# block 1

--- src/rtl/security_panel.sv ---
// -----------------------------------------------------------------------------
// security_panel
//   Intrusion panel controller: arm/disarm with a keypad code, one delayed
//   entry zone (zone 0) plus instant zones, sticky record of the zones that
//   caused the intrusion.
//
//   Optional feature macro: LOCKOUT_EN
//     defined   -> MAX_FAIL consecutive wrong disarm codes enter LOCKOUT for
//                  LOCKOUT_CYCLES cycles, then ALARM.
//     undefined -> no fail counter, no LOCKOUT state, locked tied to 0.
//
// Ports
//   clk           system clock
//   reset         synchronous, active-high; enters ARMED
//   command       0 none, 1 arm, 2 disarm, 3 ignored
//   digit         keypad digit, sampled when digit_entered=1
//   digit_entered single-cycle digit strobe
//   trigger       per-zone sensor inputs
//   bypass        per-zone bypass; a zone is active when trigger & ~bypass
//   armed         ARMED / ENTRY_DLY / DIS_ENTRY / ALARM / LOCKOUT
//   alarm         ALARM / LOCKOUT
//   pending       ENTRY_DLY / DIS_ENTRY entered from ENTRY_DLY
//   locked        LOCKOUT
//   alarm_zones   sticky OR of active zones seen while armed
// -----------------------------------------------------------------------------
module security_panel #(
    parameter int                   PIN_LEN        = 4,
    parameter logic [4*PIN_LEN-1:0] PIN            = 16'h1234,
    parameter int                   ZONES          = 4,
    parameter int                   ENTRY_DELAY    = 8,
    parameter int                   MAX_FAIL       = 3,
    parameter int                   LOCKOUT_CYCLES = 16
) (
    input  logic             clk,
    input  logic             reset,
    input  logic [1:0]       command,
    input  logic [3:0]       digit,
    input  logic             digit_entered,
    input  logic [ZONES-1:0] trigger,
    input  logic [ZONES-1:0] bypass,
    output logic             armed,
    output logic             alarm,
    output logic             pending,
    output logic             locked,
    output logic [ZONES-1:0] alarm_zones
);

    localparam int             IW         = (PIN_LEN > 1) ? $clog2(PIN_LEN) : 1;
    localparam int             TW         = $clog2(ENTRY_DELAY + 1);
    localparam logic [IW-1:0]  LAST_IDX   = IW'(PIN_LEN - 1);
    localparam logic [1:0]     CMD_ARM    = 2'd1;
    localparam logic [1:0]     CMD_DISARM = 2'd2;

`ifdef LOCKOUT_EN
    typedef enum logic [2:0] {
        DISARMED, ARM_ENTRY, ARMED, ENTRY_DLY, DIS_ENTRY, ALARM, LOCKOUT
    } state_t;
    localparam int FW = $clog2(MAX_FAIL + 1);
    localparam int LW = $clog2(LOCKOUT_CYCLES + 1);
`else
    typedef enum logic [2:0] {
        DISARMED, ARM_ENTRY, ARMED, ENTRY_DLY, DIS_ENTRY, ALARM
    } state_t;
    // Lockout parameters have no effect in this build; the empty block only
    // keeps them referenced so both builds share one parameter list.
    if (MAX_FAIL < 0 || LOCKOUT_CYCLES < 0) begin : g_lockout_params_unused
    end
`endif

    state_t           state, state_n;
    state_t           origin, origin_n;     // state that DIS_ENTRY was entered from
    logic [TW-1:0]    timer, timer_n;
    logic [IW-1:0]    idx, idx_n;
    logic             mismatch, mismatch_n;
    logic [ZONES-1:0] zones_n;
`ifdef LOCKOUT_EN
    logic [FW-1:0]    fail_cnt, fail_cnt_n;
    logic [LW-1:0]    lock_cnt, lock_cnt_n;
`endif

    logic [ZONES-1:0] active;
    logic             inst_hit, entry_hit, timed, timer_last;
    logic             collecting, code_done, code_ok;
    logic [3:0]       pin_digit;

    assign active     = trigger & ~bypass;
    assign inst_hit   = |active[ZONES-1:1];
    assign entry_hit  = active[0];
    assign timed      = (origin == ENTRY_DLY);
    // Timer holds the cycles left including the current one, so 1 means expiry.
    assign timer_last = (timer == TW'(1));
    assign collecting = (state == ARM_ENTRY) || (state == DIS_ENTRY);
    assign code_done  = collecting && digit_entered && (idx == LAST_IDX);

    // Expected digit for the current index; first digit is the top nibble.
    always_comb begin
        pin_digit = '0;
        for (int k = 0; k < PIN_LEN; k++)
            if (idx == IW'(k)) pin_digit = PIN[4*(PIN_LEN-1-k) +: 4];
    end

    // Only meaningful together with code_done: mismatch covers earlier digits.
    assign code_ok = !mismatch && (digit == pin_digit);

    // State register
    always_ff @(posedge clk) begin
        if (reset) begin
            state       <= ARMED;
            origin      <= ARMED;
            timer       <= '0;
            idx         <= '0;
            mismatch    <= 1'b0;
            alarm_zones <= '0;
`ifdef LOCKOUT_EN
            fail_cnt    <= '0;
            lock_cnt    <= '0;
`endif
        end else begin
            state       <= state_n;
            origin      <= origin_n;
            timer       <= timer_n;
            idx         <= idx_n;
            mismatch    <= mismatch_n;
            alarm_zones <= zones_n;
`ifdef LOCKOUT_EN
            fail_cnt    <= fail_cnt_n;
            lock_cnt    <= lock_cnt_n;
`endif
        end
    end

    // Next-state and datapath
    always_comb begin
        state_n    = state;
        origin_n   = origin;
        timer_n    = timer;
        idx_n      = idx;
        mismatch_n = mismatch;
        zones_n    = alarm_zones;
`ifdef LOCKOUT_EN
        fail_cnt_n = fail_cnt;
        lock_cnt_n = lock_cnt;
`endif

        // Code collection: no early abort, verdict only on the last digit.
        if (collecting && digit_entered) begin
            if (idx == LAST_IDX) begin
                idx_n      = '0;
                mismatch_n = 1'b0;
            end else begin
                idx_n      = idx + 1'b1;
                mismatch_n = mismatch | (digit != pin_digit);
            end
        end

        case (state)
            DISARMED: begin
                if (command == CMD_ARM) begin
                    state_n    = ARM_ENTRY;
                    idx_n      = '0;
                    mismatch_n = 1'b0;
                end
            end

            ARM_ENTRY: begin
                if (code_done) state_n = code_ok ? ARMED : DISARMED;
            end

            ARMED: begin
                zones_n = alarm_zones | active;
                // Any active zone beats a disarm command in the same cycle.
                if (inst_hit) begin
                    state_n = ALARM;
                end else if (entry_hit) begin
                    state_n = ENTRY_DLY;
                    timer_n = TW'(ENTRY_DELAY);
                end else if (command == CMD_DISARM) begin
                    state_n    = DIS_ENTRY;
                    origin_n   = ARMED;
                    idx_n      = '0;
                    mismatch_n = 1'b0;
                end
            end

            ENTRY_DLY: begin
                zones_n = alarm_zones | active;
                timer_n = timer - 1'b1;
                if (inst_hit || timer_last) begin
                    state_n = ALARM;
                    timer_n = '0;
                end else if (command == CMD_DISARM) begin
                    // Timer keeps running while the code is typed.
                    state_n    = DIS_ENTRY;
                    origin_n   = ENTRY_DLY;
                    idx_n      = '0;
                    mismatch_n = 1'b0;
                end
            end

            DIS_ENTRY: begin
                if (timed) timer_n = timer - 1'b1;
                if (code_done && code_ok) begin
                    state_n = DISARMED;
                    zones_n = '0;
                    timer_n = '0;
`ifdef LOCKOUT_EN
                    fail_cnt_n = '0;
`endif
                end else if (code_done) begin
                    timer_n = '0;
`ifdef LOCKOUT_EN
                    if (fail_cnt == FW'(MAX_FAIL - 1)) begin
                        state_n    = LOCKOUT;
                        lock_cnt_n = LW'(LOCKOUT_CYCLES);
                    end else begin
                        fail_cnt_n = fail_cnt + 1'b1;
                        state_n    = timed ? ALARM : origin;
                    end
`else
                    state_n = timed ? ALARM : origin;
`endif
                end else if (timed && timer_last) begin
                    // Entry time ran out mid-code: drop the partial code.
                    state_n    = ALARM;
                    timer_n    = '0;
                    idx_n      = '0;
                    mismatch_n = 1'b0;
                end
            end

            ALARM: begin
                zones_n = alarm_zones | active;
                if (command == CMD_DISARM) begin
                    state_n    = DIS_ENTRY;
                    origin_n   = ALARM;
                    idx_n      = '0;
                    mismatch_n = 1'b0;
                end
            end

`ifdef LOCKOUT_EN
            LOCKOUT: begin
                lock_cnt_n = lock_cnt - 1'b1;
                if (lock_cnt == LW'(1)) begin
                    state_n    = ALARM;
                    fail_cnt_n = '0;
                    lock_cnt_n = '0;
                end
            end
`endif

            default: state_n = ARMED;
        endcase
    end

    // Moore output decode
    always_comb begin
        armed   = 1'b0;
        alarm   = 1'b0;
        pending = 1'b0;
        locked  = 1'b0;
        case (state)
            ARMED:     armed = 1'b1;
            ENTRY_DLY: begin armed = 1'b1; pending = 1'b1; end
            DIS_ENTRY: begin armed = 1'b1; pending = timed; end
            ALARM:     begin armed = 1'b1; alarm = 1'b1; end
`ifdef LOCKOUT_EN
            LOCKOUT:   begin armed = 1'b1; alarm = 1'b1; locked = 1'b1; end
`endif
            default: ;
        endcase
    end

endmodule

--- config.mk ---
export PLATFORM = sky130hd
export DESIGN_NAME = security_panel
export DESIGN_NICKNAME = d
export VERILOG_FILES = /design/src/rtl/security_panel.sv
export SDC_FILE = /design/constraint.sdc
export NUM_CORES = 1
export LEC_CHECK = 0
export CAP_MARGIN = 20
export CORE_MARGIN = 4
export CORE_UTILIZATION = 54
export CTS_CLUSTER_DIAMETER = 80
export DETAILED_ROUTE_END_ITERATION = 10
export GPL_ROUTABILITY_DRIVEN = 0
export GPL_TIMING_DRIVEN = 0
export PLACE_DENSITY = 0.83
export SLEW_MARGIN = 40
export SYNTH_ARGS = -nofsm -noshare
export SYNTH_HDL_FRONTEND = slang
export SYNTH_SLANG_ARGS = --single-unit
--- constraint.sdc ---
create_clock -name clk -period 4.2 [get_ports clk]
set_clock_uncertainty 0.1 [all_clocks]
set_input_delay 0.63 -clock clk [delete_from_list [all_inputs] [get_ports clk]]
set_output_delay 0.63 -clock clk [all_outputs]
set_load 0.02 [all_outputs]
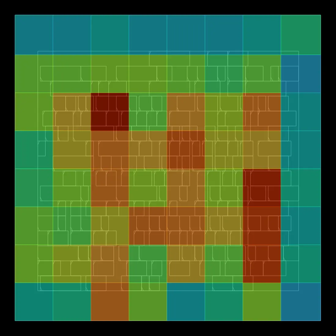
Fig. 1. Track usage over the die (block 1).
layer carrying the most global-route usage: met2
met1 usage: 0.283

==> summary.rpt <==
==== FLOW RESULTS ====
----------------------------------------------------
[Yosys]
  Parity-gate share of the synthesized area counting xor and xnor cells ........................ 0.0421
  Cell count after synthesis ........................ about 160
  Main area contributors ........................ sky130_fd_sc_hd__dfxtp_1 28%, sky130_fd_sc_hd__a21oi_1 9.4%, sky130_fd_sc_hd__nor2_1 4.9%
  Post-synthesis sequential area ratio ........................ 0.279
  Synth Area in Simple Gates ........................ 0.317

[Final timing]
  Post-layout period usage ........................ 0.645
  Worst max-slew margin expressed relative to the limit ........................ 0.451

[Critical path]
  Startpoint Class ........................ register
  Timing startpoint of the critical path ........................ state[1]
  Reg2reg end ........................ mismatch

[Power]
  Power group with the highest consumption ........................ combinational logic
  Internal ........................ a little over 400 µW

[Outcome]
  Result of the run ........................ completed

[Floorplanning]
  Ports ........................ 25
  Die outline height ........................ roughly 56 µm

[GRT]
  Wire length of the first global-routing pass ........................ ~5.3 mm

[Clock tree]
  Post-cts resize count ........................ 0

----------------------------------------------------

# block 2

Fig. 2: block 2, clock distribution
Scale bar: 20 µm.
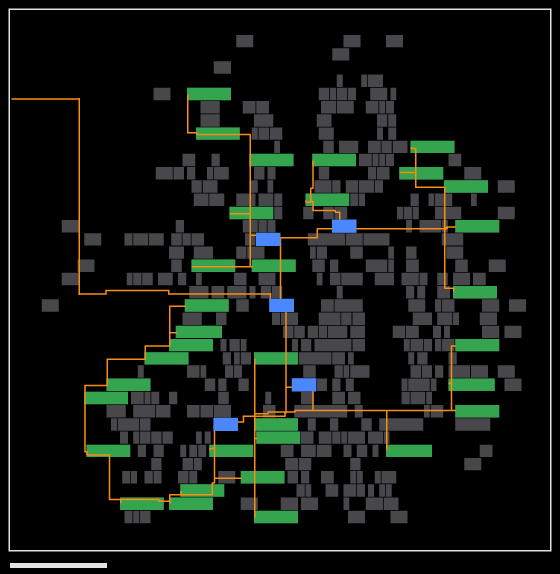
Fig. 3: block 2, track usage over the die
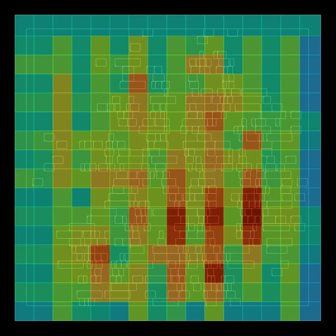
===== src/rtl/countdown_timer_hms_bcd.sv =====
// BCD hh:mm:ss countdown timer with an IDLE preset editor, pause/resume, and
// an alarm that holds for ALARM_SECS ticks after the count reaches zero.
module countdown_timer_hms_bcd #(
  parameter int unsigned ALARM_SECS = 10
) (
  input  logic       clk,
  input  logic       rst_n,
  input  logic       tick_1hz,
  input  logic       start_stop,
  input  logic       cancel,
  input  logic       inc_hour,
  input  logic       inc_min,
  input  logic       inc_sec,
  output logic [3:0] sec_ones,
  output logic [3:0] sec_tens,
  output logic [3:0] min_ones,
  output logic [3:0] min_tens,
  output logic [3:0] hour_ones,
  output logic [1:0] hour_tens,
  output logic       running,
  output logic       paused,
  output logic       alarm,
  output logic       done_pulse
);

  typedef enum logic [1:0] {IDLE, RUN, PAUSE, EXPIRED} state_t;

  localparam logic [7:0] ALARM_LAST = 8'(ALARM_SECS - 1);

  state_t     state_q, state_d;
  logic [3:0] sec_ones_q, sec_ones_d, sec_tens_q, sec_tens_d;
  logic [3:0] min_ones_q, min_ones_d, min_tens_q, min_tens_d;
  logic [3:0] hour_ones_q, hour_ones_d;
  logic [1:0] hour_tens_q, hour_tens_d;
  logic [7:0] alarm_cnt_q, alarm_cnt_d;
  logic       done_q, done_d;
  logic       hours_zero, mins_zero, is_zero, is_one;

  assign hours_zero = (hour_tens_q == 2'd0) && (hour_ones_q == 4'd0);
  assign mins_zero  = (min_tens_q == 4'd0) && (min_ones_q == 4'd0);
  assign is_zero    = hours_zero && mins_zero && (sec_tens_q == 4'd0) && (sec_ones_q == 4'd0);
  assign is_one     = hours_zero && mins_zero && (sec_tens_q == 4'd0) && (sec_ones_q == 4'd1);

  always_comb begin
    state_d     = state_q;
    sec_ones_d  = sec_ones_q;
    sec_tens_d  = sec_tens_q;
    min_ones_d  = min_ones_q;
    min_tens_d  = min_tens_q;
    hour_ones_d = hour_ones_q;
    hour_tens_d = hour_tens_q;
    alarm_cnt_d = alarm_cnt_q;
    done_d      = 1'b0;

    if (cancel) begin
      state_d     = IDLE;
      sec_ones_d  = 4'd0;
      sec_tens_d  = 4'd0;
      min_ones_d  = 4'd0;
      min_tens_d  = 4'd0;
      hour_ones_d = 4'd0;
      hour_tens_d = 2'd0;
      alarm_cnt_d = 8'd0;
    end else begin
      unique case (state_q)
        IDLE: begin
          if (start_stop) begin
            if (!is_zero) state_d = RUN;
          end else begin
            // Preset editing: each field wraps on its own, no carry.
            if (inc_sec) begin
              if (sec_ones_q == 4'd9) begin
                sec_ones_d = 4'd0;
                sec_tens_d = (sec_tens_q == 4'd5) ? 4'd0 : sec_tens_q + 4'd1;
              end else begin
                sec_ones_d = sec_ones_q + 4'd1;
              end
            end
            if (inc_min) begin
              if (min_ones_q == 4'd9) begin
                min_ones_d = 4'd0;
                min_tens_d = (min_tens_q == 4'd5) ? 4'd0 : min_tens_q + 4'd1;
              end else begin
                min_ones_d = min_ones_q + 4'd1;
              end
            end
            if (inc_hour) begin
              if (hour_tens_q == 2'd2 && hour_ones_q == 4'd3) begin
                hour_tens_d = 2'd0;
                hour_ones_d = 4'd0;
              end else if (hour_ones_q == 4'd9) begin
                hour_ones_d = 4'd0;
                hour_tens_d = hour_tens_q + 2'd1;
              end else begin
                hour_ones_d = hour_ones_q + 4'd1;
              end
            end
          end
        end

        RUN: begin
          if (start_stop) begin
            state_d = PAUSE;
          end else if (tick_1hz && !is_zero) begin
            // One-second decrement with a BCD borrow ripple up to the hours.
            if (sec_ones_q != 4'd0) begin
              sec_ones_d = sec_ones_q - 4'd1;
            end else begin
              sec_ones_d = 4'd9;
              if (sec_tens_q != 4'd0) begin
                sec_tens_d = sec_tens_q - 4'd1;
              end else begin
                sec_tens_d = 4'd5;
                if (min_ones_q != 4'd0) begin
                  min_ones_d = min_ones_q - 4'd1;
                end else begin
                  min_ones_d = 4'd9;
                  if (min_tens_q != 4'd0) begin
                    min_tens_d = min_tens_q - 4'd1;
                  end else begin
                    min_tens_d = 4'd5;
                    if (hour_ones_q != 4'd0) begin
                      hour_ones_d = hour_ones_q - 4'd1;
                    end else begin
                      hour_ones_d = 4'd9;
                      hour_tens_d = hour_tens_q - 2'd1;
                    end
                  end
                end
              end
            end
            if (is_one) begin
              state_d = EXPIRED;
              done_d  = 1'b1;
            end
          end
        end

        PAUSE: begin
          if (start_stop) state_d = RUN;
        end

        EXPIRED: begin
          if (start_stop) begin
            state_d     = IDLE;
            alarm_cnt_d = 8'd0;
          end else if (tick_1hz) begin
            if (alarm_cnt_q == ALARM_LAST) begin
              state_d     = IDLE;
              alarm_cnt_d = 8'd0;
            end else begin
              alarm_cnt_d = alarm_cnt_q + 8'd1;
            end
          end
        end

        default: state_d = IDLE;
      endcase
    end
  end

  always_ff @(posedge clk or negedge rst_n) begin
    if (!rst_n) begin
      state_q     <= IDLE;
      sec_ones_q  <= 4'd0;
      sec_tens_q  <= 4'd0;
      min_ones_q  <= 4'd0;
      min_tens_q  <= 4'd0;
      hour_ones_q <= 4'd0;
      hour_tens_q <= 2'd0;
      alarm_cnt_q <= 8'd0;
      done_q      <= 1'b0;
    end else begin
      state_q     <= state_d;
      sec_ones_q  <= sec_ones_d;
      sec_tens_q  <= sec_tens_d;
      min_ones_q  <= min_ones_d;
      min_tens_q  <= min_tens_d;
      hour_ones_q <= hour_ones_d;
      hour_tens_q <= hour_tens_d;
      alarm_cnt_q <= alarm_cnt_d;
      done_q      <= done_d;
    end
  end

  assign sec_ones   = sec_ones_q;
  assign sec_tens   = sec_tens_q;
  assign min_ones   = min_ones_q;
  assign min_tens   = min_tens_q;
  assign hour_ones  = hour_ones_q;
  assign hour_tens  = hour_tens_q;
  assign running    = (state_q == RUN);
  assign paused     = (state_q == PAUSE);
  assign alarm      = (state_q == EXPIRED);
  assign done_pulse = done_q;

endmodule


===== config.mk =====
export PLATFORM = sky130hd
export DESIGN_NAME = countdown_timer_hms_bcd
export DESIGN_NICKNAME = d
export VERILOG_FILES = /design/src/rtl/countdown_timer_hms_bcd.sv
export SDC_FILE = /design/constraint.sdc
export NUM_CORES = 1
export LEC_CHECK = 0
export ABC_CLOCK_PERIOD_IN_PS = 2300
export CORE_MARGIN = 4
export CORE_UTILIZATION = 25
export DETAILED_ROUTE_END_ITERATION = 16
export GPL_ROUTABILITY_DRIVEN = 0
export PLACE_DENSITY = 0.5
export SYNTH_ARGS = -nofsm -noshare
export SYNTH_HDL_FRONTEND = slang
export SYNTH_SLANG_ARGS = --single-unit

===== constraint.sdc =====
create_clock -name clk -period 2.3 [get_ports clk]
set_input_delay 0.23 -clock clk [delete_from_list [all_inputs] [get_ports clk]]
set_output_delay 0.23 -clock clk [all_outputs]
set_load 0.05 [all_outputs]

==> summary.rpt <==
==== FLOW RESULTS ====
----------------------------------------------------
[Outcome]
  Result of the run ........................ completed

[Floorplanning]
  Die outline height ........................ between 100 and 150 µm
  Core Util at FP ........................ 0.258
  Placeable core region ........................ approximately 10000 µm²

[Final timing]
  Slew of the pin with the lowest slew margin ........................ between 0.5 and 0.6 ns
  Worst setup margin ........................ around 0.13 ns
  Post-layout period usage ........................ 0.944

[GRT]
  Met1 usage ........................ 0.170

[Flow run]
  OpenROAD warnings ........................ 30

[Finish]
  Inverters ........................ 16
  Number of filler cells placed in the layout ........................ around 1100
  FF+latch area ........................ about 830 µm²
  Cell group occupying the most layout area ........................ multi-input combinational cells
  Nets ........................ between 300 and 400
  Final design instance area without fill ........................ roughly 3400 µm²
  Core utilization of the finished layout ........................ 0.333

[Clock tree]
  Clk root buf ........................ sky130_fd_sc_hd__clkbuf_8
  Insertion delay at the late pin of the worst-skew pair ........................ slightly below 0.3 ns
  Worst-path clk slew ........................ around 0.070 ns
  TritonCTS buffer count ........................ 5

[Power]
  IR Drop Worst-Case VDD ........................ ~0.00043 V
  LEAKAGE ........................ around 0.0014 µW

[Placed design]
  Count of input and output buffers ........................ 33

[Yosys]
  Main area contributors ........................ sky130_fd_sc_hd__dfrtp_1 31%, sky130_fd_sc_hd__o21ai_0 4.0%, sky130_fd_sc_hd__mux2_2 3.8%
  Top flip-flop cell by instance count after synthesis ........................ sky130_fd_sc_hd__dfrtp_1
  Multiplexer fraction of the synthesized cell area ........................ 0.0513

[Critical path]
  Capturing element of the worst setup path ........................ sec_ones[1]

----------------------------------------------------
About Fig. 2:
clock wires -> orange  # length 552 µm
flip-flops -> green  # count 33
clock-net drivers -> blue  # count 5
flops lie = spread over the die
routed clock nets = 6

About Fig. 3:
layer carrying the most global-route usage: met2
detail-routed net length per standard cell: 15.3 µm
overall track demand over capacity in global routing: 0.127


# block 3

Fig. 4: block 3, placement by cell class
Scale bar: 20 µm.
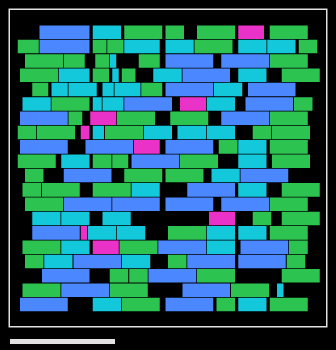
Fig. 5: block 3, logic cells by family
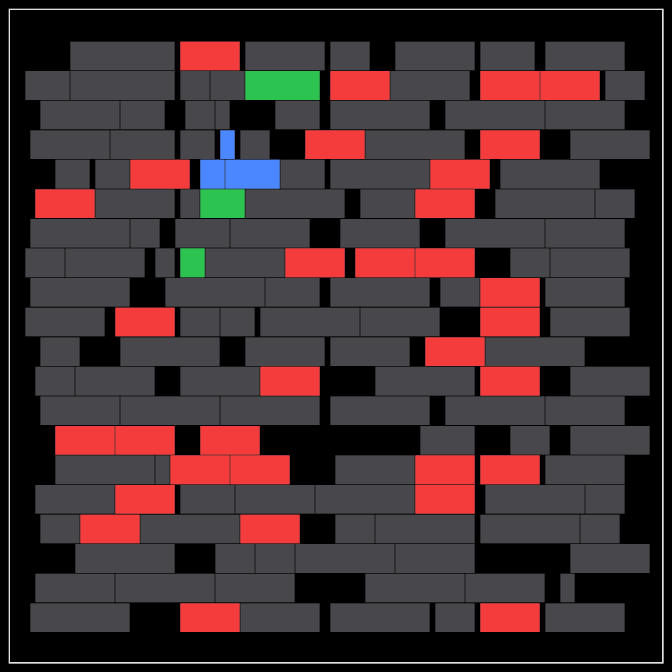
File: src/rtl/dmux16_stream_pkg.sv
// Shared constants and types for the dmux16_stream 1-to-2 stream demultiplexer.
package dmux16_stream_pkg;

    localparam int   DATA_W  = 16;
    localparam int   COUNT_W = 16;

    localparam logic CH_A = 1'b0;
    localparam logic CH_B = 1'b1;

    typedef enum logic {
        SLOT_EMPTY = 1'b0,
        SLOT_FULL  = 1'b1
    } slot_state_e;

    // A slot can take a new word when it is empty or is being drained this cycle.
    function automatic logic slot_can_load(input logic full, input logic ready);
        return (!full) || ready;
    endfunction

endpackage

File: src/rtl/dmux16_stream_if.sv
// Handshake bundle for dmux16_stream: one producer stream in, two consumer streams out.
// The slave modport is the demultiplexer side; master is the surrounding environment.
interface dmux16_stream_if #(
    parameter int WIDTH = 16
);

    logic [WIDTH-1:0] in_data;
    logic             in_sel;
    logic             in_valid;
    logic             in_ready;

    logic [WIDTH-1:0] a_data;
    logic             a_valid;
    logic             a_ready;

    logic [WIDTH-1:0] b_data;
    logic             b_valid;
    logic             b_ready;

    modport slave (
        input  in_data, in_sel, in_valid, a_ready, b_ready,
        output in_ready, a_data, a_valid, b_data, b_valid
    );

    modport master (
        output in_data, in_sel, in_valid, a_ready, b_ready,
        input  in_ready, a_data, a_valid, b_data, b_valid
    );

endinterface

File: src/rtl/dmux16_stream_slot.sv
// One-entry output slot: holds a word and a full flag until the consumer accepts it.
module dmux16_stream_slot
    import dmux16_stream_pkg::*;
#(
    parameter int WIDTH = DATA_W
) (
    input  logic             clk,
    input  logic             rst,
    input  logic             load,
    input  logic [WIDTH-1:0] d_in,
    input  logic             ready,
    output logic             valid,
    output logic [WIDTH-1:0] d_out
);

    slot_state_e      state_q, state_d;
    logic [WIDTH-1:0] data_q,  data_d;

    // State and data registers.
    always_ff @(posedge clk or posedge rst) begin
        if (rst) begin
            state_q <= SLOT_EMPTY;
            data_q  <= {WIDTH{1'b0}};
        end else begin
            state_q <= state_d;
            data_q  <= data_d;
        end
    end

    // Next state: a load always wins so a drain plus load keeps the slot full.
    always_comb begin
        state_d = state_q;
        data_d  = data_q;
        if (load) begin
            data_d = d_in;
        end else begin
            data_d = data_q;
        end
        case (state_q)
            SLOT_EMPTY: begin
                if (load) begin
                    state_d = SLOT_FULL;
                end else begin
                    state_d = SLOT_EMPTY;
                end
            end
            SLOT_FULL: begin
                if (load) begin
                    state_d = SLOT_FULL;
                end else if (ready) begin
                    state_d = SLOT_EMPTY;
                end else begin
                    state_d = SLOT_FULL;
                end
            end
            default: state_d = SLOT_EMPTY;
        endcase
    end

    assign valid = (state_q == SLOT_FULL);
    assign d_out = data_q;

endmodule

File: src/rtl/dmux16_stream.sv
// Registered 1-to-2 word demultiplexer with per-channel one-entry slots.
// Define DMUX16_COUNT_EN to add the a_count/b_count delivered-word counters.
module dmux16_stream
    import dmux16_stream_pkg::*;
#(
    parameter int WIDTH = DATA_W
) (
    input  logic               clk,
    input  logic               rst,
`ifdef DMUX16_COUNT_EN
    output logic [COUNT_W-1:0] a_count,
    output logic [COUNT_W-1:0] b_count,
`endif
    dmux16_stream_if.slave     bus
);

    logic             in_ready_s;
    logic             load_a_s;
    logic             load_b_s;
    logic             a_valid_s;
    logic             b_valid_s;
    logic [WIDTH-1:0] a_data_s;
    logic [WIDTH-1:0] b_data_s;

    // in_ready looks only at the selected slot, never at in_valid.
    always_comb begin
        in_ready_s = 1'b0;
        load_a_s   = 1'b0;
        load_b_s   = 1'b0;
        case (bus.in_sel)
            CH_A: begin
                in_ready_s = slot_can_load(a_valid_s, bus.a_ready);
                load_a_s   = bus.in_valid && in_ready_s;
            end
            CH_B: begin
                in_ready_s = slot_can_load(b_valid_s, bus.b_ready);
                load_b_s   = bus.in_valid && in_ready_s;
            end
            default: begin
                in_ready_s = 1'b0;
            end
        endcase
    end

    dmux16_stream_slot #(.WIDTH(WIDTH)) u_slot_a (
        .clk   (clk),
        .rst   (rst),
        .load  (load_a_s),
        .d_in  (bus.in_data),
        .ready (bus.a_ready),
        .valid (a_valid_s),
        .d_out (a_data_s)
    );

    dmux16_stream_slot #(.WIDTH(WIDTH)) u_slot_b (
        .clk   (clk),
        .rst   (rst),
        .load  (load_b_s),
        .d_in  (bus.in_data),
        .ready (bus.b_ready),
        .valid (b_valid_s),
        .d_out (b_data_s)
    );

    assign bus.in_ready = in_ready_s;
    assign bus.a_valid  = a_valid_s;
    assign bus.a_data   = a_data_s;
    assign bus.b_valid  = b_valid_s;
    assign bus.b_data   = b_data_s;

`ifdef DMUX16_COUNT_EN
    logic [COUNT_W-1:0] a_count_q, a_count_d;
    logic [COUNT_W-1:0] b_count_q, b_count_d;

    // Delivered-word counters, wrapping naturally at full scale.
    always_ff @(posedge clk or posedge rst) begin
        if (rst) begin
            a_count_q <= {COUNT_W{1'b0}};
            b_count_q <= {COUNT_W{1'b0}};
        end else begin
            a_count_q <= a_count_d;
            b_count_q <= b_count_d;
        end
    end

    // Count one per output transfer on each channel.
    always_comb begin
        a_count_d = a_count_q;
        b_count_d = b_count_q;
        if (a_valid_s && bus.a_ready) begin
            a_count_d = a_count_q + {{(COUNT_W-1){1'b0}}, 1'b1};
        end else begin
            a_count_d = a_count_q;
        end
        if (b_valid_s && bus.b_ready) begin
            b_count_d = b_count_q + {{(COUNT_W-1){1'b0}}, 1'b1};
        end else begin
            b_count_d = b_count_q;
        end
    end

    assign a_count = a_count_q;
    assign b_count = b_count_q;
`endif

endmodule
File: src/flat_wrapper.sv
// flat-port wrapper written by rule: the top's interface ports become plain ports
module dmux16_stream_flat import dmux16_stream_pkg::*;
#(
    parameter int WIDTH = DATA_W
)
  (clk, rst, bus_in_data, bus_in_sel, bus_in_valid, bus_a_ready, bus_b_ready, bus_in_ready, bus_a_data, bus_a_valid, bus_b_data, bus_b_valid);
  dmux16_stream_if #(.WIDTH(WIDTH)) bus_i ();
  input  logic clk;
  input  logic rst;
  input wire logic [$bits(bus_i.in_data)-1:0] bus_in_data;
  input wire logic [$bits(bus_i.in_sel)-1:0] bus_in_sel;
  input wire logic [$bits(bus_i.in_valid)-1:0] bus_in_valid;
  input wire logic [$bits(bus_i.a_ready)-1:0] bus_a_ready;
  input wire logic [$bits(bus_i.b_ready)-1:0] bus_b_ready;
  output wire logic [$bits(bus_i.in_ready)-1:0] bus_in_ready;
  output wire logic [$bits(bus_i.a_data)-1:0] bus_a_data;
  output wire logic [$bits(bus_i.a_valid)-1:0] bus_a_valid;
  output wire logic [$bits(bus_i.b_data)-1:0] bus_b_data;
  output wire logic [$bits(bus_i.b_valid)-1:0] bus_b_valid;
  assign bus_i.in_data = bus_in_data;
  assign bus_i.in_sel = bus_in_sel;
  assign bus_i.in_valid = bus_in_valid;
  assign bus_i.a_ready = bus_a_ready;
  assign bus_i.b_ready = bus_b_ready;
  assign bus_in_ready = bus_i.in_ready;
  assign bus_a_data = bus_i.a_data;
  assign bus_a_valid = bus_i.a_valid;
  assign bus_b_data = bus_i.b_data;
  assign bus_b_valid = bus_i.b_valid;
  dmux16_stream #(.WIDTH(WIDTH)) u_core (.clk(clk), .rst(rst), .bus(bus_i));
endmodule
File: config.mk
export PLATFORM = sky130hd
export DESIGN_NAME = dmux16_stream_flat
export DESIGN_NICKNAME = d
export VERILOG_FILES = /design/src/rtl/dmux16_stream_pkg.sv /design/src/rtl/dmux16_stream_if.sv /design/src/rtl/dmux16_stream_slot.sv /design/src/rtl/dmux16_stream.sv /design/src/flat_wrapper.sv
export SDC_FILE = /design/constraint.sdc
export NUM_CORES = 1
export LEC_CHECK = 0
export CAP_MARGIN = 10
export CORE_UTILIZATION = 39
export CTS_BUF_LIST = sky130_fd_sc_hd__clkbuf_8
export CTS_CLUSTER_DIAMETER = 80
export DETAILED_ROUTE_END_ITERATION = 7
export PLACE_DENSITY_LB_ADDON = 0.1
export SYNTH_ARGS = -nofsm -noshare
export SYNTH_HDL_FRONTEND = slang
export SYNTH_SLANG_ARGS = --single-unit
File: constraint.sdc
create_clock -name clk -period 1.3 [get_ports clk]
set_input_delay 0.26 -clock clk [delete_from_list [all_inputs] [get_ports clk]]
set_output_delay 0.26 -clock clk [all_outputs]
set_load 0.05 [all_outputs]
==> summary.rpt <==
==== FLOW RESULTS ====
----------------------------------------------------
[Outcome]
  Result of the run ........................ finished with violations
  Violated checks ........................ negative setup slack

[GRT]
  Number of antenna violations at the first check in global routing ........................ 0

[Power]
  Clock net power ........................ around 800 µW
  Internal ........................ 2740 µW

[Final timing]
  Achievable frequency ........................ roughly 670 MHz
  Final setup violation count ........................ 34
  Worst setup margin ........................ -0.190 ns

[Critical path]
  Startpoint Class ........................ register

[Finish]
  Multi-input logic cell count ........................ about 40

[Yosys]
  Top flip-flop cell by instance count after synthesis ........................ sky130_fd_sc_hd__dfrtp_1
  Most instantiated cells after synthesis ........................ 34 x sky130_fd_sc_hd__dfrtp_1, 32 x sky130_fd_sc_hd__mux2_2, 2 x sky130_fd_sc_hd__buf_6, 2 x sky130_fd_sc_hd__inv_1

[Clock tree]
  Clk root buf ........................ sky130_fd_sc_hd__clkbuf_8
  Max clock buf depth ........................ 2
  Post-cts resize count ........................ 29

[Drt]
  DR DRC count ........................ 0

----------------------------------------------------
About Fig. 4:
remaining logic cells -> cyan  # cells 43, share of their area 23%
remaining buffers and delay cells -> green  # cells 67, share of their area 41%
registers -> blue  # cells 34, share of their area 33%
clock drivers and dummy loads -> magenta  # cells 8, share of their area 3.6%
placeable core region: 3130 µm²
count of standard-cell rows: 20

About Fig. 5:
nand cells -> blue  # cells 3
mux cells -> red  # cells 32
nor cells -> green  # cells 3
non-filler instance count after layout: 196
most frequent logic cell in the layout: sky130_fd_sc_hd__buf_12
fraction of area in multi-input gates: 0.218


# block 4

Fig. 6: block 4, clock distribution
Scale bar: 20 µm.
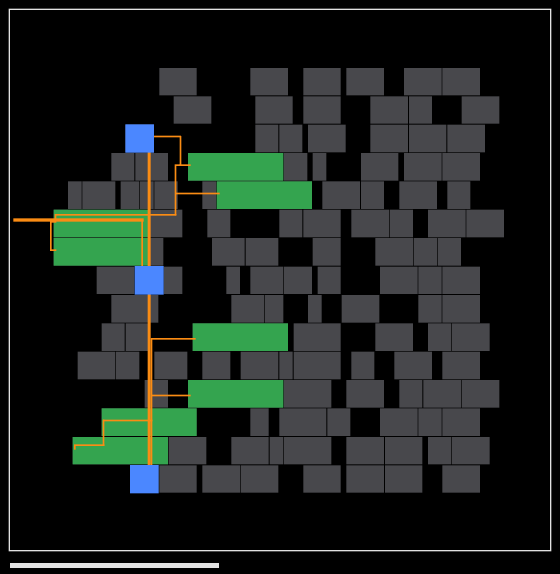
Fig. 7: block 4, track usage over the die
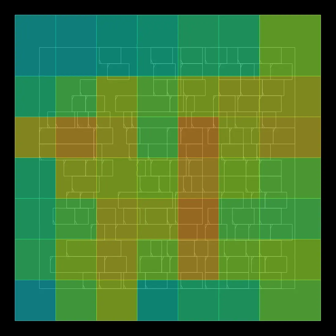
`src/rtl/rat_ctx_pkg.sv`:
```
// Shared types and default sizing for the RAT register-file context engine,
// register file and scratch RAM.
package rat_ctx_pkg;

  typedef enum logic [1:0] {
    ST_IDLE    = 2'd0,
    ST_SAVE    = 2'd1,
    ST_RESTORE = 2'd2,
    ST_FINISH  = 2'd3
  } ctx_state_e;

  localparam int            CTX_NUM_REGS   = 32;
  localparam int            CTX_DATA_W     = 8;
  localparam int            CTX_RF_ADDR_W  = 5;
  localparam int            CTX_SCR_ADDR_W = 8;
  localparam logic [7:0]    CTX_SAVE_BASE  = 8'hE0;

endpackage

```
`src/rtl/rf_ctx_engine.sv`:
```
// Context save/restore engine: copies the register file into a scratch-RAM
// window on SAVE and back on RESTORE, one register per cycle.
//
//   state      | meaning
//   -----------+--------------------------------------------------------
//   ST_IDLE    | ports released, waiting for SAVE_START / RESTORE_START
//   ST_SAVE    | RF[idx] -> scratch[SAVE_BASE+idx], one per cycle
//   ST_RESTORE | scratch[SAVE_BASE+idx] -> RF[idx], one per cycle
//   ST_FINISH  | ports released, DONE pulse, back to idle
module rf_ctx_engine
  import rat_ctx_pkg::*;
#(
  parameter int                    NUM_REGS   = CTX_NUM_REGS,
  parameter int                    DATA_W     = CTX_DATA_W,
  parameter int                    RF_ADDR_W  = CTX_RF_ADDR_W,
  parameter int                    SCR_ADDR_W = CTX_SCR_ADDR_W,
  parameter logic [SCR_ADDR_W-1:0] SAVE_BASE  = SCR_ADDR_W'(CTX_SAVE_BASE)
) (
  input  logic                  CLK,
  input  logic                  RST,
  input  logic                  SAVE_START,
  input  logic                  RESTORE_START,
  output logic                  BUSY,
  output logic                  DONE,
  output logic [RF_ADDR_W-1:0]  RF_ADDR,
  output logic [DATA_W-1:0]     RF_DIN,
  output logic                  RF_WR,
  input  logic [DATA_W-1:0]     RF_DOUT,
  output logic [SCR_ADDR_W-1:0] SCR_ADDR,
  output logic [DATA_W-1:0]     SCR_DATA_OUT,
  output logic                  SCR_WE,
  input  logic [DATA_W-1:0]     SCR_DATA_IN
);

  // One spare bit keeps the terminal compare from aliasing with index 0.
  localparam int               IDX_W    = $clog2(NUM_REGS) + 1;
  localparam logic [IDX_W-1:0] LAST_IDX = IDX_W'(NUM_REGS - 1);

  if (NUM_REGS < 1 || NUM_REGS > (1 << RF_ADDR_W)) begin : g_bad_num_regs
    $error("rf_ctx_engine: NUM_REGS must be in 1..2**RF_ADDR_W");
  end

  ctx_state_e       state_q, state_d;
  logic [IDX_W-1:0] idx_q, idx_d;

  always_ff @(posedge CLK or posedge RST) begin
    if (RST) begin
      state_q <= ST_IDLE;
      idx_q   <= '0;
    end else begin
      state_q <= state_d;
      idx_q   <= idx_d;
    end
  end

  always_comb begin
    state_d = state_q;
    idx_d   = idx_q;
    case (state_q)
      ST_IDLE: begin
        idx_d = '0;
        if (SAVE_START)         state_d = ST_SAVE;
        else if (RESTORE_START) state_d = ST_RESTORE;
      end
      ST_SAVE, ST_RESTORE: begin
        if (idx_q == LAST_IDX) begin
          state_d = ST_FINISH;
          idx_d   = '0;
        end else begin
          idx_d = idx_q + 1'b1;
        end
      end
      ST_FINISH: begin
        state_d = ST_IDLE;
        idx_d   = '0;
      end
      default: begin
        state_d = ST_IDLE;
        idx_d   = '0;
      end
    endcase
  end

  // Outputs decode only registered state so a reset drops them at once.
  always_comb begin
    BUSY         = 1'b0;
    DONE         = 1'b0;
    RF_ADDR      = '0;
    RF_DIN       = '0;
    RF_WR        = 1'b0;
    SCR_ADDR     = '0;
    SCR_DATA_OUT = '0;
    SCR_WE       = 1'b0;
    case (state_q)
      ST_SAVE: begin
        BUSY         = 1'b1;
        RF_ADDR      = RF_ADDR_W'(idx_q);
        SCR_ADDR     = SAVE_BASE + SCR_ADDR_W'(idx_q);
        SCR_DATA_OUT = RF_DOUT;
        SCR_WE       = 1'b1;
      end
      ST_RESTORE: begin
        BUSY     = 1'b1;
        RF_ADDR  = RF_ADDR_W'(idx_q);
        SCR_ADDR = SAVE_BASE + SCR_ADDR_W'(idx_q);
        RF_DIN   = SCR_DATA_IN;
        RF_WR    = 1'b1;
      end
      ST_FINISH: DONE = 1'b1;
      default: ;
    endcase
  end

endmodule

```
`config.mk`:
```
export PLATFORM = sky130hd
export DESIGN_NAME = rf_ctx_engine
export DESIGN_NICKNAME = d
export VERILOG_FILES = /design/src/rtl/rat_ctx_pkg.sv /design/src/rtl/rf_ctx_engine.sv
export SDC_FILE = /design/constraint.sdc
export NUM_CORES = 1
export LEC_CHECK = 0
export ABC_CLOCK_PERIOD_IN_PS = 4450
export CORE_MARGIN = 4
export CORE_UTILIZATION = 34
export CTS_CLUSTER_SIZE = 10
export DETAILED_ROUTE_END_ITERATION = 10
export PLACE_DENSITY = 0.83
export SYNTH_ARGS = -nofsm -noshare
export SYNTH_HDL_FRONTEND = slang
export SYNTH_SLANG_ARGS = --single-unit
```
`constraint.sdc`:
```
create_clock -name CLK -period 4.45 [get_ports CLK]
set_input_delay 0.445 -clock CLK [delete_from_list [all_inputs] [get_ports CLK]]
set_output_delay 0.445 -clock CLK [all_outputs]
set_load 0.05 [all_outputs]
```
==> summary.rpt <==
==== FLOW RESULTS ====
----------------------------------------------------
[Final timing]
  Setup repair after global routing missed its margin ........................ false
  Post-route worst hold slack ........................ between 0.4 and 0.5 ns
  Time the worst path needs with I/O delays and setup ........................ ~2.8 ns
  Slew of the pin with the lowest slew margin ........................ about 0.52 ns

[Critical path]
  Register-to-register setup slack ........................ around 2.9 ns
  Max stage delay on crit path ........................ 0.84 ns
  Crit path max fanout ........................ 13
  WP depth ........................ 4

[Floorplanning]
  Tap cells ........................ 25
  Count of standard-cell rows ........................ 15
  Placeable core region ........................ between 1500 and 2000 µm²

[Yosys]
  Most instantiated cells after synthesis ........................ 22 x sky130_fd_sc_hd__and2_1, 8 x sky130_fd_sc_hd__dfrtp_1, 7 x sky130_fd_sc_hd__buf_4
  Number of warnings printed during yosys synthesis ........................ 0
  Cell count after synthesis ........................ about 73
  Multiplexer fraction of the synthesized cell area ........................ 0

[Drt]
  Met1 wire length ........................ between 700 and 800 µm
  Drt total wl ........................ ~1.9 mm
  Number of vias after detailed routing ........................ about 650

[Flow run]
  OpenROAD warnings ........................ 30

[Outcome]
  Result of the run ........................ completed

[Finish]
  Cell group occupying the most layout area ........................ buffers
  Register with the most flip-flops ........................ idx_q
  Count of antenna diodes in the layout ........................ 0

[Clock tree]
  Post-cts resize count ........................ 0

[GRT]
  Met1 usage ........................ 0.173
  Met3 usage in global routing ........................ 0.0430
  Wire length of the first global-routing pass ........................ roughly 3 mm

[Placed design]
  Area post-placement ........................ approximately 1100 µm²

----------------------------------------------------
## Picture notes: Fig. 6
flip-flops -> green  # count 8
clock-net drivers -> blue  # count 3
clock wires -> orange  # length 117 µm
routed clock nets = 4

## Picture notes: Fig. 7
detail-routed net length per standard cell: 13.2 µm
met2 usage: 0.261


# block 5

Fig. 8: block 5, clock distribution
Scale bar: 20 µm.
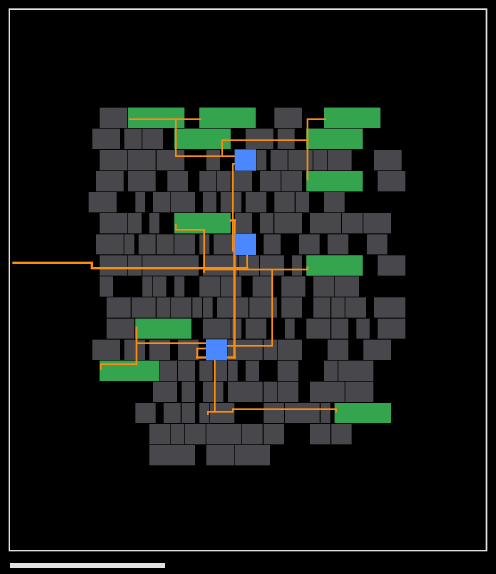
Fig. 9: block 5, routed metal per tile
Scale bar: 20 µm. The die is cut into 12 by 14 equal tiles; dark blue is low, red is high, scaled to the fullest tile. Values are wire area over tile area, all layers added.
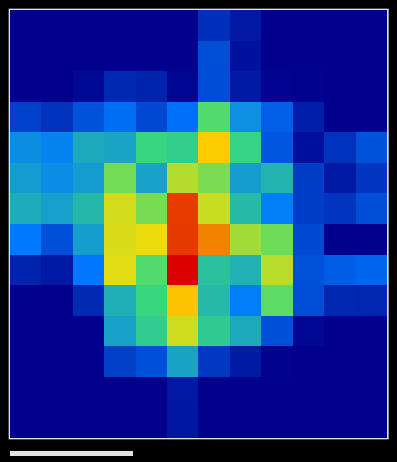
Fig. 10: block 5, placement by cell class
Scale bar: 20 µm.
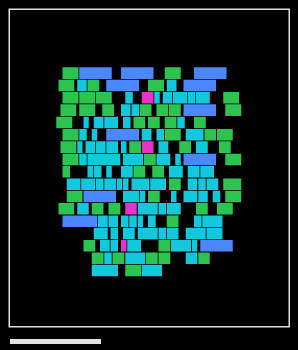
## src/rtl/mod_n_updown_counter.sv

```systemverilog
// mod_n_updown_counter: WIDTH-bit modulo-MODULUS up/down counter with
// count enable, range-checked parallel load and free-run / one-shot modes.
// Status outputs (tc, wrap, done, load_err) allow direct cascading:
// drive the next stage's en from (tc & en) of this stage.
module mod_n_updown_counter #(
  parameter int WIDTH       = 8,
  parameter int MODULUS     = 10,
  parameter int RESET_VALUE = 0
) (
  input  logic             clk,
  input  logic             reset,
  input  logic             en,
  input  logic             up_dn,
  input  logic             one_shot,
  input  logic             load,
  input  logic [WIDTH-1:0] load_data,
  output logic [WIDTH-1:0] count,
  output logic             tc,
  output logic             wrap,
  output logic             done,
  output logic             load_err
);

  // Highest legal count; always fits in WIDTH bits since MODULUS <= 2^WIDTH.
  localparam logic [WIDTH-1:0] LAST    = WIDTH'(MODULUS - 1);
  localparam logic [WIDTH-1:0] RST_VAL = WIDTH'(RESET_VALUE);
  localparam logic [WIDTH-1:0] ONE     = WIDTH'(1);
  // MODULUS needs one extra bit when it equals 2^WIDTH.
  localparam logic [WIDTH:0]   MOD_EXT = (WIDTH+1)'(MODULUS);

  logic [WIDTH-1:0] count_q, count_d;
  logic             wrap_q, wrap_d;
  logic             done_q, done_d;
  logic             load_err_q, load_err_d;
  logic             at_term;

  // True when the load value lies inside 0..MODULUS-1.
  function automatic logic load_in_range(input logic [WIDTH-1:0] d);
    return ({1'b0, d} < MOD_EXT);
  endfunction

  // Out-of-range loads saturate to the top of the count range.
  function automatic logic [WIDTH-1:0] clamp_load(input logic [WIDTH-1:0] d);
    return load_in_range(d) ? d : LAST;
  endfunction

  // Non-terminal step only: the caller handles wrap-around, so +1/-1
  // never leaves 0..MODULUS-1 and never overflows WIDTH bits.
  function automatic logic [WIDTH-1:0] step_value(input logic [WIDTH-1:0] c,
                                                  input logic dir_up);
    return dir_up ? (c + ONE) : (c - ONE);
  endfunction

  // Terminal value depends on the current direction; shared by tc and step logic.
  always_comb begin
    at_term = up_dn ? (count_q == LAST) : (count_q == '0);
  end

  // Next-state logic: load beats stepping; done freezes the counter.
  always_comb begin
    count_d    = count_q;
    wrap_d     = 1'b0;
    done_d     = done_q;
    load_err_d = 1'b0;
    if (load) begin
      count_d    = clamp_load(load_data);
      load_err_d = ~load_in_range(load_data);
      done_d     = 1'b0;
    end else if (en && !done_q) begin
      if (at_term) begin
        wrap_d = 1'b1;
        if (one_shot) begin
          done_d = 1'b1;
        end else begin
          count_d = up_dn ? '0 : LAST;
        end
      end else begin
        count_d = step_value(count_q, up_dn);
      end
    end
  end

  // State registers with synchronous active-high reset.
  always_ff @(posedge clk) begin
    if (reset) begin
      count_q    <= RST_VAL;
      wrap_q     <= 1'b0;
      done_q     <= 1'b0;
      load_err_q <= 1'b0;
    end else begin
      count_q    <= count_d;
      wrap_q     <= wrap_d;
      done_q     <= done_d;
      load_err_q <= load_err_d;
    end
  end

  assign count    = count_q;
  assign tc       = at_term;
  assign wrap     = wrap_q;
  assign done     = done_q;
  assign load_err = load_err_q;

endmodule
```

## config.mk

```make
export PLATFORM = sky130hd
export DESIGN_NAME = mod_n_updown_counter
export DESIGN_NICKNAME = d
export VERILOG_FILES = /design/src/rtl/mod_n_updown_counter.sv
export SDC_FILE = /design/constraint.sdc
export NUM_CORES = 1
export LEC_CHECK = 0
export CORE_ASPECT_RATIO = 1.2
export CORE_MARGIN = 10
export CORE_UTILIZATION = 41
export CTS_CLUSTER_SIZE = 14
export DETAILED_ROUTE_END_ITERATION = 8
export PLACE_DENSITY = 0.82
export SKIP_LAST_GASP = 1
export SYNTH_ARGS = -nofsm -noshare
export SYNTH_HDL_FRONTEND = slang
export SYNTH_SLANG_ARGS = --single-unit
```

## constraint.sdc

```tcl
create_clock -name clk -period 2.2 [get_ports clk]
set_input_delay 0.66 -clock clk [delete_from_list [all_inputs] [get_ports clk]]
set_output_delay 0.66 -clock clk [all_outputs]
set_load 0.01 [all_outputs]
```

==> summary.rpt <==
==== FLOW RESULTS ====
----------------------------------------------------
[Outcome]
  Result of the run ........................ completed

[Yosys]
  Multiplexer fraction of the synthesized cell area ........................ 0
  Most instantiated cells after synthesis ........................ 11 x sky130_fd_sc_hd__dfxtp_1, 7 x sky130_fd_sc_hd__a21oi_1, 7 x sky130_fd_sc_hd__nor2_1, 7 x sky130_fd_sc_hd__nor3_1
  Library cell with the highest instance count after synthesis ........................ sky130_fd_sc_hd__dfxtp_1
  Synth Net Count ........................ around 120
  Synth Area in Adders ........................ 0.113
  Dominant combinational cell family by area after synthesis ........................ AND-OR/OR-AND gates

[Critical path]
  Worst reg2reg path startpoint ........................ count[0]
  Combined buffer and inverter count along the critical path ........................ 2

[Placed design]
  Area post-placement ........................ between 1000 and 1500 µm²
  Total placed cells including tap cells ........................ ~170

[Floorplanning]
  Die outline height ........................ between 60 and 70 µm
  Floorplan die area ........................ 4280 µm²
  Tap cells ........................ 19

[Flow run]
  Number of max-capacitance violations reported ........................ 0

[Clock tree]
  Post-CTS Setup Repair Bufs ........................ 0
  Max clock buf depth ........................ 2

[Final timing]
  Achievable frequency ........................ approximately 470 MHz
  Worst max-slew margin expressed relative to the limit ........................ 0.719

[Finish]
  Commonest cells after routing, fill and taps aside ........................ 29 x sky130_fd_sc_hd__buf_4, 23 x sky130_fd_sc_hd__clkdlybuf4s50_1, 10 x sky130_fd_sc_hd__dfxtp_1
  Fraction of area in multi-input gates ........................ 0.441

[Min path]
  Worst min-delay path endpoint ........................ count[6]

[Drt]
  DR DRC count ........................ 0
  Iteration-0 DRC Markers ........................ ~42
  Met1 wire length ........................ approximately 1.1 mm
  Post-route antenna net violation count ........................ 0
  Length of the first detailed-routing pass in iterations ........................ 4

[GRT]
  Residual overflow from global routing ........................ 0
  Wire length of the first global-routing pass ........................ roughly 4.5 mm

[Power]
  Gate power share ........................ 0.496

----------------------------------------------------
Notes on Fig. 8 above:
clock-net drivers -> blue  # count 3
flip-flops -> green  # count 11
clock wires -> orange  # length 205 µm
routed clock nets = 4

Notes on Fig. 9 above:
fullest tile = 0.54
tiles over half the peak = 13%
mean over tiles = 0.11

Notes on Fig. 10 above:
remaining buffers and delay cells -> green  # cells 54, share of their area 35%
clock drivers and dummy loads -> magenta  # cells 4, share of their area 2.0%
registers -> blue  # cells 11, share of their area 17%
remaining logic cells -> cyan  # cells 86, share of their area 46%
final design instance area without fill: 1350 µm²
count of standard-cell rows: 17
core utilization of the finished layout: 0.713
sequential share of cell area: 0.164
placeable core region: 1890 µm²


# block 6

Fig. 11: block 6, clock distribution
Scale bar: 20 µm.
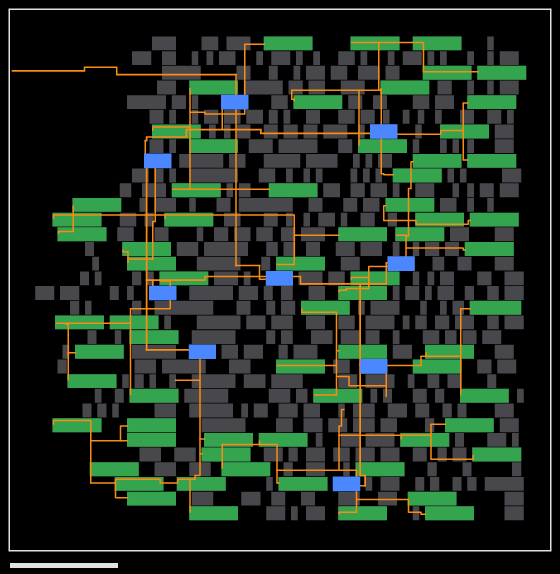
Fig. 12: block 6, placement by cell class
Scale bar: 20 µm.
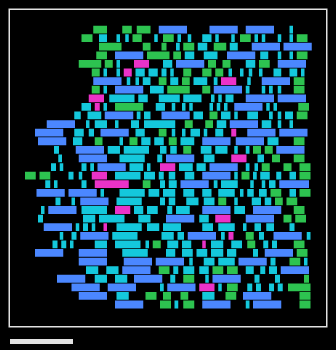
$ cat src/rtl/sp_pkg.sv
// Shared types and constants for the shift-pipe operand fetch stage.
package sp_pkg;

  localparam int XLEN = 3;
  localparam int NREG = 8;
  localparam int IMMW = 6;
  localparam int AW   = $clog2(NREG);

  typedef enum logic [1:0] {
    SLL  = 2'd0,
    SLR  = 2'd1,
    SLLI = 2'd2,
    SLRI = 2'd3
  } func_t;

  typedef enum logic [1:0] {
    EMPTY = 2'd0,
    ONE   = 2'd1,
    TWO   = 2'd2
  } buf_state_t;

  typedef struct packed {
    func_t            op;
    logic [AW-1:0]    rs1;
    logic [AW-1:0]    rs2;
    logic [AW-1:0]    rd;
    logic             imm;
    logic [XLEN-1:0]  rs1_d;
    logic [IMMW-1:0]  d2;
  } of_entry_t;

  function automatic logic is_imm(func_t op);
    return (op == SLLI) || (op == SLRI);
  endfunction

  function automatic logic [IMMW-1:0] zext(logic [XLEN-1:0] v);
    return {{(IMMW-XLEN){1'b0}}, v};
  endfunction

endpackage

$ cat src/rtl/operand_fetch_if.sv
// Decode, write-back and execute links of the operand fetch stage.
// master = surrounding pipeline (decode/execute side), slave = operand_fetch.
interface operand_fetch_if;
  import sp_pkg::*;

  logic               dec_valid_i;
  logic               dec_ready_o;
  func_t              dec_opcode_i;
  logic [AW-1:0]      dec_rs1_i;
  logic [AW-1:0]      dec_rs2_i;
  logic [AW-1:0]      dec_rd_i;
  logic [IMMW-1:0]    dec_imm_i;

  logic               wb_en_i;
  logic [AW-1:0]      wb_rd_i;
  logic [XLEN-1:0]    wb_data_i;

  logic               ex_valid_o;
  logic               ex_ready_i;
  func_t              ex_opcode_o;
  logic [XLEN-1:0]    ex_rs1_data_o;
  logic [IMMW-1:0]    ex_data2_o;
  logic [AW-1:0]      ex_rd_o;

  modport master (
    output dec_valid_i, dec_opcode_i, dec_rs1_i, dec_rs2_i, dec_rd_i, dec_imm_i,
    output wb_en_i, wb_rd_i, wb_data_i, ex_ready_i,
    input  dec_ready_o, ex_valid_o, ex_opcode_o, ex_rs1_data_o, ex_data2_o, ex_rd_o
  );

  modport slave (
    input  dec_valid_i, dec_opcode_i, dec_rs1_i, dec_rs2_i, dec_rd_i, dec_imm_i,
    input  wb_en_i, wb_rd_i, wb_data_i, ex_ready_i,
    output dec_ready_o, ex_valid_o, ex_opcode_o, ex_rs1_data_o, ex_data2_o, ex_rd_o
  );

endinterface

$ cat src/rtl/sp_regfile.sv
// Architectural register file: two async read ports with write-back bypass, r0 hardwired to 0.
module sp_regfile
  import sp_pkg::*;
(
  input  logic             clk_i,
  input  logic             arst_ni,
  input  logic             we,
  input  logic [AW-1:0]    wa,
  input  logic [XLEN-1:0]  wd,
  input  logic [AW-1:0]    ra1,
  input  logic [AW-1:0]    ra2,
  output logic [XLEN-1:0]  rd1,
  output logic [XLEN-1:0]  rd2
);

  logic [XLEN-1:0] regs [NREG];

  // regs[0] is never written, so it stays at its reset value of 0
  always_ff @(posedge clk_i or negedge arst_ni) begin
    if (!arst_ni) begin
      for (int i = 0; i < NREG; i++) regs[i] <= '0;
    end else if (we && (wa != '0)) begin
      regs[wa] <= wd;
    end
  end

  assign rd1 = (we && (wa == ra1) && (ra1 != '0)) ? wd : regs[ra1];
  assign rd2 = (we && (wa == ra2) && (ra2 != '0)) ? wd : regs[ra2];

endmodule

$ cat src/rtl/operand_fetch.sv
// Operand fetch: register read, data2 formation and 2-entry skid buffer toward execute.
//  state | meaning
//  EMPTY | no op held, ex_valid_o low
//  ONE   | MAIN holds the op presented to execute
//  TWO   | MAIN presented, SKID holds overflow op, decode stalled
module operand_fetch
  import sp_pkg::*;
(
  input  logic           clk_i,
  input  logic           arst_ni,
  operand_fetch_if.slave bus
);

  buf_state_t      state_q, state_d;
  of_entry_t       main_q, main_d, skid_q, skid_d;
  of_entry_t       main_p, skid_p, new_e;
  logic [XLEN-1:0] rs1_rd, rs2_rd;
  logic            dec_ready, ex_valid, take_in, take_out;

  sp_regfile u_rf (
    .clk_i   (clk_i),
    .arst_ni (arst_ni),
    .we      (bus.wb_en_i),
    .wa      (bus.wb_rd_i),
    .wd      (bus.wb_data_i),
    .ra1     (bus.dec_rs1_i),
    .ra2     (bus.dec_rs2_i),
    .rd1     (rs1_rd),
    .rd2     (rs2_rd)
  );

  // Refresh a held entry's operands with a write-back landing this edge
  function automatic of_entry_t patch(of_entry_t e, logic en, logic [AW-1:0] rd,
                                      logic [XLEN-1:0] d);
    of_entry_t r;
    r = e;
    if (en && (rd != '0)) begin
      if (e.rs1 == rd) r.rs1_d = d;
      if (!e.imm && (e.rs2 == rd)) r.d2 = zext(d);
    end
    return r;
  endfunction

  always_comb begin
    new_e       = '0;
    new_e.op    = bus.dec_opcode_i;
    new_e.rs1   = bus.dec_rs1_i;
    new_e.rs2   = bus.dec_rs2_i;
    new_e.rd    = bus.dec_rd_i;
    new_e.imm   = is_imm(bus.dec_opcode_i);
    new_e.rs1_d = rs1_rd;
    new_e.d2    = new_e.imm ? bus.dec_imm_i : zext(rs2_rd);
  end

  assign main_p    = patch(main_q, bus.wb_en_i, bus.wb_rd_i, bus.wb_data_i);
  assign skid_p    = patch(skid_q, bus.wb_en_i, bus.wb_rd_i, bus.wb_data_i);

  assign dec_ready = (state_q != TWO);
  assign ex_valid  = (state_q != EMPTY);
  assign take_in   = bus.dec_valid_i && dec_ready;
  assign take_out  = ex_valid && bus.ex_ready_i;

  always_ff @(posedge clk_i or negedge arst_ni) begin
    if (!arst_ni) begin
      state_q <= EMPTY;
      main_q  <= '0;
      skid_q  <= '0;
    end else begin
      state_q <= state_d;
      main_q  <= main_d;
      skid_q  <= skid_d;
    end
  end

  always_comb begin
    state_d = state_q;
    main_d  = main_p;
    skid_d  = skid_p;
    case (state_q)
      EMPTY: begin
        if (take_in) begin
          main_d  = new_e;
          state_d = ONE;
        end
      end
      ONE: begin
        if (take_in && take_out) begin
          main_d = new_e;
        end else if (take_in) begin
          skid_d  = new_e;
          state_d = TWO;
        end else if (take_out) begin
          state_d = EMPTY;
        end
      end
      TWO: begin
        if (take_out) begin
          main_d  = skid_p;
          state_d = ONE;
        end
      end
      default: state_d = EMPTY;
    endcase
  end

  assign bus.dec_ready_o   = dec_ready;
  assign bus.ex_valid_o    = ex_valid;
  assign bus.ex_opcode_o   = main_q.op;
  assign bus.ex_rs1_data_o = main_q.rs1_d;
  assign bus.ex_data2_o    = main_q.d2;
  assign bus.ex_rd_o       = main_q.rd;

endmodule

$ cat src/flat_wrapper.sv
// flat-port wrapper written by rule: the top's interface ports become plain ports
module operand_fetch_flat import sp_pkg::*;
  (clk_i, arst_ni, bus_dec_valid_i, bus_dec_opcode_i, bus_dec_rs1_i, bus_dec_rs2_i, bus_dec_rd_i, bus_dec_imm_i, bus_wb_en_i, bus_wb_rd_i, bus_wb_data_i, bus_ex_ready_i, bus_dec_ready_o, bus_ex_valid_o, bus_ex_opcode_o, bus_ex_rs1_data_o, bus_ex_data2_o, bus_ex_rd_o);
  operand_fetch_if bus_i ();
  input  logic clk_i;
  input  logic arst_ni;
  input wire logic [$bits(bus_i.dec_valid_i)-1:0] bus_dec_valid_i;
  input wire logic [$bits(bus_i.dec_opcode_i)-1:0] bus_dec_opcode_i;
  input wire logic [$bits(bus_i.dec_rs1_i)-1:0] bus_dec_rs1_i;
  input wire logic [$bits(bus_i.dec_rs2_i)-1:0] bus_dec_rs2_i;
  input wire logic [$bits(bus_i.dec_rd_i)-1:0] bus_dec_rd_i;
  input wire logic [$bits(bus_i.dec_imm_i)-1:0] bus_dec_imm_i;
  input wire logic [$bits(bus_i.wb_en_i)-1:0] bus_wb_en_i;
  input wire logic [$bits(bus_i.wb_rd_i)-1:0] bus_wb_rd_i;
  input wire logic [$bits(bus_i.wb_data_i)-1:0] bus_wb_data_i;
  input wire logic [$bits(bus_i.ex_ready_i)-1:0] bus_ex_ready_i;
  output wire logic [$bits(bus_i.dec_ready_o)-1:0] bus_dec_ready_o;
  output wire logic [$bits(bus_i.ex_valid_o)-1:0] bus_ex_valid_o;
  output wire logic [$bits(bus_i.ex_opcode_o)-1:0] bus_ex_opcode_o;
  output wire logic [$bits(bus_i.ex_rs1_data_o)-1:0] bus_ex_rs1_data_o;
  output wire logic [$bits(bus_i.ex_data2_o)-1:0] bus_ex_data2_o;
  output wire logic [$bits(bus_i.ex_rd_o)-1:0] bus_ex_rd_o;
  assign bus_i.dec_valid_i = bus_dec_valid_i;
  assign bus_i.dec_opcode_i = bus_dec_opcode_i;
  assign bus_i.dec_rs1_i = bus_dec_rs1_i;
  assign bus_i.dec_rs2_i = bus_dec_rs2_i;
  assign bus_i.dec_rd_i = bus_dec_rd_i;
  assign bus_i.dec_imm_i = bus_dec_imm_i;
  assign bus_i.wb_en_i = bus_wb_en_i;
  assign bus_i.wb_rd_i = bus_wb_rd_i;
  assign bus_i.wb_data_i = bus_wb_data_i;
  assign bus_i.ex_ready_i = bus_ex_ready_i;
  assign bus_dec_ready_o = bus_i.dec_ready_o;
  assign bus_ex_valid_o = bus_i.ex_valid_o;
  assign bus_ex_opcode_o = bus_i.ex_opcode_o;
  assign bus_ex_rs1_data_o = bus_i.ex_rs1_data_o;
  assign bus_ex_data2_o = bus_i.ex_data2_o;
  assign bus_ex_rd_o = bus_i.ex_rd_o;
  operand_fetch u_core (.clk_i(clk_i), .arst_ni(arst_ni), .bus(bus_i));
endmodule
$ cat config.mk
export PLATFORM = sky130hd
export DESIGN_NAME = operand_fetch_flat
export DESIGN_NICKNAME = d
export VERILOG_FILES = /design/src/rtl/sp_pkg.sv /design/src/rtl/operand_fetch_if.sv /design/src/rtl/sp_regfile.sv /design/src/rtl/operand_fetch.sv /design/src/flat_wrapper.sv
export SDC_FILE = /design/constraint.sdc
export NUM_CORES = 1
export LEC_CHECK = 0
export CELL_PAD_IN_SITES_DETAIL_PLACEMENT = 1
export CELL_PAD_IN_SITES_GLOBAL_PLACEMENT = 1
export CORE_MARGIN = 4
export CORE_UTILIZATION = 44
export DETAILED_ROUTE_END_ITERATION = 6
export PLACE_DENSITY = 0.81
export SETUP_SLACK_MARGIN = 0.1
export SYNTH_ARGS = -nofsm -noshare
export SYNTH_HDL_FRONTEND = slang
export SYNTH_SLANG_ARGS = --single-unit
$ cat constraint.sdc
create_clock -name clk_i -period 2.1 [get_ports clk_i]
set_input_delay 0.42 -clock clk_i [delete_from_list [all_inputs] [get_ports clk_i]]
set_output_delay 0.42 -clock clk_i [all_outputs]
set_load 0.005 [all_outputs]
==> summary.rpt <==
==== FLOW RESULTS ====
----------------------------------------------------
[Outcome]
  Result of the run ........................ completed

[Floorplanning]
  Tap cells ........................ roughly 110

[Yosys]
  Top flip-flop cell by instance count after synthesis ........................ sky130_fd_sc_hd__dfrtp_1
  Flip-flop and latch count after synthesis ........................ roughly 68
  Number of cells in Yosys stat ........................ about 350
  Area figure in the yosys stat output ........................ around 3700 µm²
  Synth Net Count ........................ roughly 380
  Count of unique library cells instantiated by Yosys ........................ around 47

[Finish]
  Area of combinational cells with multiple inputs ........................ approximately 1900 µm²
  Non-filler instance count after layout ........................ 525
  Multi-input logic cell count ........................ between 200 and 250
  Number of filler cells placed in the layout ........................ 902

[Final timing]
  Setup repair after global routing missed its margin ........................ false
  Final setup violation count ........................ 0

[Power]
  Clock net power ........................ roughly 1100 µW
  Power Total ........................ 4700 µW
  Power group with the highest consumption ........................ sequential cells

[Drt]
  Met1 wire length ........................ roughly 4.6 mm

[Critical path]
  Register-to-register setup slack ........................ about 0.23 ns
  List of cells traversed by the critical path ........................ clkdlybuf4s50_1 -> o21ai_0 -> a2111oi_4 -> buf_12 -> mux2i_1 -> o221ai_1
  Reg2reg end ........................ u_core.bus.ex_data2_o[2]

[Placed design]
  Area post-placement ........................ about 4400 µm²

----------------------------------------------------
## Picture notes: Fig. 11
clock wires -> orange  # length 999 µm
clock-net drivers -> blue  # count 9
flip-flops -> green  # count 68
routed clock nets = 10
flops lie = spread over the die

## Picture notes: Fig. 12
registers -> blue  # cells 68, share of their area 37%
remaining buffers and delay cells -> green  # cells 86, share of their area 18%
remaining logic cells -> cyan  # cells 250, share of their area 41%
clock drivers and dummy loads -> magenta  # cells 16, share of their area 4.0%


# block 7

--- src/rtl/regfile_wb_arbiter_if.sv ---
// Writeback, issue and regfile-port bundle for regfile_wb_arbiter.
// The master side is the pipeline; the slave side is the arbiter.
interface regfile_wb_arbiter_if #(
  parameter int XLEN = 32,
  parameter int AW   = 5
);
  logic            alu_wb_valid;
  logic            alu_wb_ready;
  logic [AW-1:0]   alu_wb_rd;
  logic [XLEN-1:0] alu_wb_data;
  logic            lsu_wb_valid;
  logic            lsu_wb_ready;
  logic [AW-1:0]   lsu_wb_rd;
  logic [XLEN-1:0] lsu_wb_data;
  logic            issue_valid;
  logic [AW-1:0]   issue_rs1;
  logic [AW-1:0]   issue_rs2;
  logic [AW-1:0]   issue_rd;
  logic            flush;
  logic            stall;
  logic            pc_inc_en;
  logic            reg_rd_wrn;
  logic [AW-1:0]   rd_reg_offset;
  logic [XLEN-1:0] reg_data_in;

  modport master (
    output alu_wb_valid, alu_wb_rd, alu_wb_data,
    output lsu_wb_valid, lsu_wb_rd, lsu_wb_data,
    output issue_valid, issue_rs1, issue_rs2,
    output issue_rd, flush,
    input  alu_wb_ready, lsu_wb_ready,
    input  stall, pc_inc_en,
    input  reg_rd_wrn, rd_reg_offset, reg_data_in
  );

  modport slave (
    input  alu_wb_valid, alu_wb_rd, alu_wb_data,
    input  lsu_wb_valid, lsu_wb_rd, lsu_wb_data,
    input  issue_valid, issue_rs1, issue_rs2,
    input  issue_rd, flush,
    output alu_wb_ready, lsu_wb_ready,
    output stall, pc_inc_en,
    output reg_rd_wrn, rd_reg_offset, reg_data_in
  );
endinterface

--- src/rtl/regfile_wb_arbiter.sv ---
// Register file write-port owner: round-robin ALU/LSU writeback,
// busy scoreboard with RAW/WAW stall, and flush handling.
module regfile_wb_arbiter #(
  parameter int XLEN = 32,
  parameter int NREG = 32,
  parameter int AW   = 5
) (
  input logic ck_ref,
  input logic rst_n,
  regfile_wb_arbiter_if.slave bus
);

  typedef enum logic {
    RUN      = 1'b0,
    FLUSHING = 1'b1
  } state_t;

  state_t          state;
  logic [NREG-1:0] busy;
  logic [NREG-1:0] busy_nxt;
  logic            last_alu;
  logic            wrn_q;
  logic [AW-1:0]   off_q;
  logic [XLEN-1:0] data_q;

  logic            run;
  logic            alu_rdy;
  logic            lsu_rdy;
  logic            acc;
  logic [AW-1:0]   acc_rd;
  logic [XLEN-1:0] acc_data;
  logic            hazard;
  logic            stall;
  logic            pc_inc;
  logic            set_busy;

  always_comb begin
    run     = rst_n && (state == RUN);
    alu_rdy = 1'b0;
    lsu_rdy = 1'b0;
    if (run) begin
      unique case (1'b1)
        bus.alu_wb_valid && !bus.lsu_wb_valid:
          alu_rdy = 1'b1;
        bus.lsu_wb_valid && !bus.alu_wb_valid:
          lsu_rdy = 1'b1;
        bus.alu_wb_valid && bus.lsu_wb_valid: begin
          alu_rdy = !last_alu;
          lsu_rdy = last_alu;
        end
        default: ;
      endcase
    end
  end

  always_comb begin
    acc      = 1'b0;
    acc_rd   = '0;
    acc_data = '0;
    unique case (1'b1)
      alu_rdy && bus.alu_wb_valid: begin
        acc      = 1'b1;
        acc_rd   = bus.alu_wb_rd;
        acc_data = bus.alu_wb_data;
      end
      lsu_rdy && bus.lsu_wb_valid: begin
        acc      = 1'b1;
        acc_rd   = bus.lsu_wb_rd;
        acc_data = bus.lsu_wb_data;
      end
      default: ;
    endcase
  end

  always_comb begin
    hazard = busy[bus.issue_rs1]
           | busy[bus.issue_rs2]
           | busy[bus.issue_rd];
    stall  = rst_n
           && ((bus.issue_valid && hazard)
           || (state == FLUSHING));
    pc_inc = rst_n && bus.issue_valid
           && !stall && !bus.flush;
    set_busy = pc_inc && (bus.issue_rd != '0);
  end

  // Clear-on-commit, then flush wipe, then set wins.
  always_comb begin
    busy_nxt = busy;
    if (!wrn_q) busy_nxt[off_q] = 1'b0;
    if (state == FLUSHING) busy_nxt = '0;
    if (set_busy) busy_nxt[bus.issue_rd] = 1'b1;
    busy_nxt[0] = 1'b0;
  end

  always_ff @(posedge ck_ref or negedge rst_n) begin
    if (!rst_n) begin
      state    <= RUN;
      busy     <= '0;
      last_alu <= 1'b0;
      wrn_q    <= 1'b1;
      off_q    <= '0;
      data_q   <= '0;
    end else begin
      busy  <= busy_nxt;
      wrn_q <= !(acc && (acc_rd != '0));
      if (acc && (acc_rd != '0)) begin
        off_q  <= acc_rd;
        data_q <= acc_data;
      end
      if (acc) last_alu <= alu_rdy;
      unique case (state)
        RUN:      if (bus.flush) state <= FLUSHING;
        FLUSHING: if (!bus.flush) state <= RUN;
        default:  state <= RUN;
      endcase
    end
  end

  assign bus.alu_wb_ready  = alu_rdy;
  assign bus.lsu_wb_ready  = lsu_rdy;
  assign bus.stall         = stall;
  assign bus.pc_inc_en     = pc_inc;
  assign bus.reg_rd_wrn    = wrn_q;
  assign bus.rd_reg_offset = off_q;
  assign bus.reg_data_in   = data_q;

endmodule
--- src/flat_wrapper.sv ---
// flat-port wrapper written by rule: the top's interface ports become plain ports
module regfile_wb_arbiter_flat 
#(
  parameter int XLEN = 32,
  parameter int NREG = 32,
  parameter int AW   = 5
)
  (ck_ref, rst_n, bus_alu_wb_valid, bus_alu_wb_rd, bus_alu_wb_data, bus_lsu_wb_valid, bus_lsu_wb_rd, bus_lsu_wb_data, bus_issue_valid, bus_issue_rs1, bus_issue_rs2, bus_issue_rd, bus_flush, bus_alu_wb_ready, bus_lsu_wb_ready, bus_stall, bus_pc_inc_en, bus_reg_rd_wrn, bus_rd_reg_offset, bus_reg_data_in);
  regfile_wb_arbiter_if #(.XLEN(XLEN), .AW(AW)) bus_i ();
  input logic ck_ref;
  input logic rst_n;
  input wire logic [$bits(bus_i.alu_wb_valid)-1:0] bus_alu_wb_valid;
  input wire logic [$bits(bus_i.alu_wb_rd)-1:0] bus_alu_wb_rd;
  input wire logic [$bits(bus_i.alu_wb_data)-1:0] bus_alu_wb_data;
  input wire logic [$bits(bus_i.lsu_wb_valid)-1:0] bus_lsu_wb_valid;
  input wire logic [$bits(bus_i.lsu_wb_rd)-1:0] bus_lsu_wb_rd;
  input wire logic [$bits(bus_i.lsu_wb_data)-1:0] bus_lsu_wb_data;
  input wire logic [$bits(bus_i.issue_valid)-1:0] bus_issue_valid;
  input wire logic [$bits(bus_i.issue_rs1)-1:0] bus_issue_rs1;
  input wire logic [$bits(bus_i.issue_rs2)-1:0] bus_issue_rs2;
  input wire logic [$bits(bus_i.issue_rd)-1:0] bus_issue_rd;
  input wire logic [$bits(bus_i.flush)-1:0] bus_flush;
  output wire logic [$bits(bus_i.alu_wb_ready)-1:0] bus_alu_wb_ready;
  output wire logic [$bits(bus_i.lsu_wb_ready)-1:0] bus_lsu_wb_ready;
  output wire logic [$bits(bus_i.stall)-1:0] bus_stall;
  output wire logic [$bits(bus_i.pc_inc_en)-1:0] bus_pc_inc_en;
  output wire logic [$bits(bus_i.reg_rd_wrn)-1:0] bus_reg_rd_wrn;
  output wire logic [$bits(bus_i.rd_reg_offset)-1:0] bus_rd_reg_offset;
  output wire logic [$bits(bus_i.reg_data_in)-1:0] bus_reg_data_in;
  assign bus_i.alu_wb_valid = bus_alu_wb_valid;
  assign bus_i.alu_wb_rd = bus_alu_wb_rd;
  assign bus_i.alu_wb_data = bus_alu_wb_data;
  assign bus_i.lsu_wb_valid = bus_lsu_wb_valid;
  assign bus_i.lsu_wb_rd = bus_lsu_wb_rd;
  assign bus_i.lsu_wb_data = bus_lsu_wb_data;
  assign bus_i.issue_valid = bus_issue_valid;
  assign bus_i.issue_rs1 = bus_issue_rs1;
  assign bus_i.issue_rs2 = bus_issue_rs2;
  assign bus_i.issue_rd = bus_issue_rd;
  assign bus_i.flush = bus_flush;
  assign bus_alu_wb_ready = bus_i.alu_wb_ready;
  assign bus_lsu_wb_ready = bus_i.lsu_wb_ready;
  assign bus_stall = bus_i.stall;
  assign bus_pc_inc_en = bus_i.pc_inc_en;
  assign bus_reg_rd_wrn = bus_i.reg_rd_wrn;
  assign bus_rd_reg_offset = bus_i.rd_reg_offset;
  assign bus_reg_data_in = bus_i.reg_data_in;
  regfile_wb_arbiter #(.XLEN(XLEN), .NREG(NREG), .AW(AW)) u_core (.ck_ref(ck_ref), .rst_n(rst_n), .bus(bus_i));
endmodule
--- config.mk ---
export PLATFORM = sky130hd
export DESIGN_NAME = regfile_wb_arbiter_flat
export DESIGN_NICKNAME = d
export VERILOG_FILES = /design/src/rtl/regfile_wb_arbiter_if.sv /design/src/rtl/regfile_wb_arbiter.sv /design/src/flat_wrapper.sv
export SDC_FILE = /design/constraint.sdc
export NUM_CORES = 1
export LEC_CHECK = 0
export ABC_AREA = 1
export CAP_MARGIN = 15
export CORE_UTILIZATION = 45
export CTS_CLUSTER_SIZE = 10
export DETAILED_ROUTE_END_ITERATION = 10
export PLACE_DENSITY = 0.89
export REMOVE_ABC_BUFFERS = 1
export SLEW_MARGIN = 20
export SYNTH_ARGS = -nofsm -noshare
export SYNTH_HDL_FRONTEND = slang
export SYNTH_SLANG_ARGS = --single-unit
--- constraint.sdc ---
create_clock -name ck_ref -period 4.74 [get_ports ck_ref]
set_input_delay 0.474 -clock ck_ref [delete_from_list [all_inputs] [get_ports ck_ref]]
set_output_delay 0.474 -clock ck_ref [all_outputs]
set_load 0.01 [all_outputs]
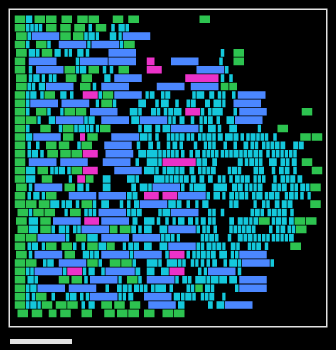
Fig. 13. Placement by cell class (block 7).
Scale bar: 20 µm.
registers -> blue  # cells 71, share of their area 30%
remaining logic cells -> cyan  # cells 551, share of their area 43%
clock drivers and dummy loads -> magenta  # cells 16, share of their area 3.9%
remaining buffers and delay cells -> green  # cells 142, share of their area 24%

==> summary.rpt <==
==== FLOW RESULTS ====
----------------------------------------------------
[Finish]
  Share of final-layout standard cells stronger than drive strength 1 ........................ 0.0603
  Number of flip-flops under the largest register name ........................ 32
  Fraction of area in multi-input gates ........................ 0.372
  Sequential share of cell area ........................ 0.290
  Non-filler instance count after layout ........................ just over 900

[Outcome]
  Result of the run ........................ completed

[Critical path]
  WP data arrival ........................ 2.99 ns
  Max stage delay on crit path ........................ ~0.7 ns
  Crit path max fanout ........................ 17
  WP depth ........................ 13
  Family with the most delay on the worst path ........................ buffers and inverters

[GRT]
  Residual overflow from global routing ........................ 0

[Yosys]
  Complex Gates by Area ........................ 0.133
  Library cell with the highest instance count after synthesis ........................ sky130_fd_sc_hd__nand2_1
  Asr flop ratio synth ........................ 1.00
  Area figure in the yosys stat output ........................ 4530 µm²
  Netlist area before placement ........................ about 4500 µm²
  Area share of the largest cell type after synthesis ........................ 0.387
  Synth Area in Adders ........................ 0
  Main area contributors ........................ sky130_fd_sc_hd__dfrtp_1 39%, sky130_fd_sc_hd__nand2_1 16%, sky130_fd_sc_hd__nand3_1 10%

[Clock tree]
  H-tree Lvls ........................ 3
  Max clock buf depth ........................ 2

[Power]
  Power group with the highest consumption ........................ sequential cells
  Sw Share ........................ 0.313

[Drt]
  Iteration-0 DRC Markers ........................ 540

[Floorplanning]
  Ports ........................ 137

[Flow run]
  OpenROAD warnings ........................ 26
  Number of max-capacitance violations reported ........................ 0

[Final timing]
  Time the worst path needs with I/O delays and setup ........................ approximately 3.5 ns

----------------------------------------------------
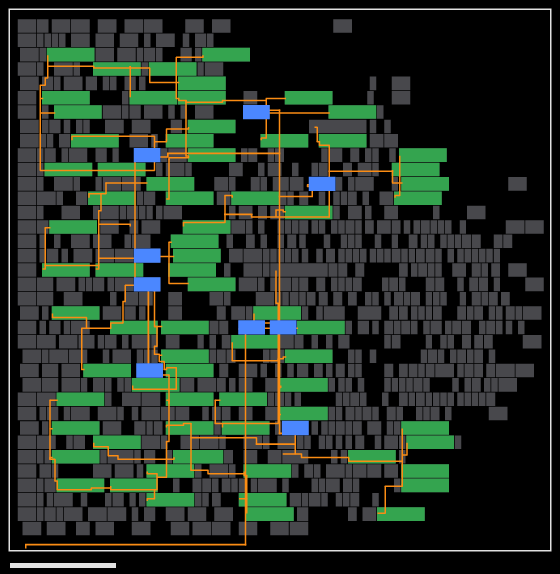
Fig. 14. Clock distribution (block 7).
Scale bar: 20 µm.
clock wires -> orange  # length 959 µm
clock-net drivers -> blue  # count 9
flip-flops -> green  # count 71
routed clock nets = 10
post-route clock skew: 0.0101 ns
insertion delay at the late pin of the worst-skew pair: 0.35 ns
Clock net power: 566 µW


# block 8

Fig. 15: block 8, logic cells by family
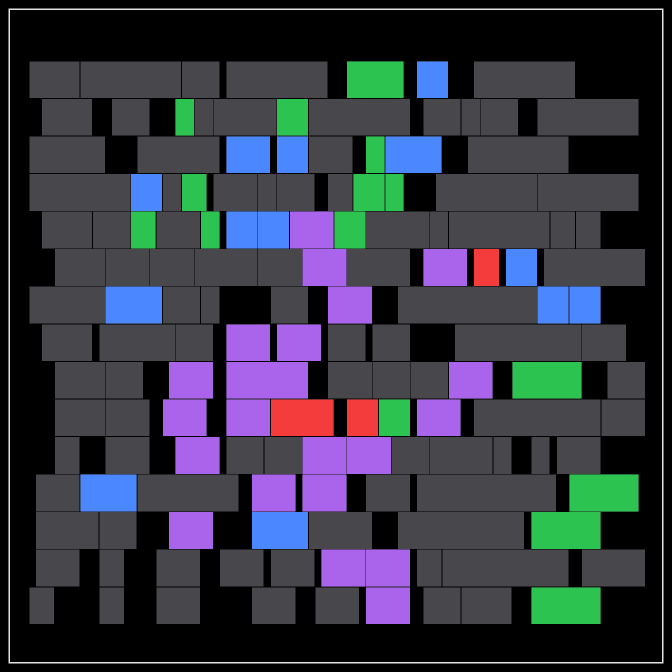
Fig. 16: block 8, clock distribution
Scale bar: 10 µm.
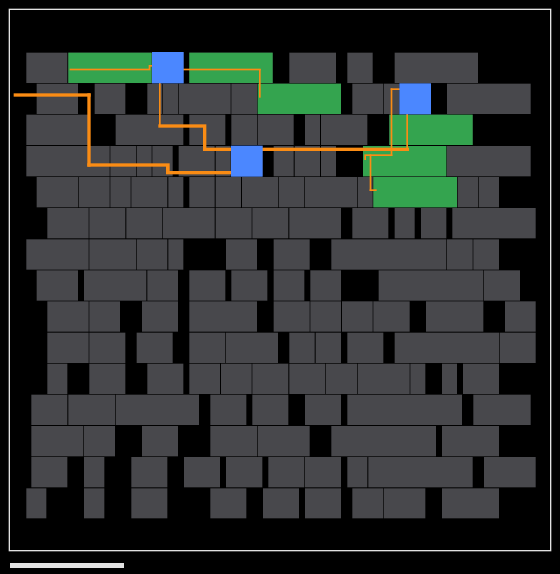
<file path="src/rtl/stall_ctrl_pkg.sv">
// stall_ctrl_pkg: shared constants, FSM state encoding and the hazard
// compare helper for the stall controller.
package stall_ctrl_pkg;

  localparam int unsigned MULT_CYCLES = 5;
  localparam int unsigned DIV_CYCLES  = 10;
  localparam int unsigned MD_CNT_W    = 4;

  typedef enum logic [1:0] {
    MD_IDLE = 2'd0,
    MD_MULT = 2'd1,
    MD_DIV  = 2'd2
  } md_state_e;

  typedef logic [4:0] reg_idx_t;

  // A read must wait when the producing stage will not have the value
  // ready by the time the consumer needs it. Register 0 never hazards,
  // which also covers wa == 0 meaning "no write".
  function automatic logic hazard(input reg_idx_t   src,
                                  input logic       use_src,
                                  input logic [1:0] tuse,
                                  input reg_idx_t   wa,
                                  input logic [1:0] tnew);
    return use_src && (src != '0) && (src == wa) && (tuse < tnew);
  endfunction

endpackage

</file>
<file path="src/rtl/stall_ctrl_if.sv">
// stall_ctrl_if: pipeline-side signal bundle of the stall controller.
//   master: pipeline (drives D/E/M stage info, receives enables/status)
//   slave : stall_ctrl
// Optional STALL_CTRL_PERF_EN adds the 32-bit stall_cycles counter output.
interface stall_ctrl_if;
  logic [4:0] rs_D;
  logic [4:0] rt_D;
  logic       use_rs_D;
  logic       use_rt_D;
  logic [1:0] tuse_rs_D;
  logic [1:0] tuse_rt_D;
  logic [4:0] wa_E;
  logic [4:0] wa_M;
  logic [1:0] tnew_E;
  logic [1:0] tnew_M;
  logic       md_start_E;
  logic       md_is_div_E;
  logic       md_use_D;
  logic       en_PC;
  logic       en_D;
  logic       clr_E;
  logic       md_busy;
  logic [3:0] md_cnt;
`ifdef STALL_CTRL_PERF_EN
  logic [31:0] stall_cycles;
`endif

  modport master (
    output rs_D, rt_D, use_rs_D, use_rt_D, tuse_rs_D, tuse_rt_D,
    output wa_E, wa_M, tnew_E, tnew_M, md_start_E, md_is_div_E, md_use_D,
    input  en_PC, en_D, clr_E, md_busy, md_cnt
`ifdef STALL_CTRL_PERF_EN
    , input stall_cycles
`endif
  );

  modport slave (
    input  rs_D, rt_D, use_rs_D, use_rt_D, tuse_rs_D, tuse_rt_D,
    input  wa_E, wa_M, tnew_E, tnew_M, md_start_E, md_is_div_E, md_use_D,
    output en_PC, en_D, clr_E, md_busy, md_cnt
`ifdef STALL_CTRL_PERF_EN
    , output stall_cycles
`endif
  );
endinterface

</file>
<file path="src/rtl/stall_ctrl_md_busy_timer.sv">
// md_busy_timer: HI/LO unit occupancy FSM (IDLE/MULT/DIV) with a down
// counter of remaining busy cycles. Start requests while busy are ignored.
// Ports: clk, reset (sync, active-low), start, is_div -> busy, cnt.
module md_busy_timer
  import stall_ctrl_pkg::*;
(
  input  logic                clk,
  input  logic                reset,
  input  logic                start,
  input  logic                is_div,
  output logic                busy,
  output logic [MD_CNT_W-1:0] cnt
);

  md_state_e           state_q, state_d;
  logic [MD_CNT_W-1:0] cnt_q, cnt_d;

  always_ff @(posedge clk) begin
    if (!reset) begin
      state_q <= MD_IDLE;
      cnt_q   <= '0;
    end else begin
      state_q <= state_d;
      cnt_q   <= cnt_d;
    end
  end

  always_comb begin
    state_d = state_q;
    cnt_d   = cnt_q;
    unique case (state_q)
      MD_IDLE: begin
        cnt_d = '0;
        if (start) begin
          state_d = is_div ? MD_DIV : MD_MULT;
          cnt_d   = is_div ? MD_CNT_W'(DIV_CYCLES) : MD_CNT_W'(MULT_CYCLES);
        end
      end
      MD_MULT, MD_DIV: begin
        if (cnt_q == MD_CNT_W'(1)) begin
          state_d = MD_IDLE;
          cnt_d   = '0;
        end else begin
          cnt_d = cnt_q - MD_CNT_W'(1);
        end
      end
      default: begin
        state_d = MD_IDLE;
        cnt_d   = '0;
      end
    endcase
  end

  assign busy = (state_q != MD_IDLE);
  assign cnt  = cnt_q;

endmodule

</file>
<file path="src/rtl/stall_ctrl.sv">
// stall_ctrl: pipeline hazard/stall controller. Freezes PC and D and
// bubbles E on register-read data hazards against E/M producers and on
// HI/LO access while the mult/div unit is busy or starting.
// Ports: clk, reset (sync, active-low), bus (stall_ctrl_if.slave).
// Optional STALL_CTRL_PERF_EN: bus.stall_cycles counts stalled cycles.
module stall_ctrl
  import stall_ctrl_pkg::*;
(
  input  logic         clk,
  input  logic         reset,
  stall_ctrl_if.slave  bus
);

  logic                data_stall;
  logic                md_stall;
  logic                stall;
  logic                md_busy_q;
  logic [MD_CNT_W-1:0] md_cnt_q;

  md_busy_timer u_md_busy_timer (
    .clk    (clk),
    .reset  (reset),
    .start  (bus.md_start_E),
    .is_div (bus.md_is_div_E),
    .busy   (md_busy_q),
    .cnt    (md_cnt_q)
  );

  assign data_stall =
      hazard(bus.rs_D, bus.use_rs_D, bus.tuse_rs_D, bus.wa_E, bus.tnew_E) |
      hazard(bus.rs_D, bus.use_rs_D, bus.tuse_rs_D, bus.wa_M, bus.tnew_M) |
      hazard(bus.rt_D, bus.use_rt_D, bus.tuse_rt_D, bus.wa_E, bus.tnew_E) |
      hazard(bus.rt_D, bus.use_rt_D, bus.tuse_rt_D, bus.wa_M, bus.tnew_M);

  // A starting op in E occupies HI/LO from the next edge, so D must wait now.
  assign md_stall = bus.md_use_D & (md_busy_q | bus.md_start_E);

  // Outputs are held quiescent while reset is asserted, before the
  // registered state has had an edge to clear.
  assign stall       = reset & (data_stall | md_stall);
  assign bus.en_PC   = ~stall;
  assign bus.en_D    = ~stall;
  assign bus.clr_E   = stall;
  assign bus.md_busy = reset & md_busy_q;
  assign bus.md_cnt  = reset ? md_cnt_q : '0;

`ifdef STALL_CTRL_PERF_EN
  logic [31:0] stall_cycles_q;

  always_ff @(posedge clk) begin
    if (!reset)
      stall_cycles_q <= '0;
    else if (stall)
      stall_cycles_q <= stall_cycles_q + 32'd1;
  end

  assign bus.stall_cycles = stall_cycles_q;
`endif

endmodule
</file>
<file path="src/flat_wrapper.sv">
// flat-port wrapper written by rule: the top's interface ports become plain ports
module stall_ctrl_flat import stall_ctrl_pkg::*;
  (clk, reset, bus_rs_D, bus_rt_D, bus_use_rs_D, bus_use_rt_D, bus_tuse_rs_D, bus_tuse_rt_D, bus_wa_E, bus_wa_M, bus_tnew_E, bus_tnew_M, bus_md_start_E, bus_md_is_div_E, bus_md_use_D, bus_en_PC, bus_en_D, bus_clr_E, bus_md_busy, bus_md_cnt);
  stall_ctrl_if bus_i ();
  input  logic clk;
  input  logic reset;
  input wire logic [$bits(bus_i.rs_D)-1:0] bus_rs_D;
  input wire logic [$bits(bus_i.rt_D)-1:0] bus_rt_D;
  input wire logic [$bits(bus_i.use_rs_D)-1:0] bus_use_rs_D;
  input wire logic [$bits(bus_i.use_rt_D)-1:0] bus_use_rt_D;
  input wire logic [$bits(bus_i.tuse_rs_D)-1:0] bus_tuse_rs_D;
  input wire logic [$bits(bus_i.tuse_rt_D)-1:0] bus_tuse_rt_D;
  input wire logic [$bits(bus_i.wa_E)-1:0] bus_wa_E;
  input wire logic [$bits(bus_i.wa_M)-1:0] bus_wa_M;
  input wire logic [$bits(bus_i.tnew_E)-1:0] bus_tnew_E;
  input wire logic [$bits(bus_i.tnew_M)-1:0] bus_tnew_M;
  input wire logic [$bits(bus_i.md_start_E)-1:0] bus_md_start_E;
  input wire logic [$bits(bus_i.md_is_div_E)-1:0] bus_md_is_div_E;
  input wire logic [$bits(bus_i.md_use_D)-1:0] bus_md_use_D;
  output wire logic [$bits(bus_i.en_PC)-1:0] bus_en_PC;
  output wire logic [$bits(bus_i.en_D)-1:0] bus_en_D;
  output wire logic [$bits(bus_i.clr_E)-1:0] bus_clr_E;
  output wire logic [$bits(bus_i.md_busy)-1:0] bus_md_busy;
  output wire logic [$bits(bus_i.md_cnt)-1:0] bus_md_cnt;
  assign bus_i.rs_D = bus_rs_D;
  assign bus_i.rt_D = bus_rt_D;
  assign bus_i.use_rs_D = bus_use_rs_D;
  assign bus_i.use_rt_D = bus_use_rt_D;
  assign bus_i.tuse_rs_D = bus_tuse_rs_D;
  assign bus_i.tuse_rt_D = bus_tuse_rt_D;
  assign bus_i.wa_E = bus_wa_E;
  assign bus_i.wa_M = bus_wa_M;
  assign bus_i.tnew_E = bus_tnew_E;
  assign bus_i.tnew_M = bus_tnew_M;
  assign bus_i.md_start_E = bus_md_start_E;
  assign bus_i.md_is_div_E = bus_md_is_div_E;
  assign bus_i.md_use_D = bus_md_use_D;
  assign bus_en_PC = bus_i.en_PC;
  assign bus_en_D = bus_i.en_D;
  assign bus_clr_E = bus_i.clr_E;
  assign bus_md_busy = bus_i.md_busy;
  assign bus_md_cnt = bus_i.md_cnt;
  stall_ctrl u_core (.clk(clk), .reset(reset), .bus(bus_i));
endmodule
</file>
<file path="config.mk">
export PLATFORM = sky130hd
export DESIGN_NAME = stall_ctrl_flat
export DESIGN_NICKNAME = d
export VERILOG_FILES = /design/src/rtl/stall_ctrl_pkg.sv /design/src/rtl/stall_ctrl_if.sv /design/src/rtl/stall_ctrl_md_busy_timer.sv /design/src/rtl/stall_ctrl.sv /design/src/flat_wrapper.sv
export SDC_FILE = /design/constraint.sdc
export NUM_CORES = 1
export LEC_CHECK = 0
export CAP_MARGIN = 5
export CORE_UTILIZATION = 39
export DETAILED_ROUTE_END_ITERATION = 10
export PLACE_DENSITY_LB_ADDON = 0.05
export SYNTH_ARGS = -nofsm -noshare
export SYNTH_HDL_FRONTEND = slang
export SYNTH_HIERARCHICAL = 1
export SYNTH_SLANG_ARGS = --single-unit
</file>
<file path="constraint.sdc">
create_clock -name clk -period 2.45 [get_ports clk]
set_input_delay 0.49 -clock clk [delete_from_list [all_inputs] [get_ports clk]]
set_output_delay 0.49 -clock clk [all_outputs]
set_load 0.05 [all_outputs]
</file>
==> summary.rpt <==
==== FLOW RESULTS ====
----------------------------------------------------
[Critical path]
  Worst reg2reg path startpoint ........................ u_core/u_md_busy_timer/cnt[0]
  Register-to-register setup slack ........................ around 0.96 ns

[Clock tree]
  Max clock buf depth ........................ 2
  Clk root buf ........................ sky130_fd_sc_hd__clkbuf_4

[Yosys]
  Multiplexer fraction of the synthesized cell area ........................ 0
  Parity-gate share of the synthesized area counting xor and xnor cells ........................ 0.231
  Count of unique library cells instantiated by Yosys ........................ 32

[Finish]
  Sequential share of cell area ........................ 0.0797
  ClkCell Share ........................ 0.0149
  Fraction of area in multi-input gates ........................ 0.514
  Most frequent logic cell in the layout ........................ sky130_fd_sc_hd__dlygate4sd2_1

[GRT]
  Number of antenna violations at the first check in global routing ........................ 0
  Via count of the first global-routing pass ........................ approximately 910
  Met3 usage in global routing ........................ 0.0962

[Min path]
  Worst hold stages ........................ 2

[Power]
  Switching component of the power ........................ about 210 µW

[Drt]
  Amount of wire on met2 after detailed routing ........................ ~1.3 mm
  Length of the first detailed-routing pass in iterations ........................ 4
  Iteration-0 DRC Markers ........................ 13
  Detail-routed net length per standard cell ........................ about 15 µm

[Final timing]
  Post-layout period usage ........................ 0.989
  Worst max-slew margin expressed relative to the limit ........................ 0.783

[Outcome]
  Result of the run ........................ completed

----------------------------------------------------
Notes on Fig. 15 above:
nand cells -> green  # cells 15
nor cells -> red  # cells 3
and/or cells -> blue  # cells 13
xor and xnor cells -> purple  # cells 21

Notes on Fig. 16 above:
clock wires -> orange  # length 94.2 µm
flip-flops -> green  # count 6
clock-net drivers -> blue  # count 3
routed clock nets = 4
insertion delay at the late pin of the worst-skew pair: 0.24 ns
clock network fraction of total power: 0.168
Clock net power: 90.1 µW
post-route clock skew: 0.000561 ns


# block 9

===== config.mk =====
export PLATFORM = sky130hd
export DESIGN_NAME = pwm_update_scheduler
export DESIGN_NICKNAME = d
export VERILOG_FILES = /design/src/rtl/pwm_update_scheduler.sv
export SDC_FILE = /design/constraint.sdc
export NUM_CORES = 2
export LEC_CHECK = 0
export CELL_PAD_IN_SITES_DETAIL_PLACEMENT = 0
export CELL_PAD_IN_SITES_GLOBAL_PLACEMENT = 1
export CORE_ASPECT_RATIO = 1.1
export CORE_MARGIN = 4
export CORE_UTILIZATION = 30
export CTS_CLUSTER_DIAMETER = 200
export CTS_CLUSTER_SIZE = 40
export DETAILED_ROUTE_END_ITERATION = 10
export GPL_ROUTABILITY_DRIVEN = 0
export GPL_TIMING_DRIVEN = 0
export PLACE_DENSITY_LB_ADDON = 0.1
export SYNTH_ARGS = -nofsm -noshare
export SYNTH_HDL_FRONTEND = slang
export SYNTH_SLANG_ARGS = --single-unit
export TNS_END_PERCENT = 30

===== constraint.sdc =====
create_clock -name clk -period 47 [get_ports clk]
set_input_delay 9.4 -clock clk [delete_from_list [all_inputs] [get_ports clk]]
set_output_delay 9.4 -clock clk [all_outputs]
set_load 0.01 [all_outputs]

===== src/rtl/pwm_update_scheduler.sv =====
// Per-channel shadow/active register scheduler for PWM generators; parameters reach the active set only at a period boundary.
// Optional build macro PWM_UPDATE_SCHED_ERR_CNT_EN adds saturating drop/overwrite event counters.
module pwm_update_scheduler #(
    parameter int CH_NUM = 8,
    parameter int CNT_W  = 28
) (
    input  logic                    clk,
    input  logic                    rst,
    input  logic                    pwm_config_vld,
    input  logic [7:0]              pwm_config_channel,
    input  logic                    pwm_en,
    input  logic [CNT_W-1:0]        pwm_period,
    input  logic [CNT_W-1:0]        pwm_hlevel,
    input  logic [CH_NUM-1:0]       ch_cycle_end,
    output logic [CH_NUM-1:0]       ch_load,
    output logic [CH_NUM-1:0]       ch_en,
    output logic [CH_NUM*CNT_W-1:0] ch_period,
    output logic [CH_NUM*CNT_W-1:0] ch_hlevel,
    output logic [CH_NUM-1:0]       cfg_pending,
    output logic                    cfg_drop,
    output logic                    cfg_overwrite
`ifdef PWM_UPDATE_SCHED_ERR_CNT_EN
    ,
    output logic [15:0]             drop_cnt,
    output logic [15:0]             overwrite_cnt
`endif
);

    typedef enum logic {ST_IDLE = 1'b0, ST_PEND = 1'b1} state_t;

    localparam logic [7:0] CH_LIM = 8'(CH_NUM);

    state_t            state_r      [CH_NUM];
    state_t            state_next_s [CH_NUM];
    logic [CH_NUM-1:0] hit_s;
    logic [CH_NUM-1:0] direct_s;
    logic [CH_NUM-1:0] from_shadow_s;
    logic [CH_NUM-1:0] load_s;
    logic              overwrite_s;
    logic              drop_s;
    logic [CH_NUM-1:0] sh_en_r;
    logic [CNT_W-1:0]  sh_period_r [CH_NUM];
    logic [CNT_W-1:0]  sh_hlevel_r [CH_NUM];

    // Channel decode; direct covers stopped channel, disable request and same-cycle boundary
    always_comb begin
        drop_s = pwm_config_vld && (pwm_config_channel >= CH_LIM);
        for (int i = 0; i < CH_NUM; i++) begin
            hit_s[i]    = pwm_config_vld && (pwm_config_channel == 8'(i));
            direct_s[i] = hit_s[i] && (!ch_en[i] || !pwm_en || ch_cycle_end[i]);
        end
    end

    // FSM state register
    always_ff @(posedge clk or posedge rst) begin
        if (rst) begin
            for (int i = 0; i < CH_NUM; i++) state_r[i] <= ST_IDLE;
        end else begin
            for (int i = 0; i < CH_NUM; i++) state_r[i] <= state_next_s[i];
        end
    end

    // FSM next-state logic
    always_comb begin
        for (int i = 0; i < CH_NUM; i++) begin
            state_next_s[i] = ST_IDLE;
            case (state_r[i])
                ST_IDLE: begin
                    if (hit_s[i] && !direct_s[i]) state_next_s[i] = ST_PEND;
                    else                          state_next_s[i] = ST_IDLE;
                end
                ST_PEND: begin
                    if (ch_cycle_end[i] || direct_s[i]) state_next_s[i] = ST_IDLE;
                    else                                state_next_s[i] = ST_PEND;
                end
                default: state_next_s[i] = ST_IDLE;
            endcase
        end
    end

    // FSM outputs: load source select, overwrite detection, pending flags
    always_comb begin
        overwrite_s = 1'b0;
        for (int i = 0; i < CH_NUM; i++) begin
            from_shadow_s[i] = (state_r[i] == ST_PEND) && ch_cycle_end[i] && !hit_s[i];
            load_s[i]        = direct_s[i] || from_shadow_s[i];
            cfg_pending[i]   = (state_r[i] == ST_PEND);
            if (hit_s[i] && (state_r[i] == ST_PEND)) overwrite_s = 1'b1;
            else                                     overwrite_s = overwrite_s;
        end
    end

    // Shadow capture of every accepted config
    always_ff @(posedge clk or posedge rst) begin
        if (rst) begin
            sh_en_r <= '0;
            for (int i = 0; i < CH_NUM; i++) begin
                sh_period_r[i] <= '0;
                sh_hlevel_r[i] <= '0;
            end
        end else begin
            for (int i = 0; i < CH_NUM; i++) begin
                if (hit_s[i]) begin
                    sh_en_r[i]     <= pwm_en;
                    sh_period_r[i] <= pwm_period;
                    sh_hlevel_r[i] <= pwm_hlevel;
                end
            end
        end
    end

    // Active registers and event pulses
    always_ff @(posedge clk or posedge rst) begin
        if (rst) begin
            ch_load       <= '0;
            ch_en         <= '0;
            ch_period     <= '0;
            ch_hlevel     <= '0;
            cfg_drop      <= 1'b0;
            cfg_overwrite <= 1'b0;
        end else begin
            ch_load       <= load_s;
            cfg_drop      <= drop_s;
            cfg_overwrite <= overwrite_s;
            for (int i = 0; i < CH_NUM; i++) begin
                if (direct_s[i]) begin
                    ch_en[i]                     <= pwm_en;
                    ch_period[i*CNT_W +: CNT_W]  <= pwm_period;
                    ch_hlevel[i*CNT_W +: CNT_W]  <= pwm_hlevel;
                end else if (from_shadow_s[i]) begin
                    ch_en[i]                     <= sh_en_r[i];
                    ch_period[i*CNT_W +: CNT_W]  <= sh_period_r[i];
                    ch_hlevel[i*CNT_W +: CNT_W]  <= sh_hlevel_r[i];
                end
            end
        end
    end

`ifdef PWM_UPDATE_SCHED_ERR_CNT_EN
    function automatic logic [15:0] sat_inc(input logic [15:0] v);
        if (v == 16'hFFFF) return v;
        else               return v + 16'd1;
    endfunction

    // Saturating event counters
    always_ff @(posedge clk or posedge rst) begin
        if (rst) begin
            drop_cnt      <= 16'd0;
            overwrite_cnt <= 16'd0;
        end else begin
            if (cfg_drop)      drop_cnt      <= sat_inc(drop_cnt);
            if (cfg_overwrite) overwrite_cnt <= sat_inc(overwrite_cnt);
        end
    end
`endif

endmodule


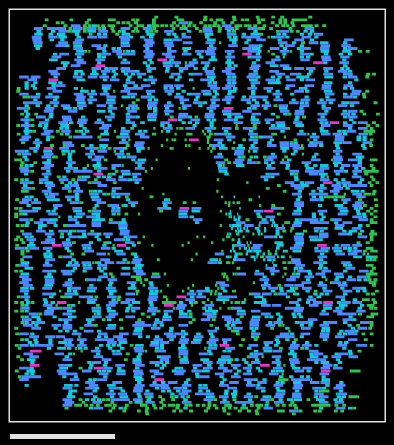
Fig. 17. Placement by cell class (block 9).
Scale bar: 100 µm.
remaining buffers and delay cells -> green  # cells 765, share of their area 14%
registers -> blue  # cells 930, share of their area 50%
clock drivers and dummy loads -> magenta  # cells 28, share of their area 1.5%
remaining logic cells -> cyan  # cells 1455, share of their area 34%
count of standard-cell rows: 140
final design instance area without fill: 48800 µm²

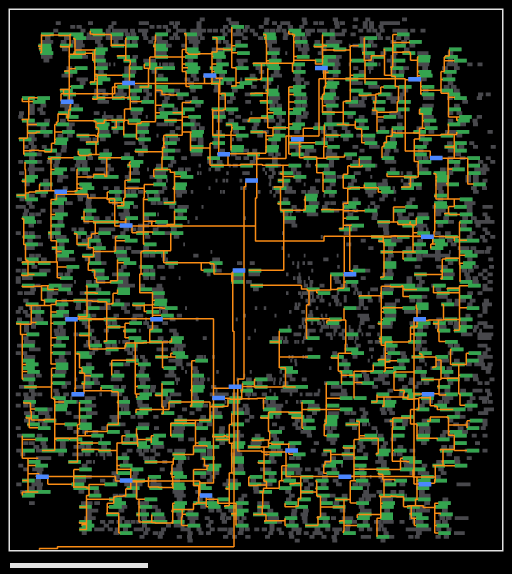
Fig. 18. Clock distribution (block 9).
Scale bar: 100 µm.
flip-flops -> green  # count 930
clock-net drivers -> blue  # count 27
clock wires -> orange  # length 11400 µm
routed clock nets = 28
flops lie = spread over the die
clock network fraction of total power: 0.243
post-route clock skew: 0.0617 ns
insertion delay at the late pin of the worst-skew pair: 0.68 ns

==> summary.rpt <==
==== FLOW RESULTS ====
----------------------------------------------------
[Yosys]
  Count of unique library cells instantiated by Yosys ........................ 34
  Synth Area in Simple Gates ........................ 0.00954
  Leading area contributor after synthesis ........................ sky130_fd_sc_hd__dfrtp_1
  Number of warnings printed during yosys synthesis ........................ 0

[Critical path]
  Capturing element of the worst setup path ........................ ch_period[88]
  Reg2reg end ........................ ch_period[173]

[Final timing]
  Setup repair after global routing missed its margin ........................ false
  Achievable frequency ........................ around 82 MHz
  Post-route worst hold slack ........................ roughly 0.51 ns
  TNS Setup ........................ 0 ns

[Placed design]
  Count of input and output buffers ........................ approximately 550
  Area post-placement ........................ between 40000 and 50000 µm²

[Min path]
  Critical hold path startpoint ........................ sh_hlevel_r[8]
  Worst min-delay path endpoint ........................ sh_hlevel_r[8]

[Floorplanning]
  Ports ........................ about 550
  Placeable core region ........................ ~130000 µm²
  Core Util at FP ........................ 0.303

[Clock tree]
  TritonCTS buffer count ........................ 27

[Finish]
  Cell group occupying the most layout area ........................ sequential cells
  ClkCell Share ........................ 0.0145

[Power]
  Sequential share of power ........................ 0.609
  Power drawn by the sequential cells ........................ just under 900 µW

[Outcome]
  Result of the run ........................ completed

[GRT]
  Number of antenna violations at the first check in global routing ........................ 13

----------------------------------------------------
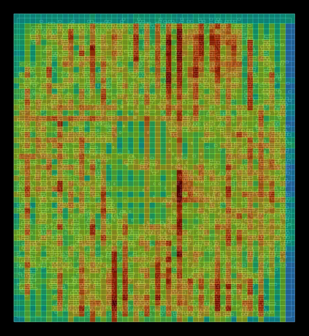
Fig. 19. Track usage over the die (block 9).
met1 usage: 0.252
layer carrying the most global-route usage: met2
detail-routed net length per standard cell: 28.5 µm
overall track demand over capacity in global routing: 0.198
core utilization of the finished layout: 0.368


# block 10

Fig. 20: block 10, logic cells by family
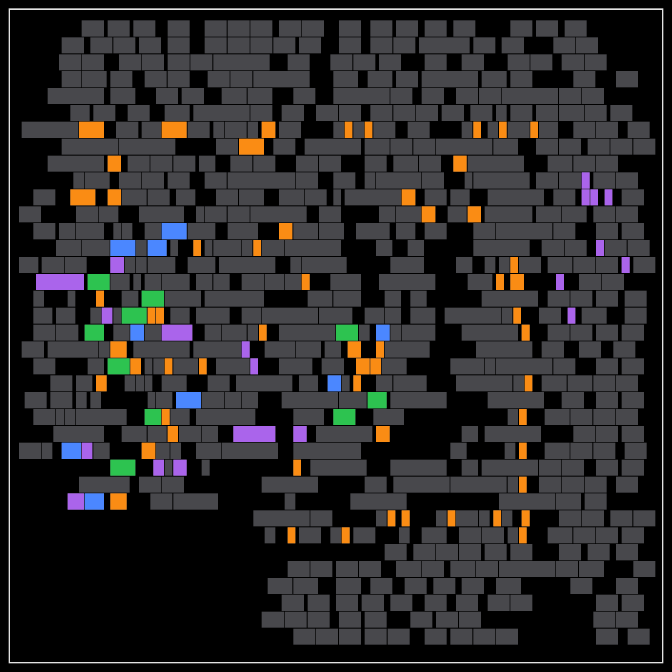
Fig. 21: block 10, clock distribution
Scale bar: 20 µm.
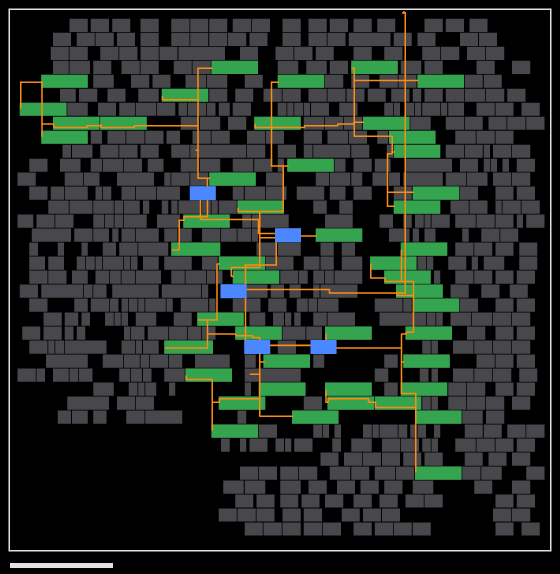
<file path="src/rtl/reg_arb_pkg.sv">
// Shared types and default widths for the register-file write arbiter.
package reg_arb_pkg;

    typedef enum logic {ARB_IDLE, ARB_LOCKED} arb_state_t;

    localparam int unsigned REG_AW = 5;
    localparam int unsigned REG_DW = 32;

    // Burst counter width; covers LOCK_MAX up to 15.
    localparam int unsigned CNT_W = 4;

endpackage

</file>
<file path="src/rtl/reg_write_arbiter_if.sv">
// Requester-side handshake bundle: per-requester valid/lock/addr/data plus the ready vector.
interface reg_write_arbiter_if
    import reg_arb_pkg::*;
#(
    parameter int unsigned NREQ = 4,
    parameter int unsigned AW   = REG_AW,
    parameter int unsigned DW   = REG_DW
) ();

    logic [NREQ-1:0]         req_valid;
    logic [NREQ-1:0]         req_lock;
    logic [NREQ-1:0][AW-1:0] req_addr;
    logic [NREQ-1:0][DW-1:0] req_data;
    logic [NREQ-1:0]         req_ready;

    modport master (
        output req_valid,
        output req_lock,
        output req_addr,
        output req_data,
        input  req_ready
    );

    modport slave (
        input  req_valid,
        input  req_lock,
        input  req_addr,
        input  req_data,
        output req_ready
    );

endinterface

</file>
<file path="src/rtl/rr_picker.sv">
// Combinational round-robin picker: first set request scanning upward from ptr+1, wrapping.
module rr_picker #(
    parameter int unsigned NREQ = 4,
    parameter int unsigned IW   = $clog2(NREQ)
) (
    input  logic [NREQ-1:0] i_req,
    input  logic [IW-1:0]   i_ptr,
    output logic [NREQ-1:0] o_gnt,
    output logic [IW-1:0]   o_gnt_idx
);

    logic [IW-1:0] w_idx;
    logic          w_found;

    always_comb begin
        o_gnt     = '0;
        o_gnt_idx = '0;
        w_idx     = '0;
        w_found   = 1'b0;
        for (int unsigned k = 1; k <= NREQ; k++) begin
            w_idx = IW'((32'(i_ptr) + k) % NREQ);
            if (!w_found && i_req[w_idx]) begin
                w_found      = 1'b1;
                o_gnt[w_idx] = 1'b1;
                o_gnt_idx    = w_idx;
            end
        end
    end

endmodule

</file>
<file path="src/rtl/reg_write_arbiter.sv">
// Round-robin arbiter for the register file write port, with bounded lock bursts
// and a registered A3/wd3/we3 output stage.
module reg_write_arbiter
    import reg_arb_pkg::*;
#(
    parameter int unsigned NREQ     = 4,
    parameter int unsigned AW       = REG_AW,
    parameter int unsigned DW       = REG_DW,
    parameter int unsigned LOCK_MAX = 4,
    parameter int unsigned IW       = $clog2(NREQ)
) (
    input  logic                 clk,
    input  logic                 rst,
    reg_write_arbiter_if.slave   bus,
    output logic [AW-1:0]        A3,
    output logic [DW-1:0]        wd3,
    output logic                 we3,
    output logic [IW-1:0]        lock_owner,
    output logic                 locked
);

    arb_state_t        r_state;
    arb_state_t        w_state_nxt;
    logic [IW-1:0]     r_ptr;
    logic [IW-1:0]     w_ptr_nxt;
    logic [IW-1:0]     r_owner;
    logic [IW-1:0]     w_owner_nxt;
    logic [CNT_W-1:0]  r_cnt;
    logic [CNT_W-1:0]  w_cnt_nxt;
    logic [CNT_W-1:0]  w_cnt_inc;
    logic [AW-1:0]     r_a3;
    logic [DW-1:0]     r_wd3;
    logic              r_we3;

    logic [NREQ-1:0]   w_pick_gnt;
    logic [IW-1:0]     w_pick_idx;
    logic [NREQ-1:0]   w_ready;
    logic              w_xfer;
    logic [IW-1:0]     w_g;
    logic              w_lock_g;
    logic [AW-1:0]     w_addr_g;
    logic [DW-1:0]     w_data_g;

    rr_picker #(
        .NREQ (NREQ),
        .IW   (IW)
    ) u_picker (
        .i_req     (bus.req_valid),
        .i_ptr     (r_ptr),
        .o_gnt     (w_pick_gnt),
        .o_gnt_idx (w_pick_idx)
    );

    // Ready is forced low while reset is held so no transfer is acknowledged then.
    always_comb begin
        w_ready = '0;
        if (!rst) begin
            if (r_state == ARB_IDLE) begin
                w_ready = w_pick_gnt;
            end else begin
                w_ready[r_owner] = bus.req_valid[r_owner];
            end
        end
    end

    assign bus.req_ready = w_ready;
    assign w_xfer        = |w_ready;
    assign w_g           = (r_state == ARB_IDLE) ? w_pick_idx : r_owner;
    assign w_lock_g      = bus.req_lock[w_g];
    assign w_addr_g      = bus.req_addr[w_g];
    assign w_data_g      = bus.req_data[w_g];
    assign w_cnt_inc     = r_cnt + CNT_W'(1);

    always_comb begin
        w_state_nxt = r_state;
        w_ptr_nxt   = r_ptr;
        w_owner_nxt = r_owner;
        w_cnt_nxt   = r_cnt;
        unique case (r_state)
            ARB_IDLE: begin
                if (w_xfer) begin
                    w_ptr_nxt = w_g;
                    if (w_lock_g && (LOCK_MAX > 1)) begin
                        w_state_nxt = ARB_LOCKED;
                        w_owner_nxt = w_g;
                        w_cnt_nxt   = CNT_W'(1);
                    end
                end
            end
            ARB_LOCKED: begin
                // ptr already equals the owner, leaving it lowest priority on exit.
                if (w_xfer) begin
                    w_cnt_nxt = w_cnt_inc;
                    if (!w_lock_g || (w_cnt_inc == CNT_W'(LOCK_MAX))) begin
                        w_state_nxt = ARB_IDLE;
                        w_cnt_nxt   = '0;
                    end
                end
            end
            default: begin
                w_state_nxt = ARB_IDLE;
            end
        endcase
    end

    always_ff @(posedge clk or posedge rst) begin
        if (rst) begin
            r_state <= ARB_IDLE;
            r_ptr   <= IW'(NREQ - 1);
            r_owner <= '0;
            r_cnt   <= '0;
        end else begin
            r_state <= w_state_nxt;
            r_ptr   <= w_ptr_nxt;
            r_owner <= w_owner_nxt;
            r_cnt   <= w_cnt_nxt;
        end
    end

    // x0 writes are accepted on the handshake but never enable the register file.
    always_ff @(posedge clk or posedge rst) begin
        if (rst) begin
            r_a3  <= '0;
            r_wd3 <= '0;
            r_we3 <= 1'b0;
        end else if (w_xfer) begin
            r_a3  <= w_addr_g;
            r_wd3 <= w_data_g;
            r_we3 <= (w_addr_g != '0);
        end else begin
            r_we3 <= 1'b0;
        end
    end

    assign A3         = r_a3;
    assign wd3        = r_wd3;
    assign we3        = r_we3;
    assign lock_owner = r_owner;
    assign locked     = (r_state == ARB_LOCKED);

endmodule
</file>
<file path="src/flat_wrapper.sv">
// flat-port wrapper written by rule: the top's interface ports become plain ports
module reg_write_arbiter_flat import reg_arb_pkg::*;
#(
    parameter int unsigned NREQ     = 4,
    parameter int unsigned AW       = REG_AW,
    parameter int unsigned DW       = REG_DW,
    parameter int unsigned LOCK_MAX = 4,
    parameter int unsigned IW       = $clog2(NREQ)
)
  (clk, rst, A3, wd3, we3, lock_owner, locked, bus_req_valid, bus_req_lock, bus_req_addr, bus_req_data, bus_req_ready);
  reg_write_arbiter_if #(.NREQ(NREQ), .AW(AW), .DW(DW)) bus_i ();
  input  logic clk;
  input  logic rst;
  output logic [AW-1:0] A3;
  output logic [DW-1:0] wd3;
  output logic we3;
  output logic [IW-1:0] lock_owner;
  output logic locked;
  input wire logic [$bits(bus_i.req_valid)-1:0] bus_req_valid;
  input wire logic [$bits(bus_i.req_lock)-1:0] bus_req_lock;
  input wire logic [$bits(bus_i.req_addr)-1:0] bus_req_addr;
  input wire logic [$bits(bus_i.req_data)-1:0] bus_req_data;
  output wire logic [$bits(bus_i.req_ready)-1:0] bus_req_ready;
  assign bus_i.req_valid = bus_req_valid;
  assign bus_i.req_lock = bus_req_lock;
  assign bus_i.req_addr = bus_req_addr;
  assign bus_i.req_data = bus_req_data;
  assign bus_req_ready = bus_i.req_ready;
  reg_write_arbiter #(.NREQ(NREQ), .AW(AW), .DW(DW), .LOCK_MAX(LOCK_MAX), .IW(IW)) u_core (.clk(clk), .rst(rst), .bus(bus_i), .A3(A3), .wd3(wd3), .we3(we3), .lock_owner(lock_owner), .locked(locked));
endmodule
</file>
<file path="config.mk">
export PLATFORM = sky130hd
export DESIGN_NAME = reg_write_arbiter_flat
export DESIGN_NICKNAME = d
export VERILOG_FILES = /design/src/rtl/reg_arb_pkg.sv /design/src/rtl/reg_write_arbiter_if.sv /design/src/rtl/rr_picker.sv /design/src/rtl/reg_write_arbiter.sv /design/src/flat_wrapper.sv
export SDC_FILE = /design/constraint.sdc
export NUM_CORES = 1
export LEC_CHECK = 0
export CORE_UTILIZATION = 36
export CTS_CLUSTER_DIAMETER = 80
export CTS_CLUSTER_SIZE = 12
export DETAILED_ROUTE_END_ITERATION = 10
export GPL_TIMING_DRIVEN = 0
export PLACE_DENSITY = 0.8
export RECOVER_POWER = 50
export SETUP_SLACK_MARGIN = 0.1
export SLEW_MARGIN = 20
export SYNTH_ARGS = -nofsm -noshare
export SYNTH_HDL_FRONTEND = slang
export SYNTH_SLANG_ARGS = --single-unit
</file>
<file path="constraint.sdc">
create_clock -name clk -period 3.45 [get_ports clk]
set_clock_uncertainty 0.05 [all_clocks]
set_input_delay 0.345 -clock clk [delete_from_list [all_inputs] [get_ports clk]]
set_output_delay 0.345 -clock clk [all_outputs]
set_load 0.005 [all_outputs]
</file>
==> summary.rpt <==
==== FLOW RESULTS ====
----------------------------------------------------
[Yosys]
  Area figure in the yosys stat output ........................ around 3800 µm²
  Most instantiated cells after synthesis ........................ 85 x sky130_fd_sc_hd__mux2i_1, 47 x sky130_fd_sc_hd__nand2_1, 45 x sky130_fd_sc_hd__dfrtp_1
  Number of warnings printed during yosys synthesis ........................ 0
  Count of unique library cells instantiated by Yosys ........................ just over 50
  Area share of the largest cell type after synthesis ........................ 0.295
  Main area contributors ........................ sky130_fd_sc_hd__dfrtp_1 29%, sky130_fd_sc_hd__mux2i_1 22%, sky130_fd_sc_hd__mux2_2 11%
  Synth Area in Simple Gates ........................ 0.109

[Power]
  Power group with the highest consumption ........................ combinational logic
  Power Total ........................ 7670 µW
  Sequential share of power ........................ 0.139

[Min path]
  Worst min-delay path endpoint ........................ u_core.wd3[27]

[Drt]
  Drt total wl ........................ between 10 and 15 mm
  Post-route antenna net violation count ........................ 0
  Number of vias per cell after detailed routing ........................ between 5 and 6

[Clock tree]
  Clk root buf ........................ sky130_fd_sc_hd__clkbuf_8
  Post-cts resize count ........................ 29

[Outcome]
  Result of the run ........................ completed

[GRT]
  Met2 usage ........................ 0.452
  Largest net degree at the start of global routing ........................ 36

[Critical path]
  Family with the most delay on the worst path ........................ multiplexers
  WP data arrival ........................ ~3.6 ns

[Floorplanning]
  Die outline height ........................ 105 µm
  Ports ........................ 203

[Finish]
  Multi-input logic cell count ........................ approximately 300
  Layout overhead on the synthesized area ........................ 77.2%

[Flow run]
  Number of max-capacitance violations reported ........................ 0

----------------------------------------------------
Notes on Fig. 20 above:
non-inverting ao/oa cells -> green  # cells 10, where left middle
nand cells -> orange  # cells 57
nor cells -> purple  # cells 20
and/or cells -> blue  # cells 9
most frequent logic cell in the layout: sky130_fd_sc_hd__clkdlybuf4s50_1
non-filler instance count after layout: 765
fraction of area in multi-input gates: 0.385

Notes on Fig. 21 above:
flip-flops -> green  # count 47
clock-net drivers -> blue  # count 5
clock wires -> orange  # length 607 µm
routed clock nets = 6



==> screenshots <==
Logic cells by family.
picture 1
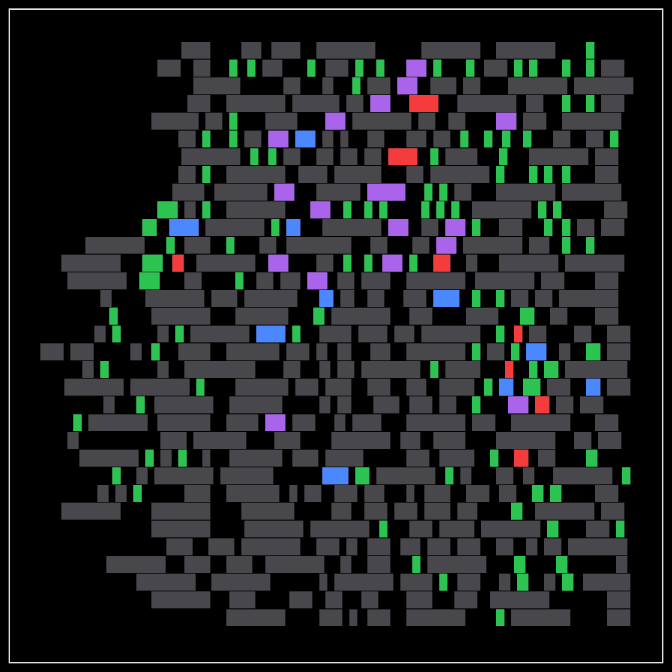
picture 2
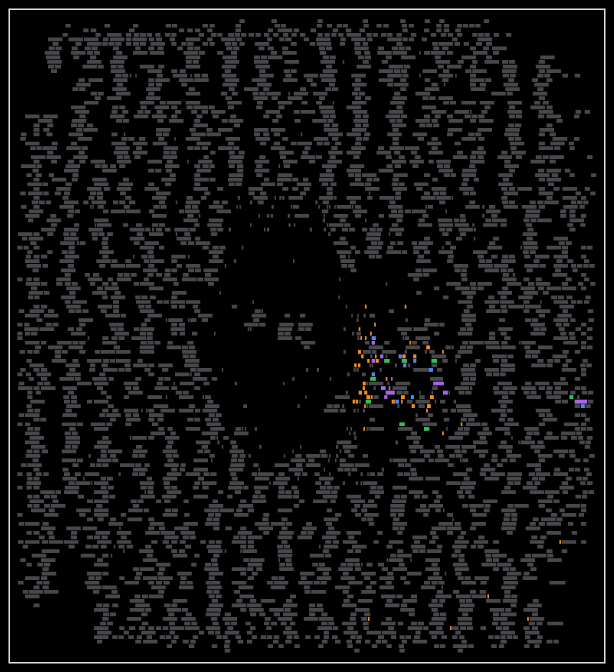
picture 3
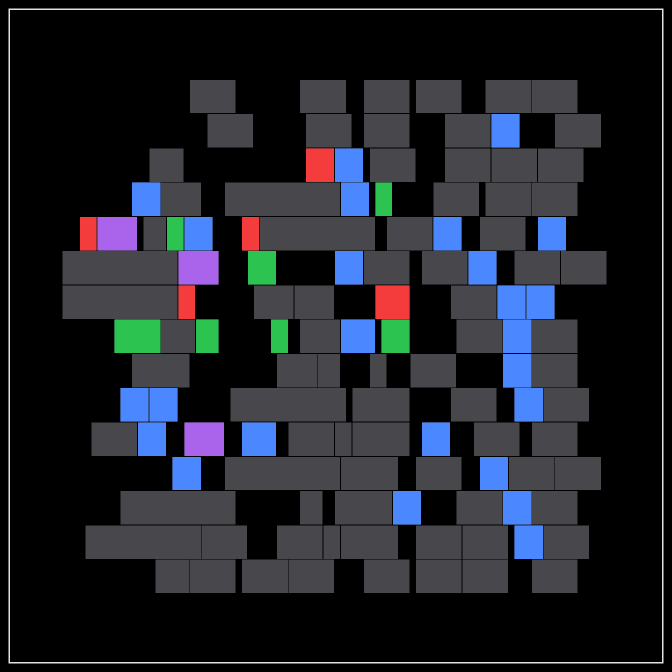
picture 4
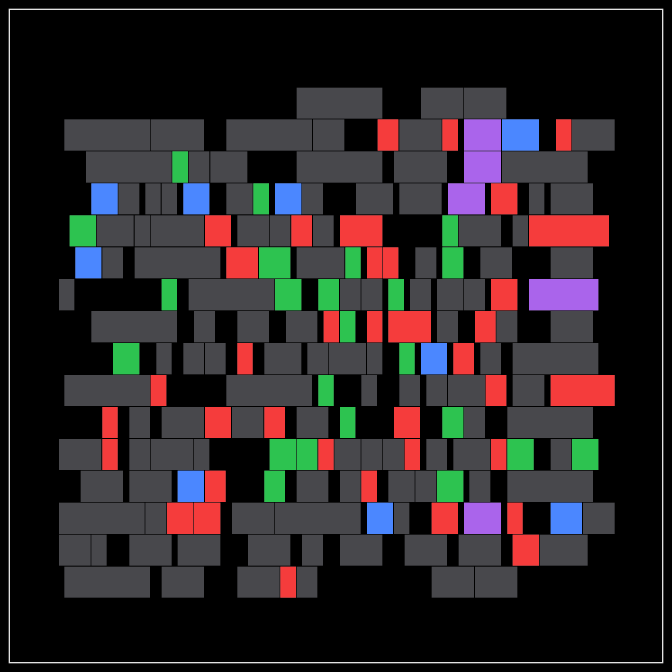
picture 5
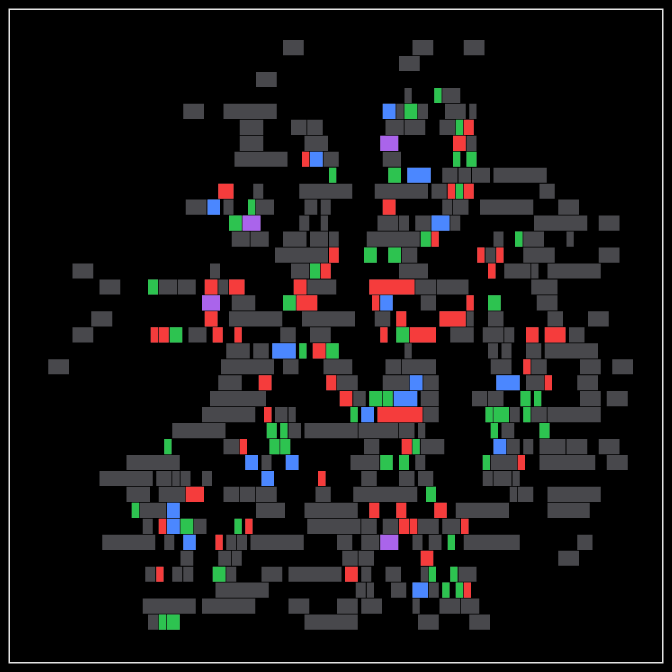
picture 6
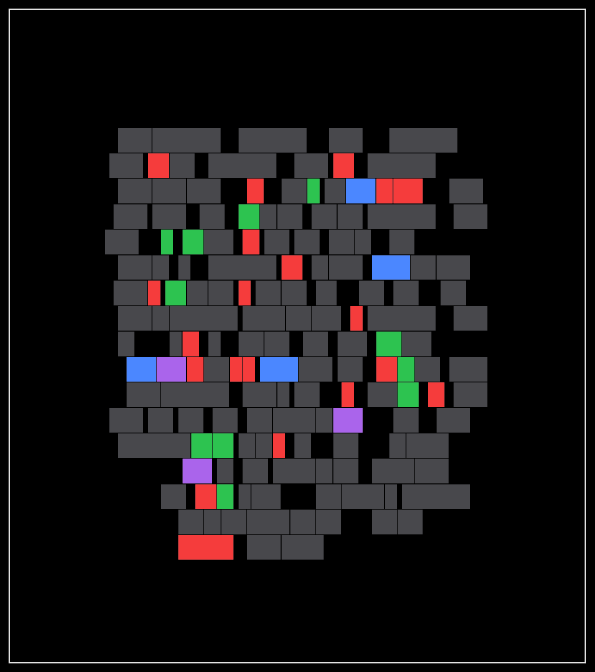
block 6: picture 1
block 4: picture 3
block 1: picture 4
block 2: picture 5
block 5: picture 6
block 9: picture 2
- fewest cells: picture 3
- most cells: picture 2


==> layout pictures side by side <==
Register map, names as in the netlist.
shot_01.png
Scale bar: 10 µm. Other cells in gray.
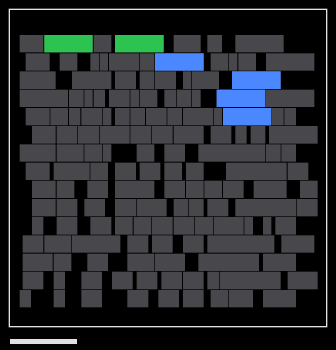
shot_02.png
Scale bar: 20 µm. Other sequential cells in the stronger gray, the rest of the logic in the fainter gray.
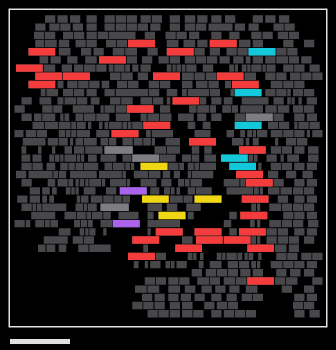
shot_03.png
Scale bar: 20 µm. Other sequential cells in the stronger gray, the rest of the logic in the fainter gray.
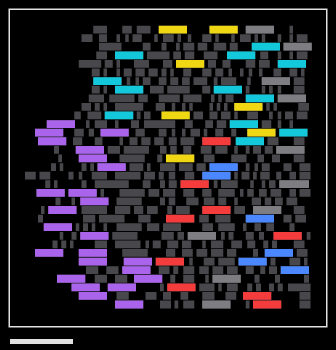
shot_04.png
Scale bar: 20 µm. Other sequential cells in the stronger gray, the rest of the logic in the fainter gray.
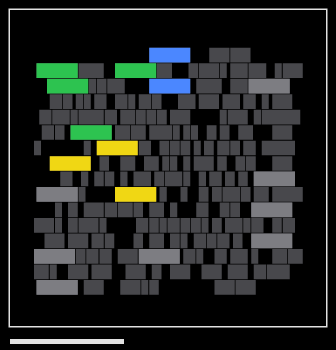
shot_05.png
Scale bar: 20 µm. Other sequential cells in the stronger gray, the rest of the logic in the fainter gray.
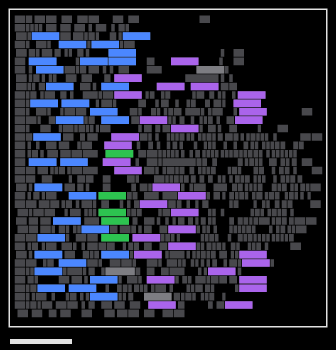
shot_06.png
Scale bar: 20 µm. Other sequential cells in the stronger gray, the rest of the logic in the fainter gray.
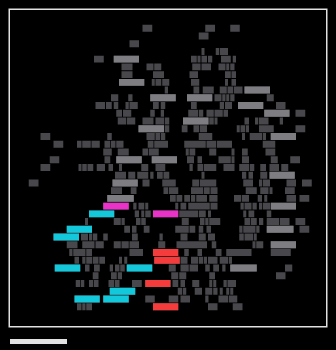
| picture | from |
|---|---|
| shot_01.png | block 8 |
| shot_06.png | block 2 |
| shot_02.png | block 10 |
| shot_05.png | block 7 |
| shot_03.png | block 6 |
| shot_04.png | block 1 |
Of these, most cells: shot_05.png

Power is estimated from default activity; no workload was simulated.
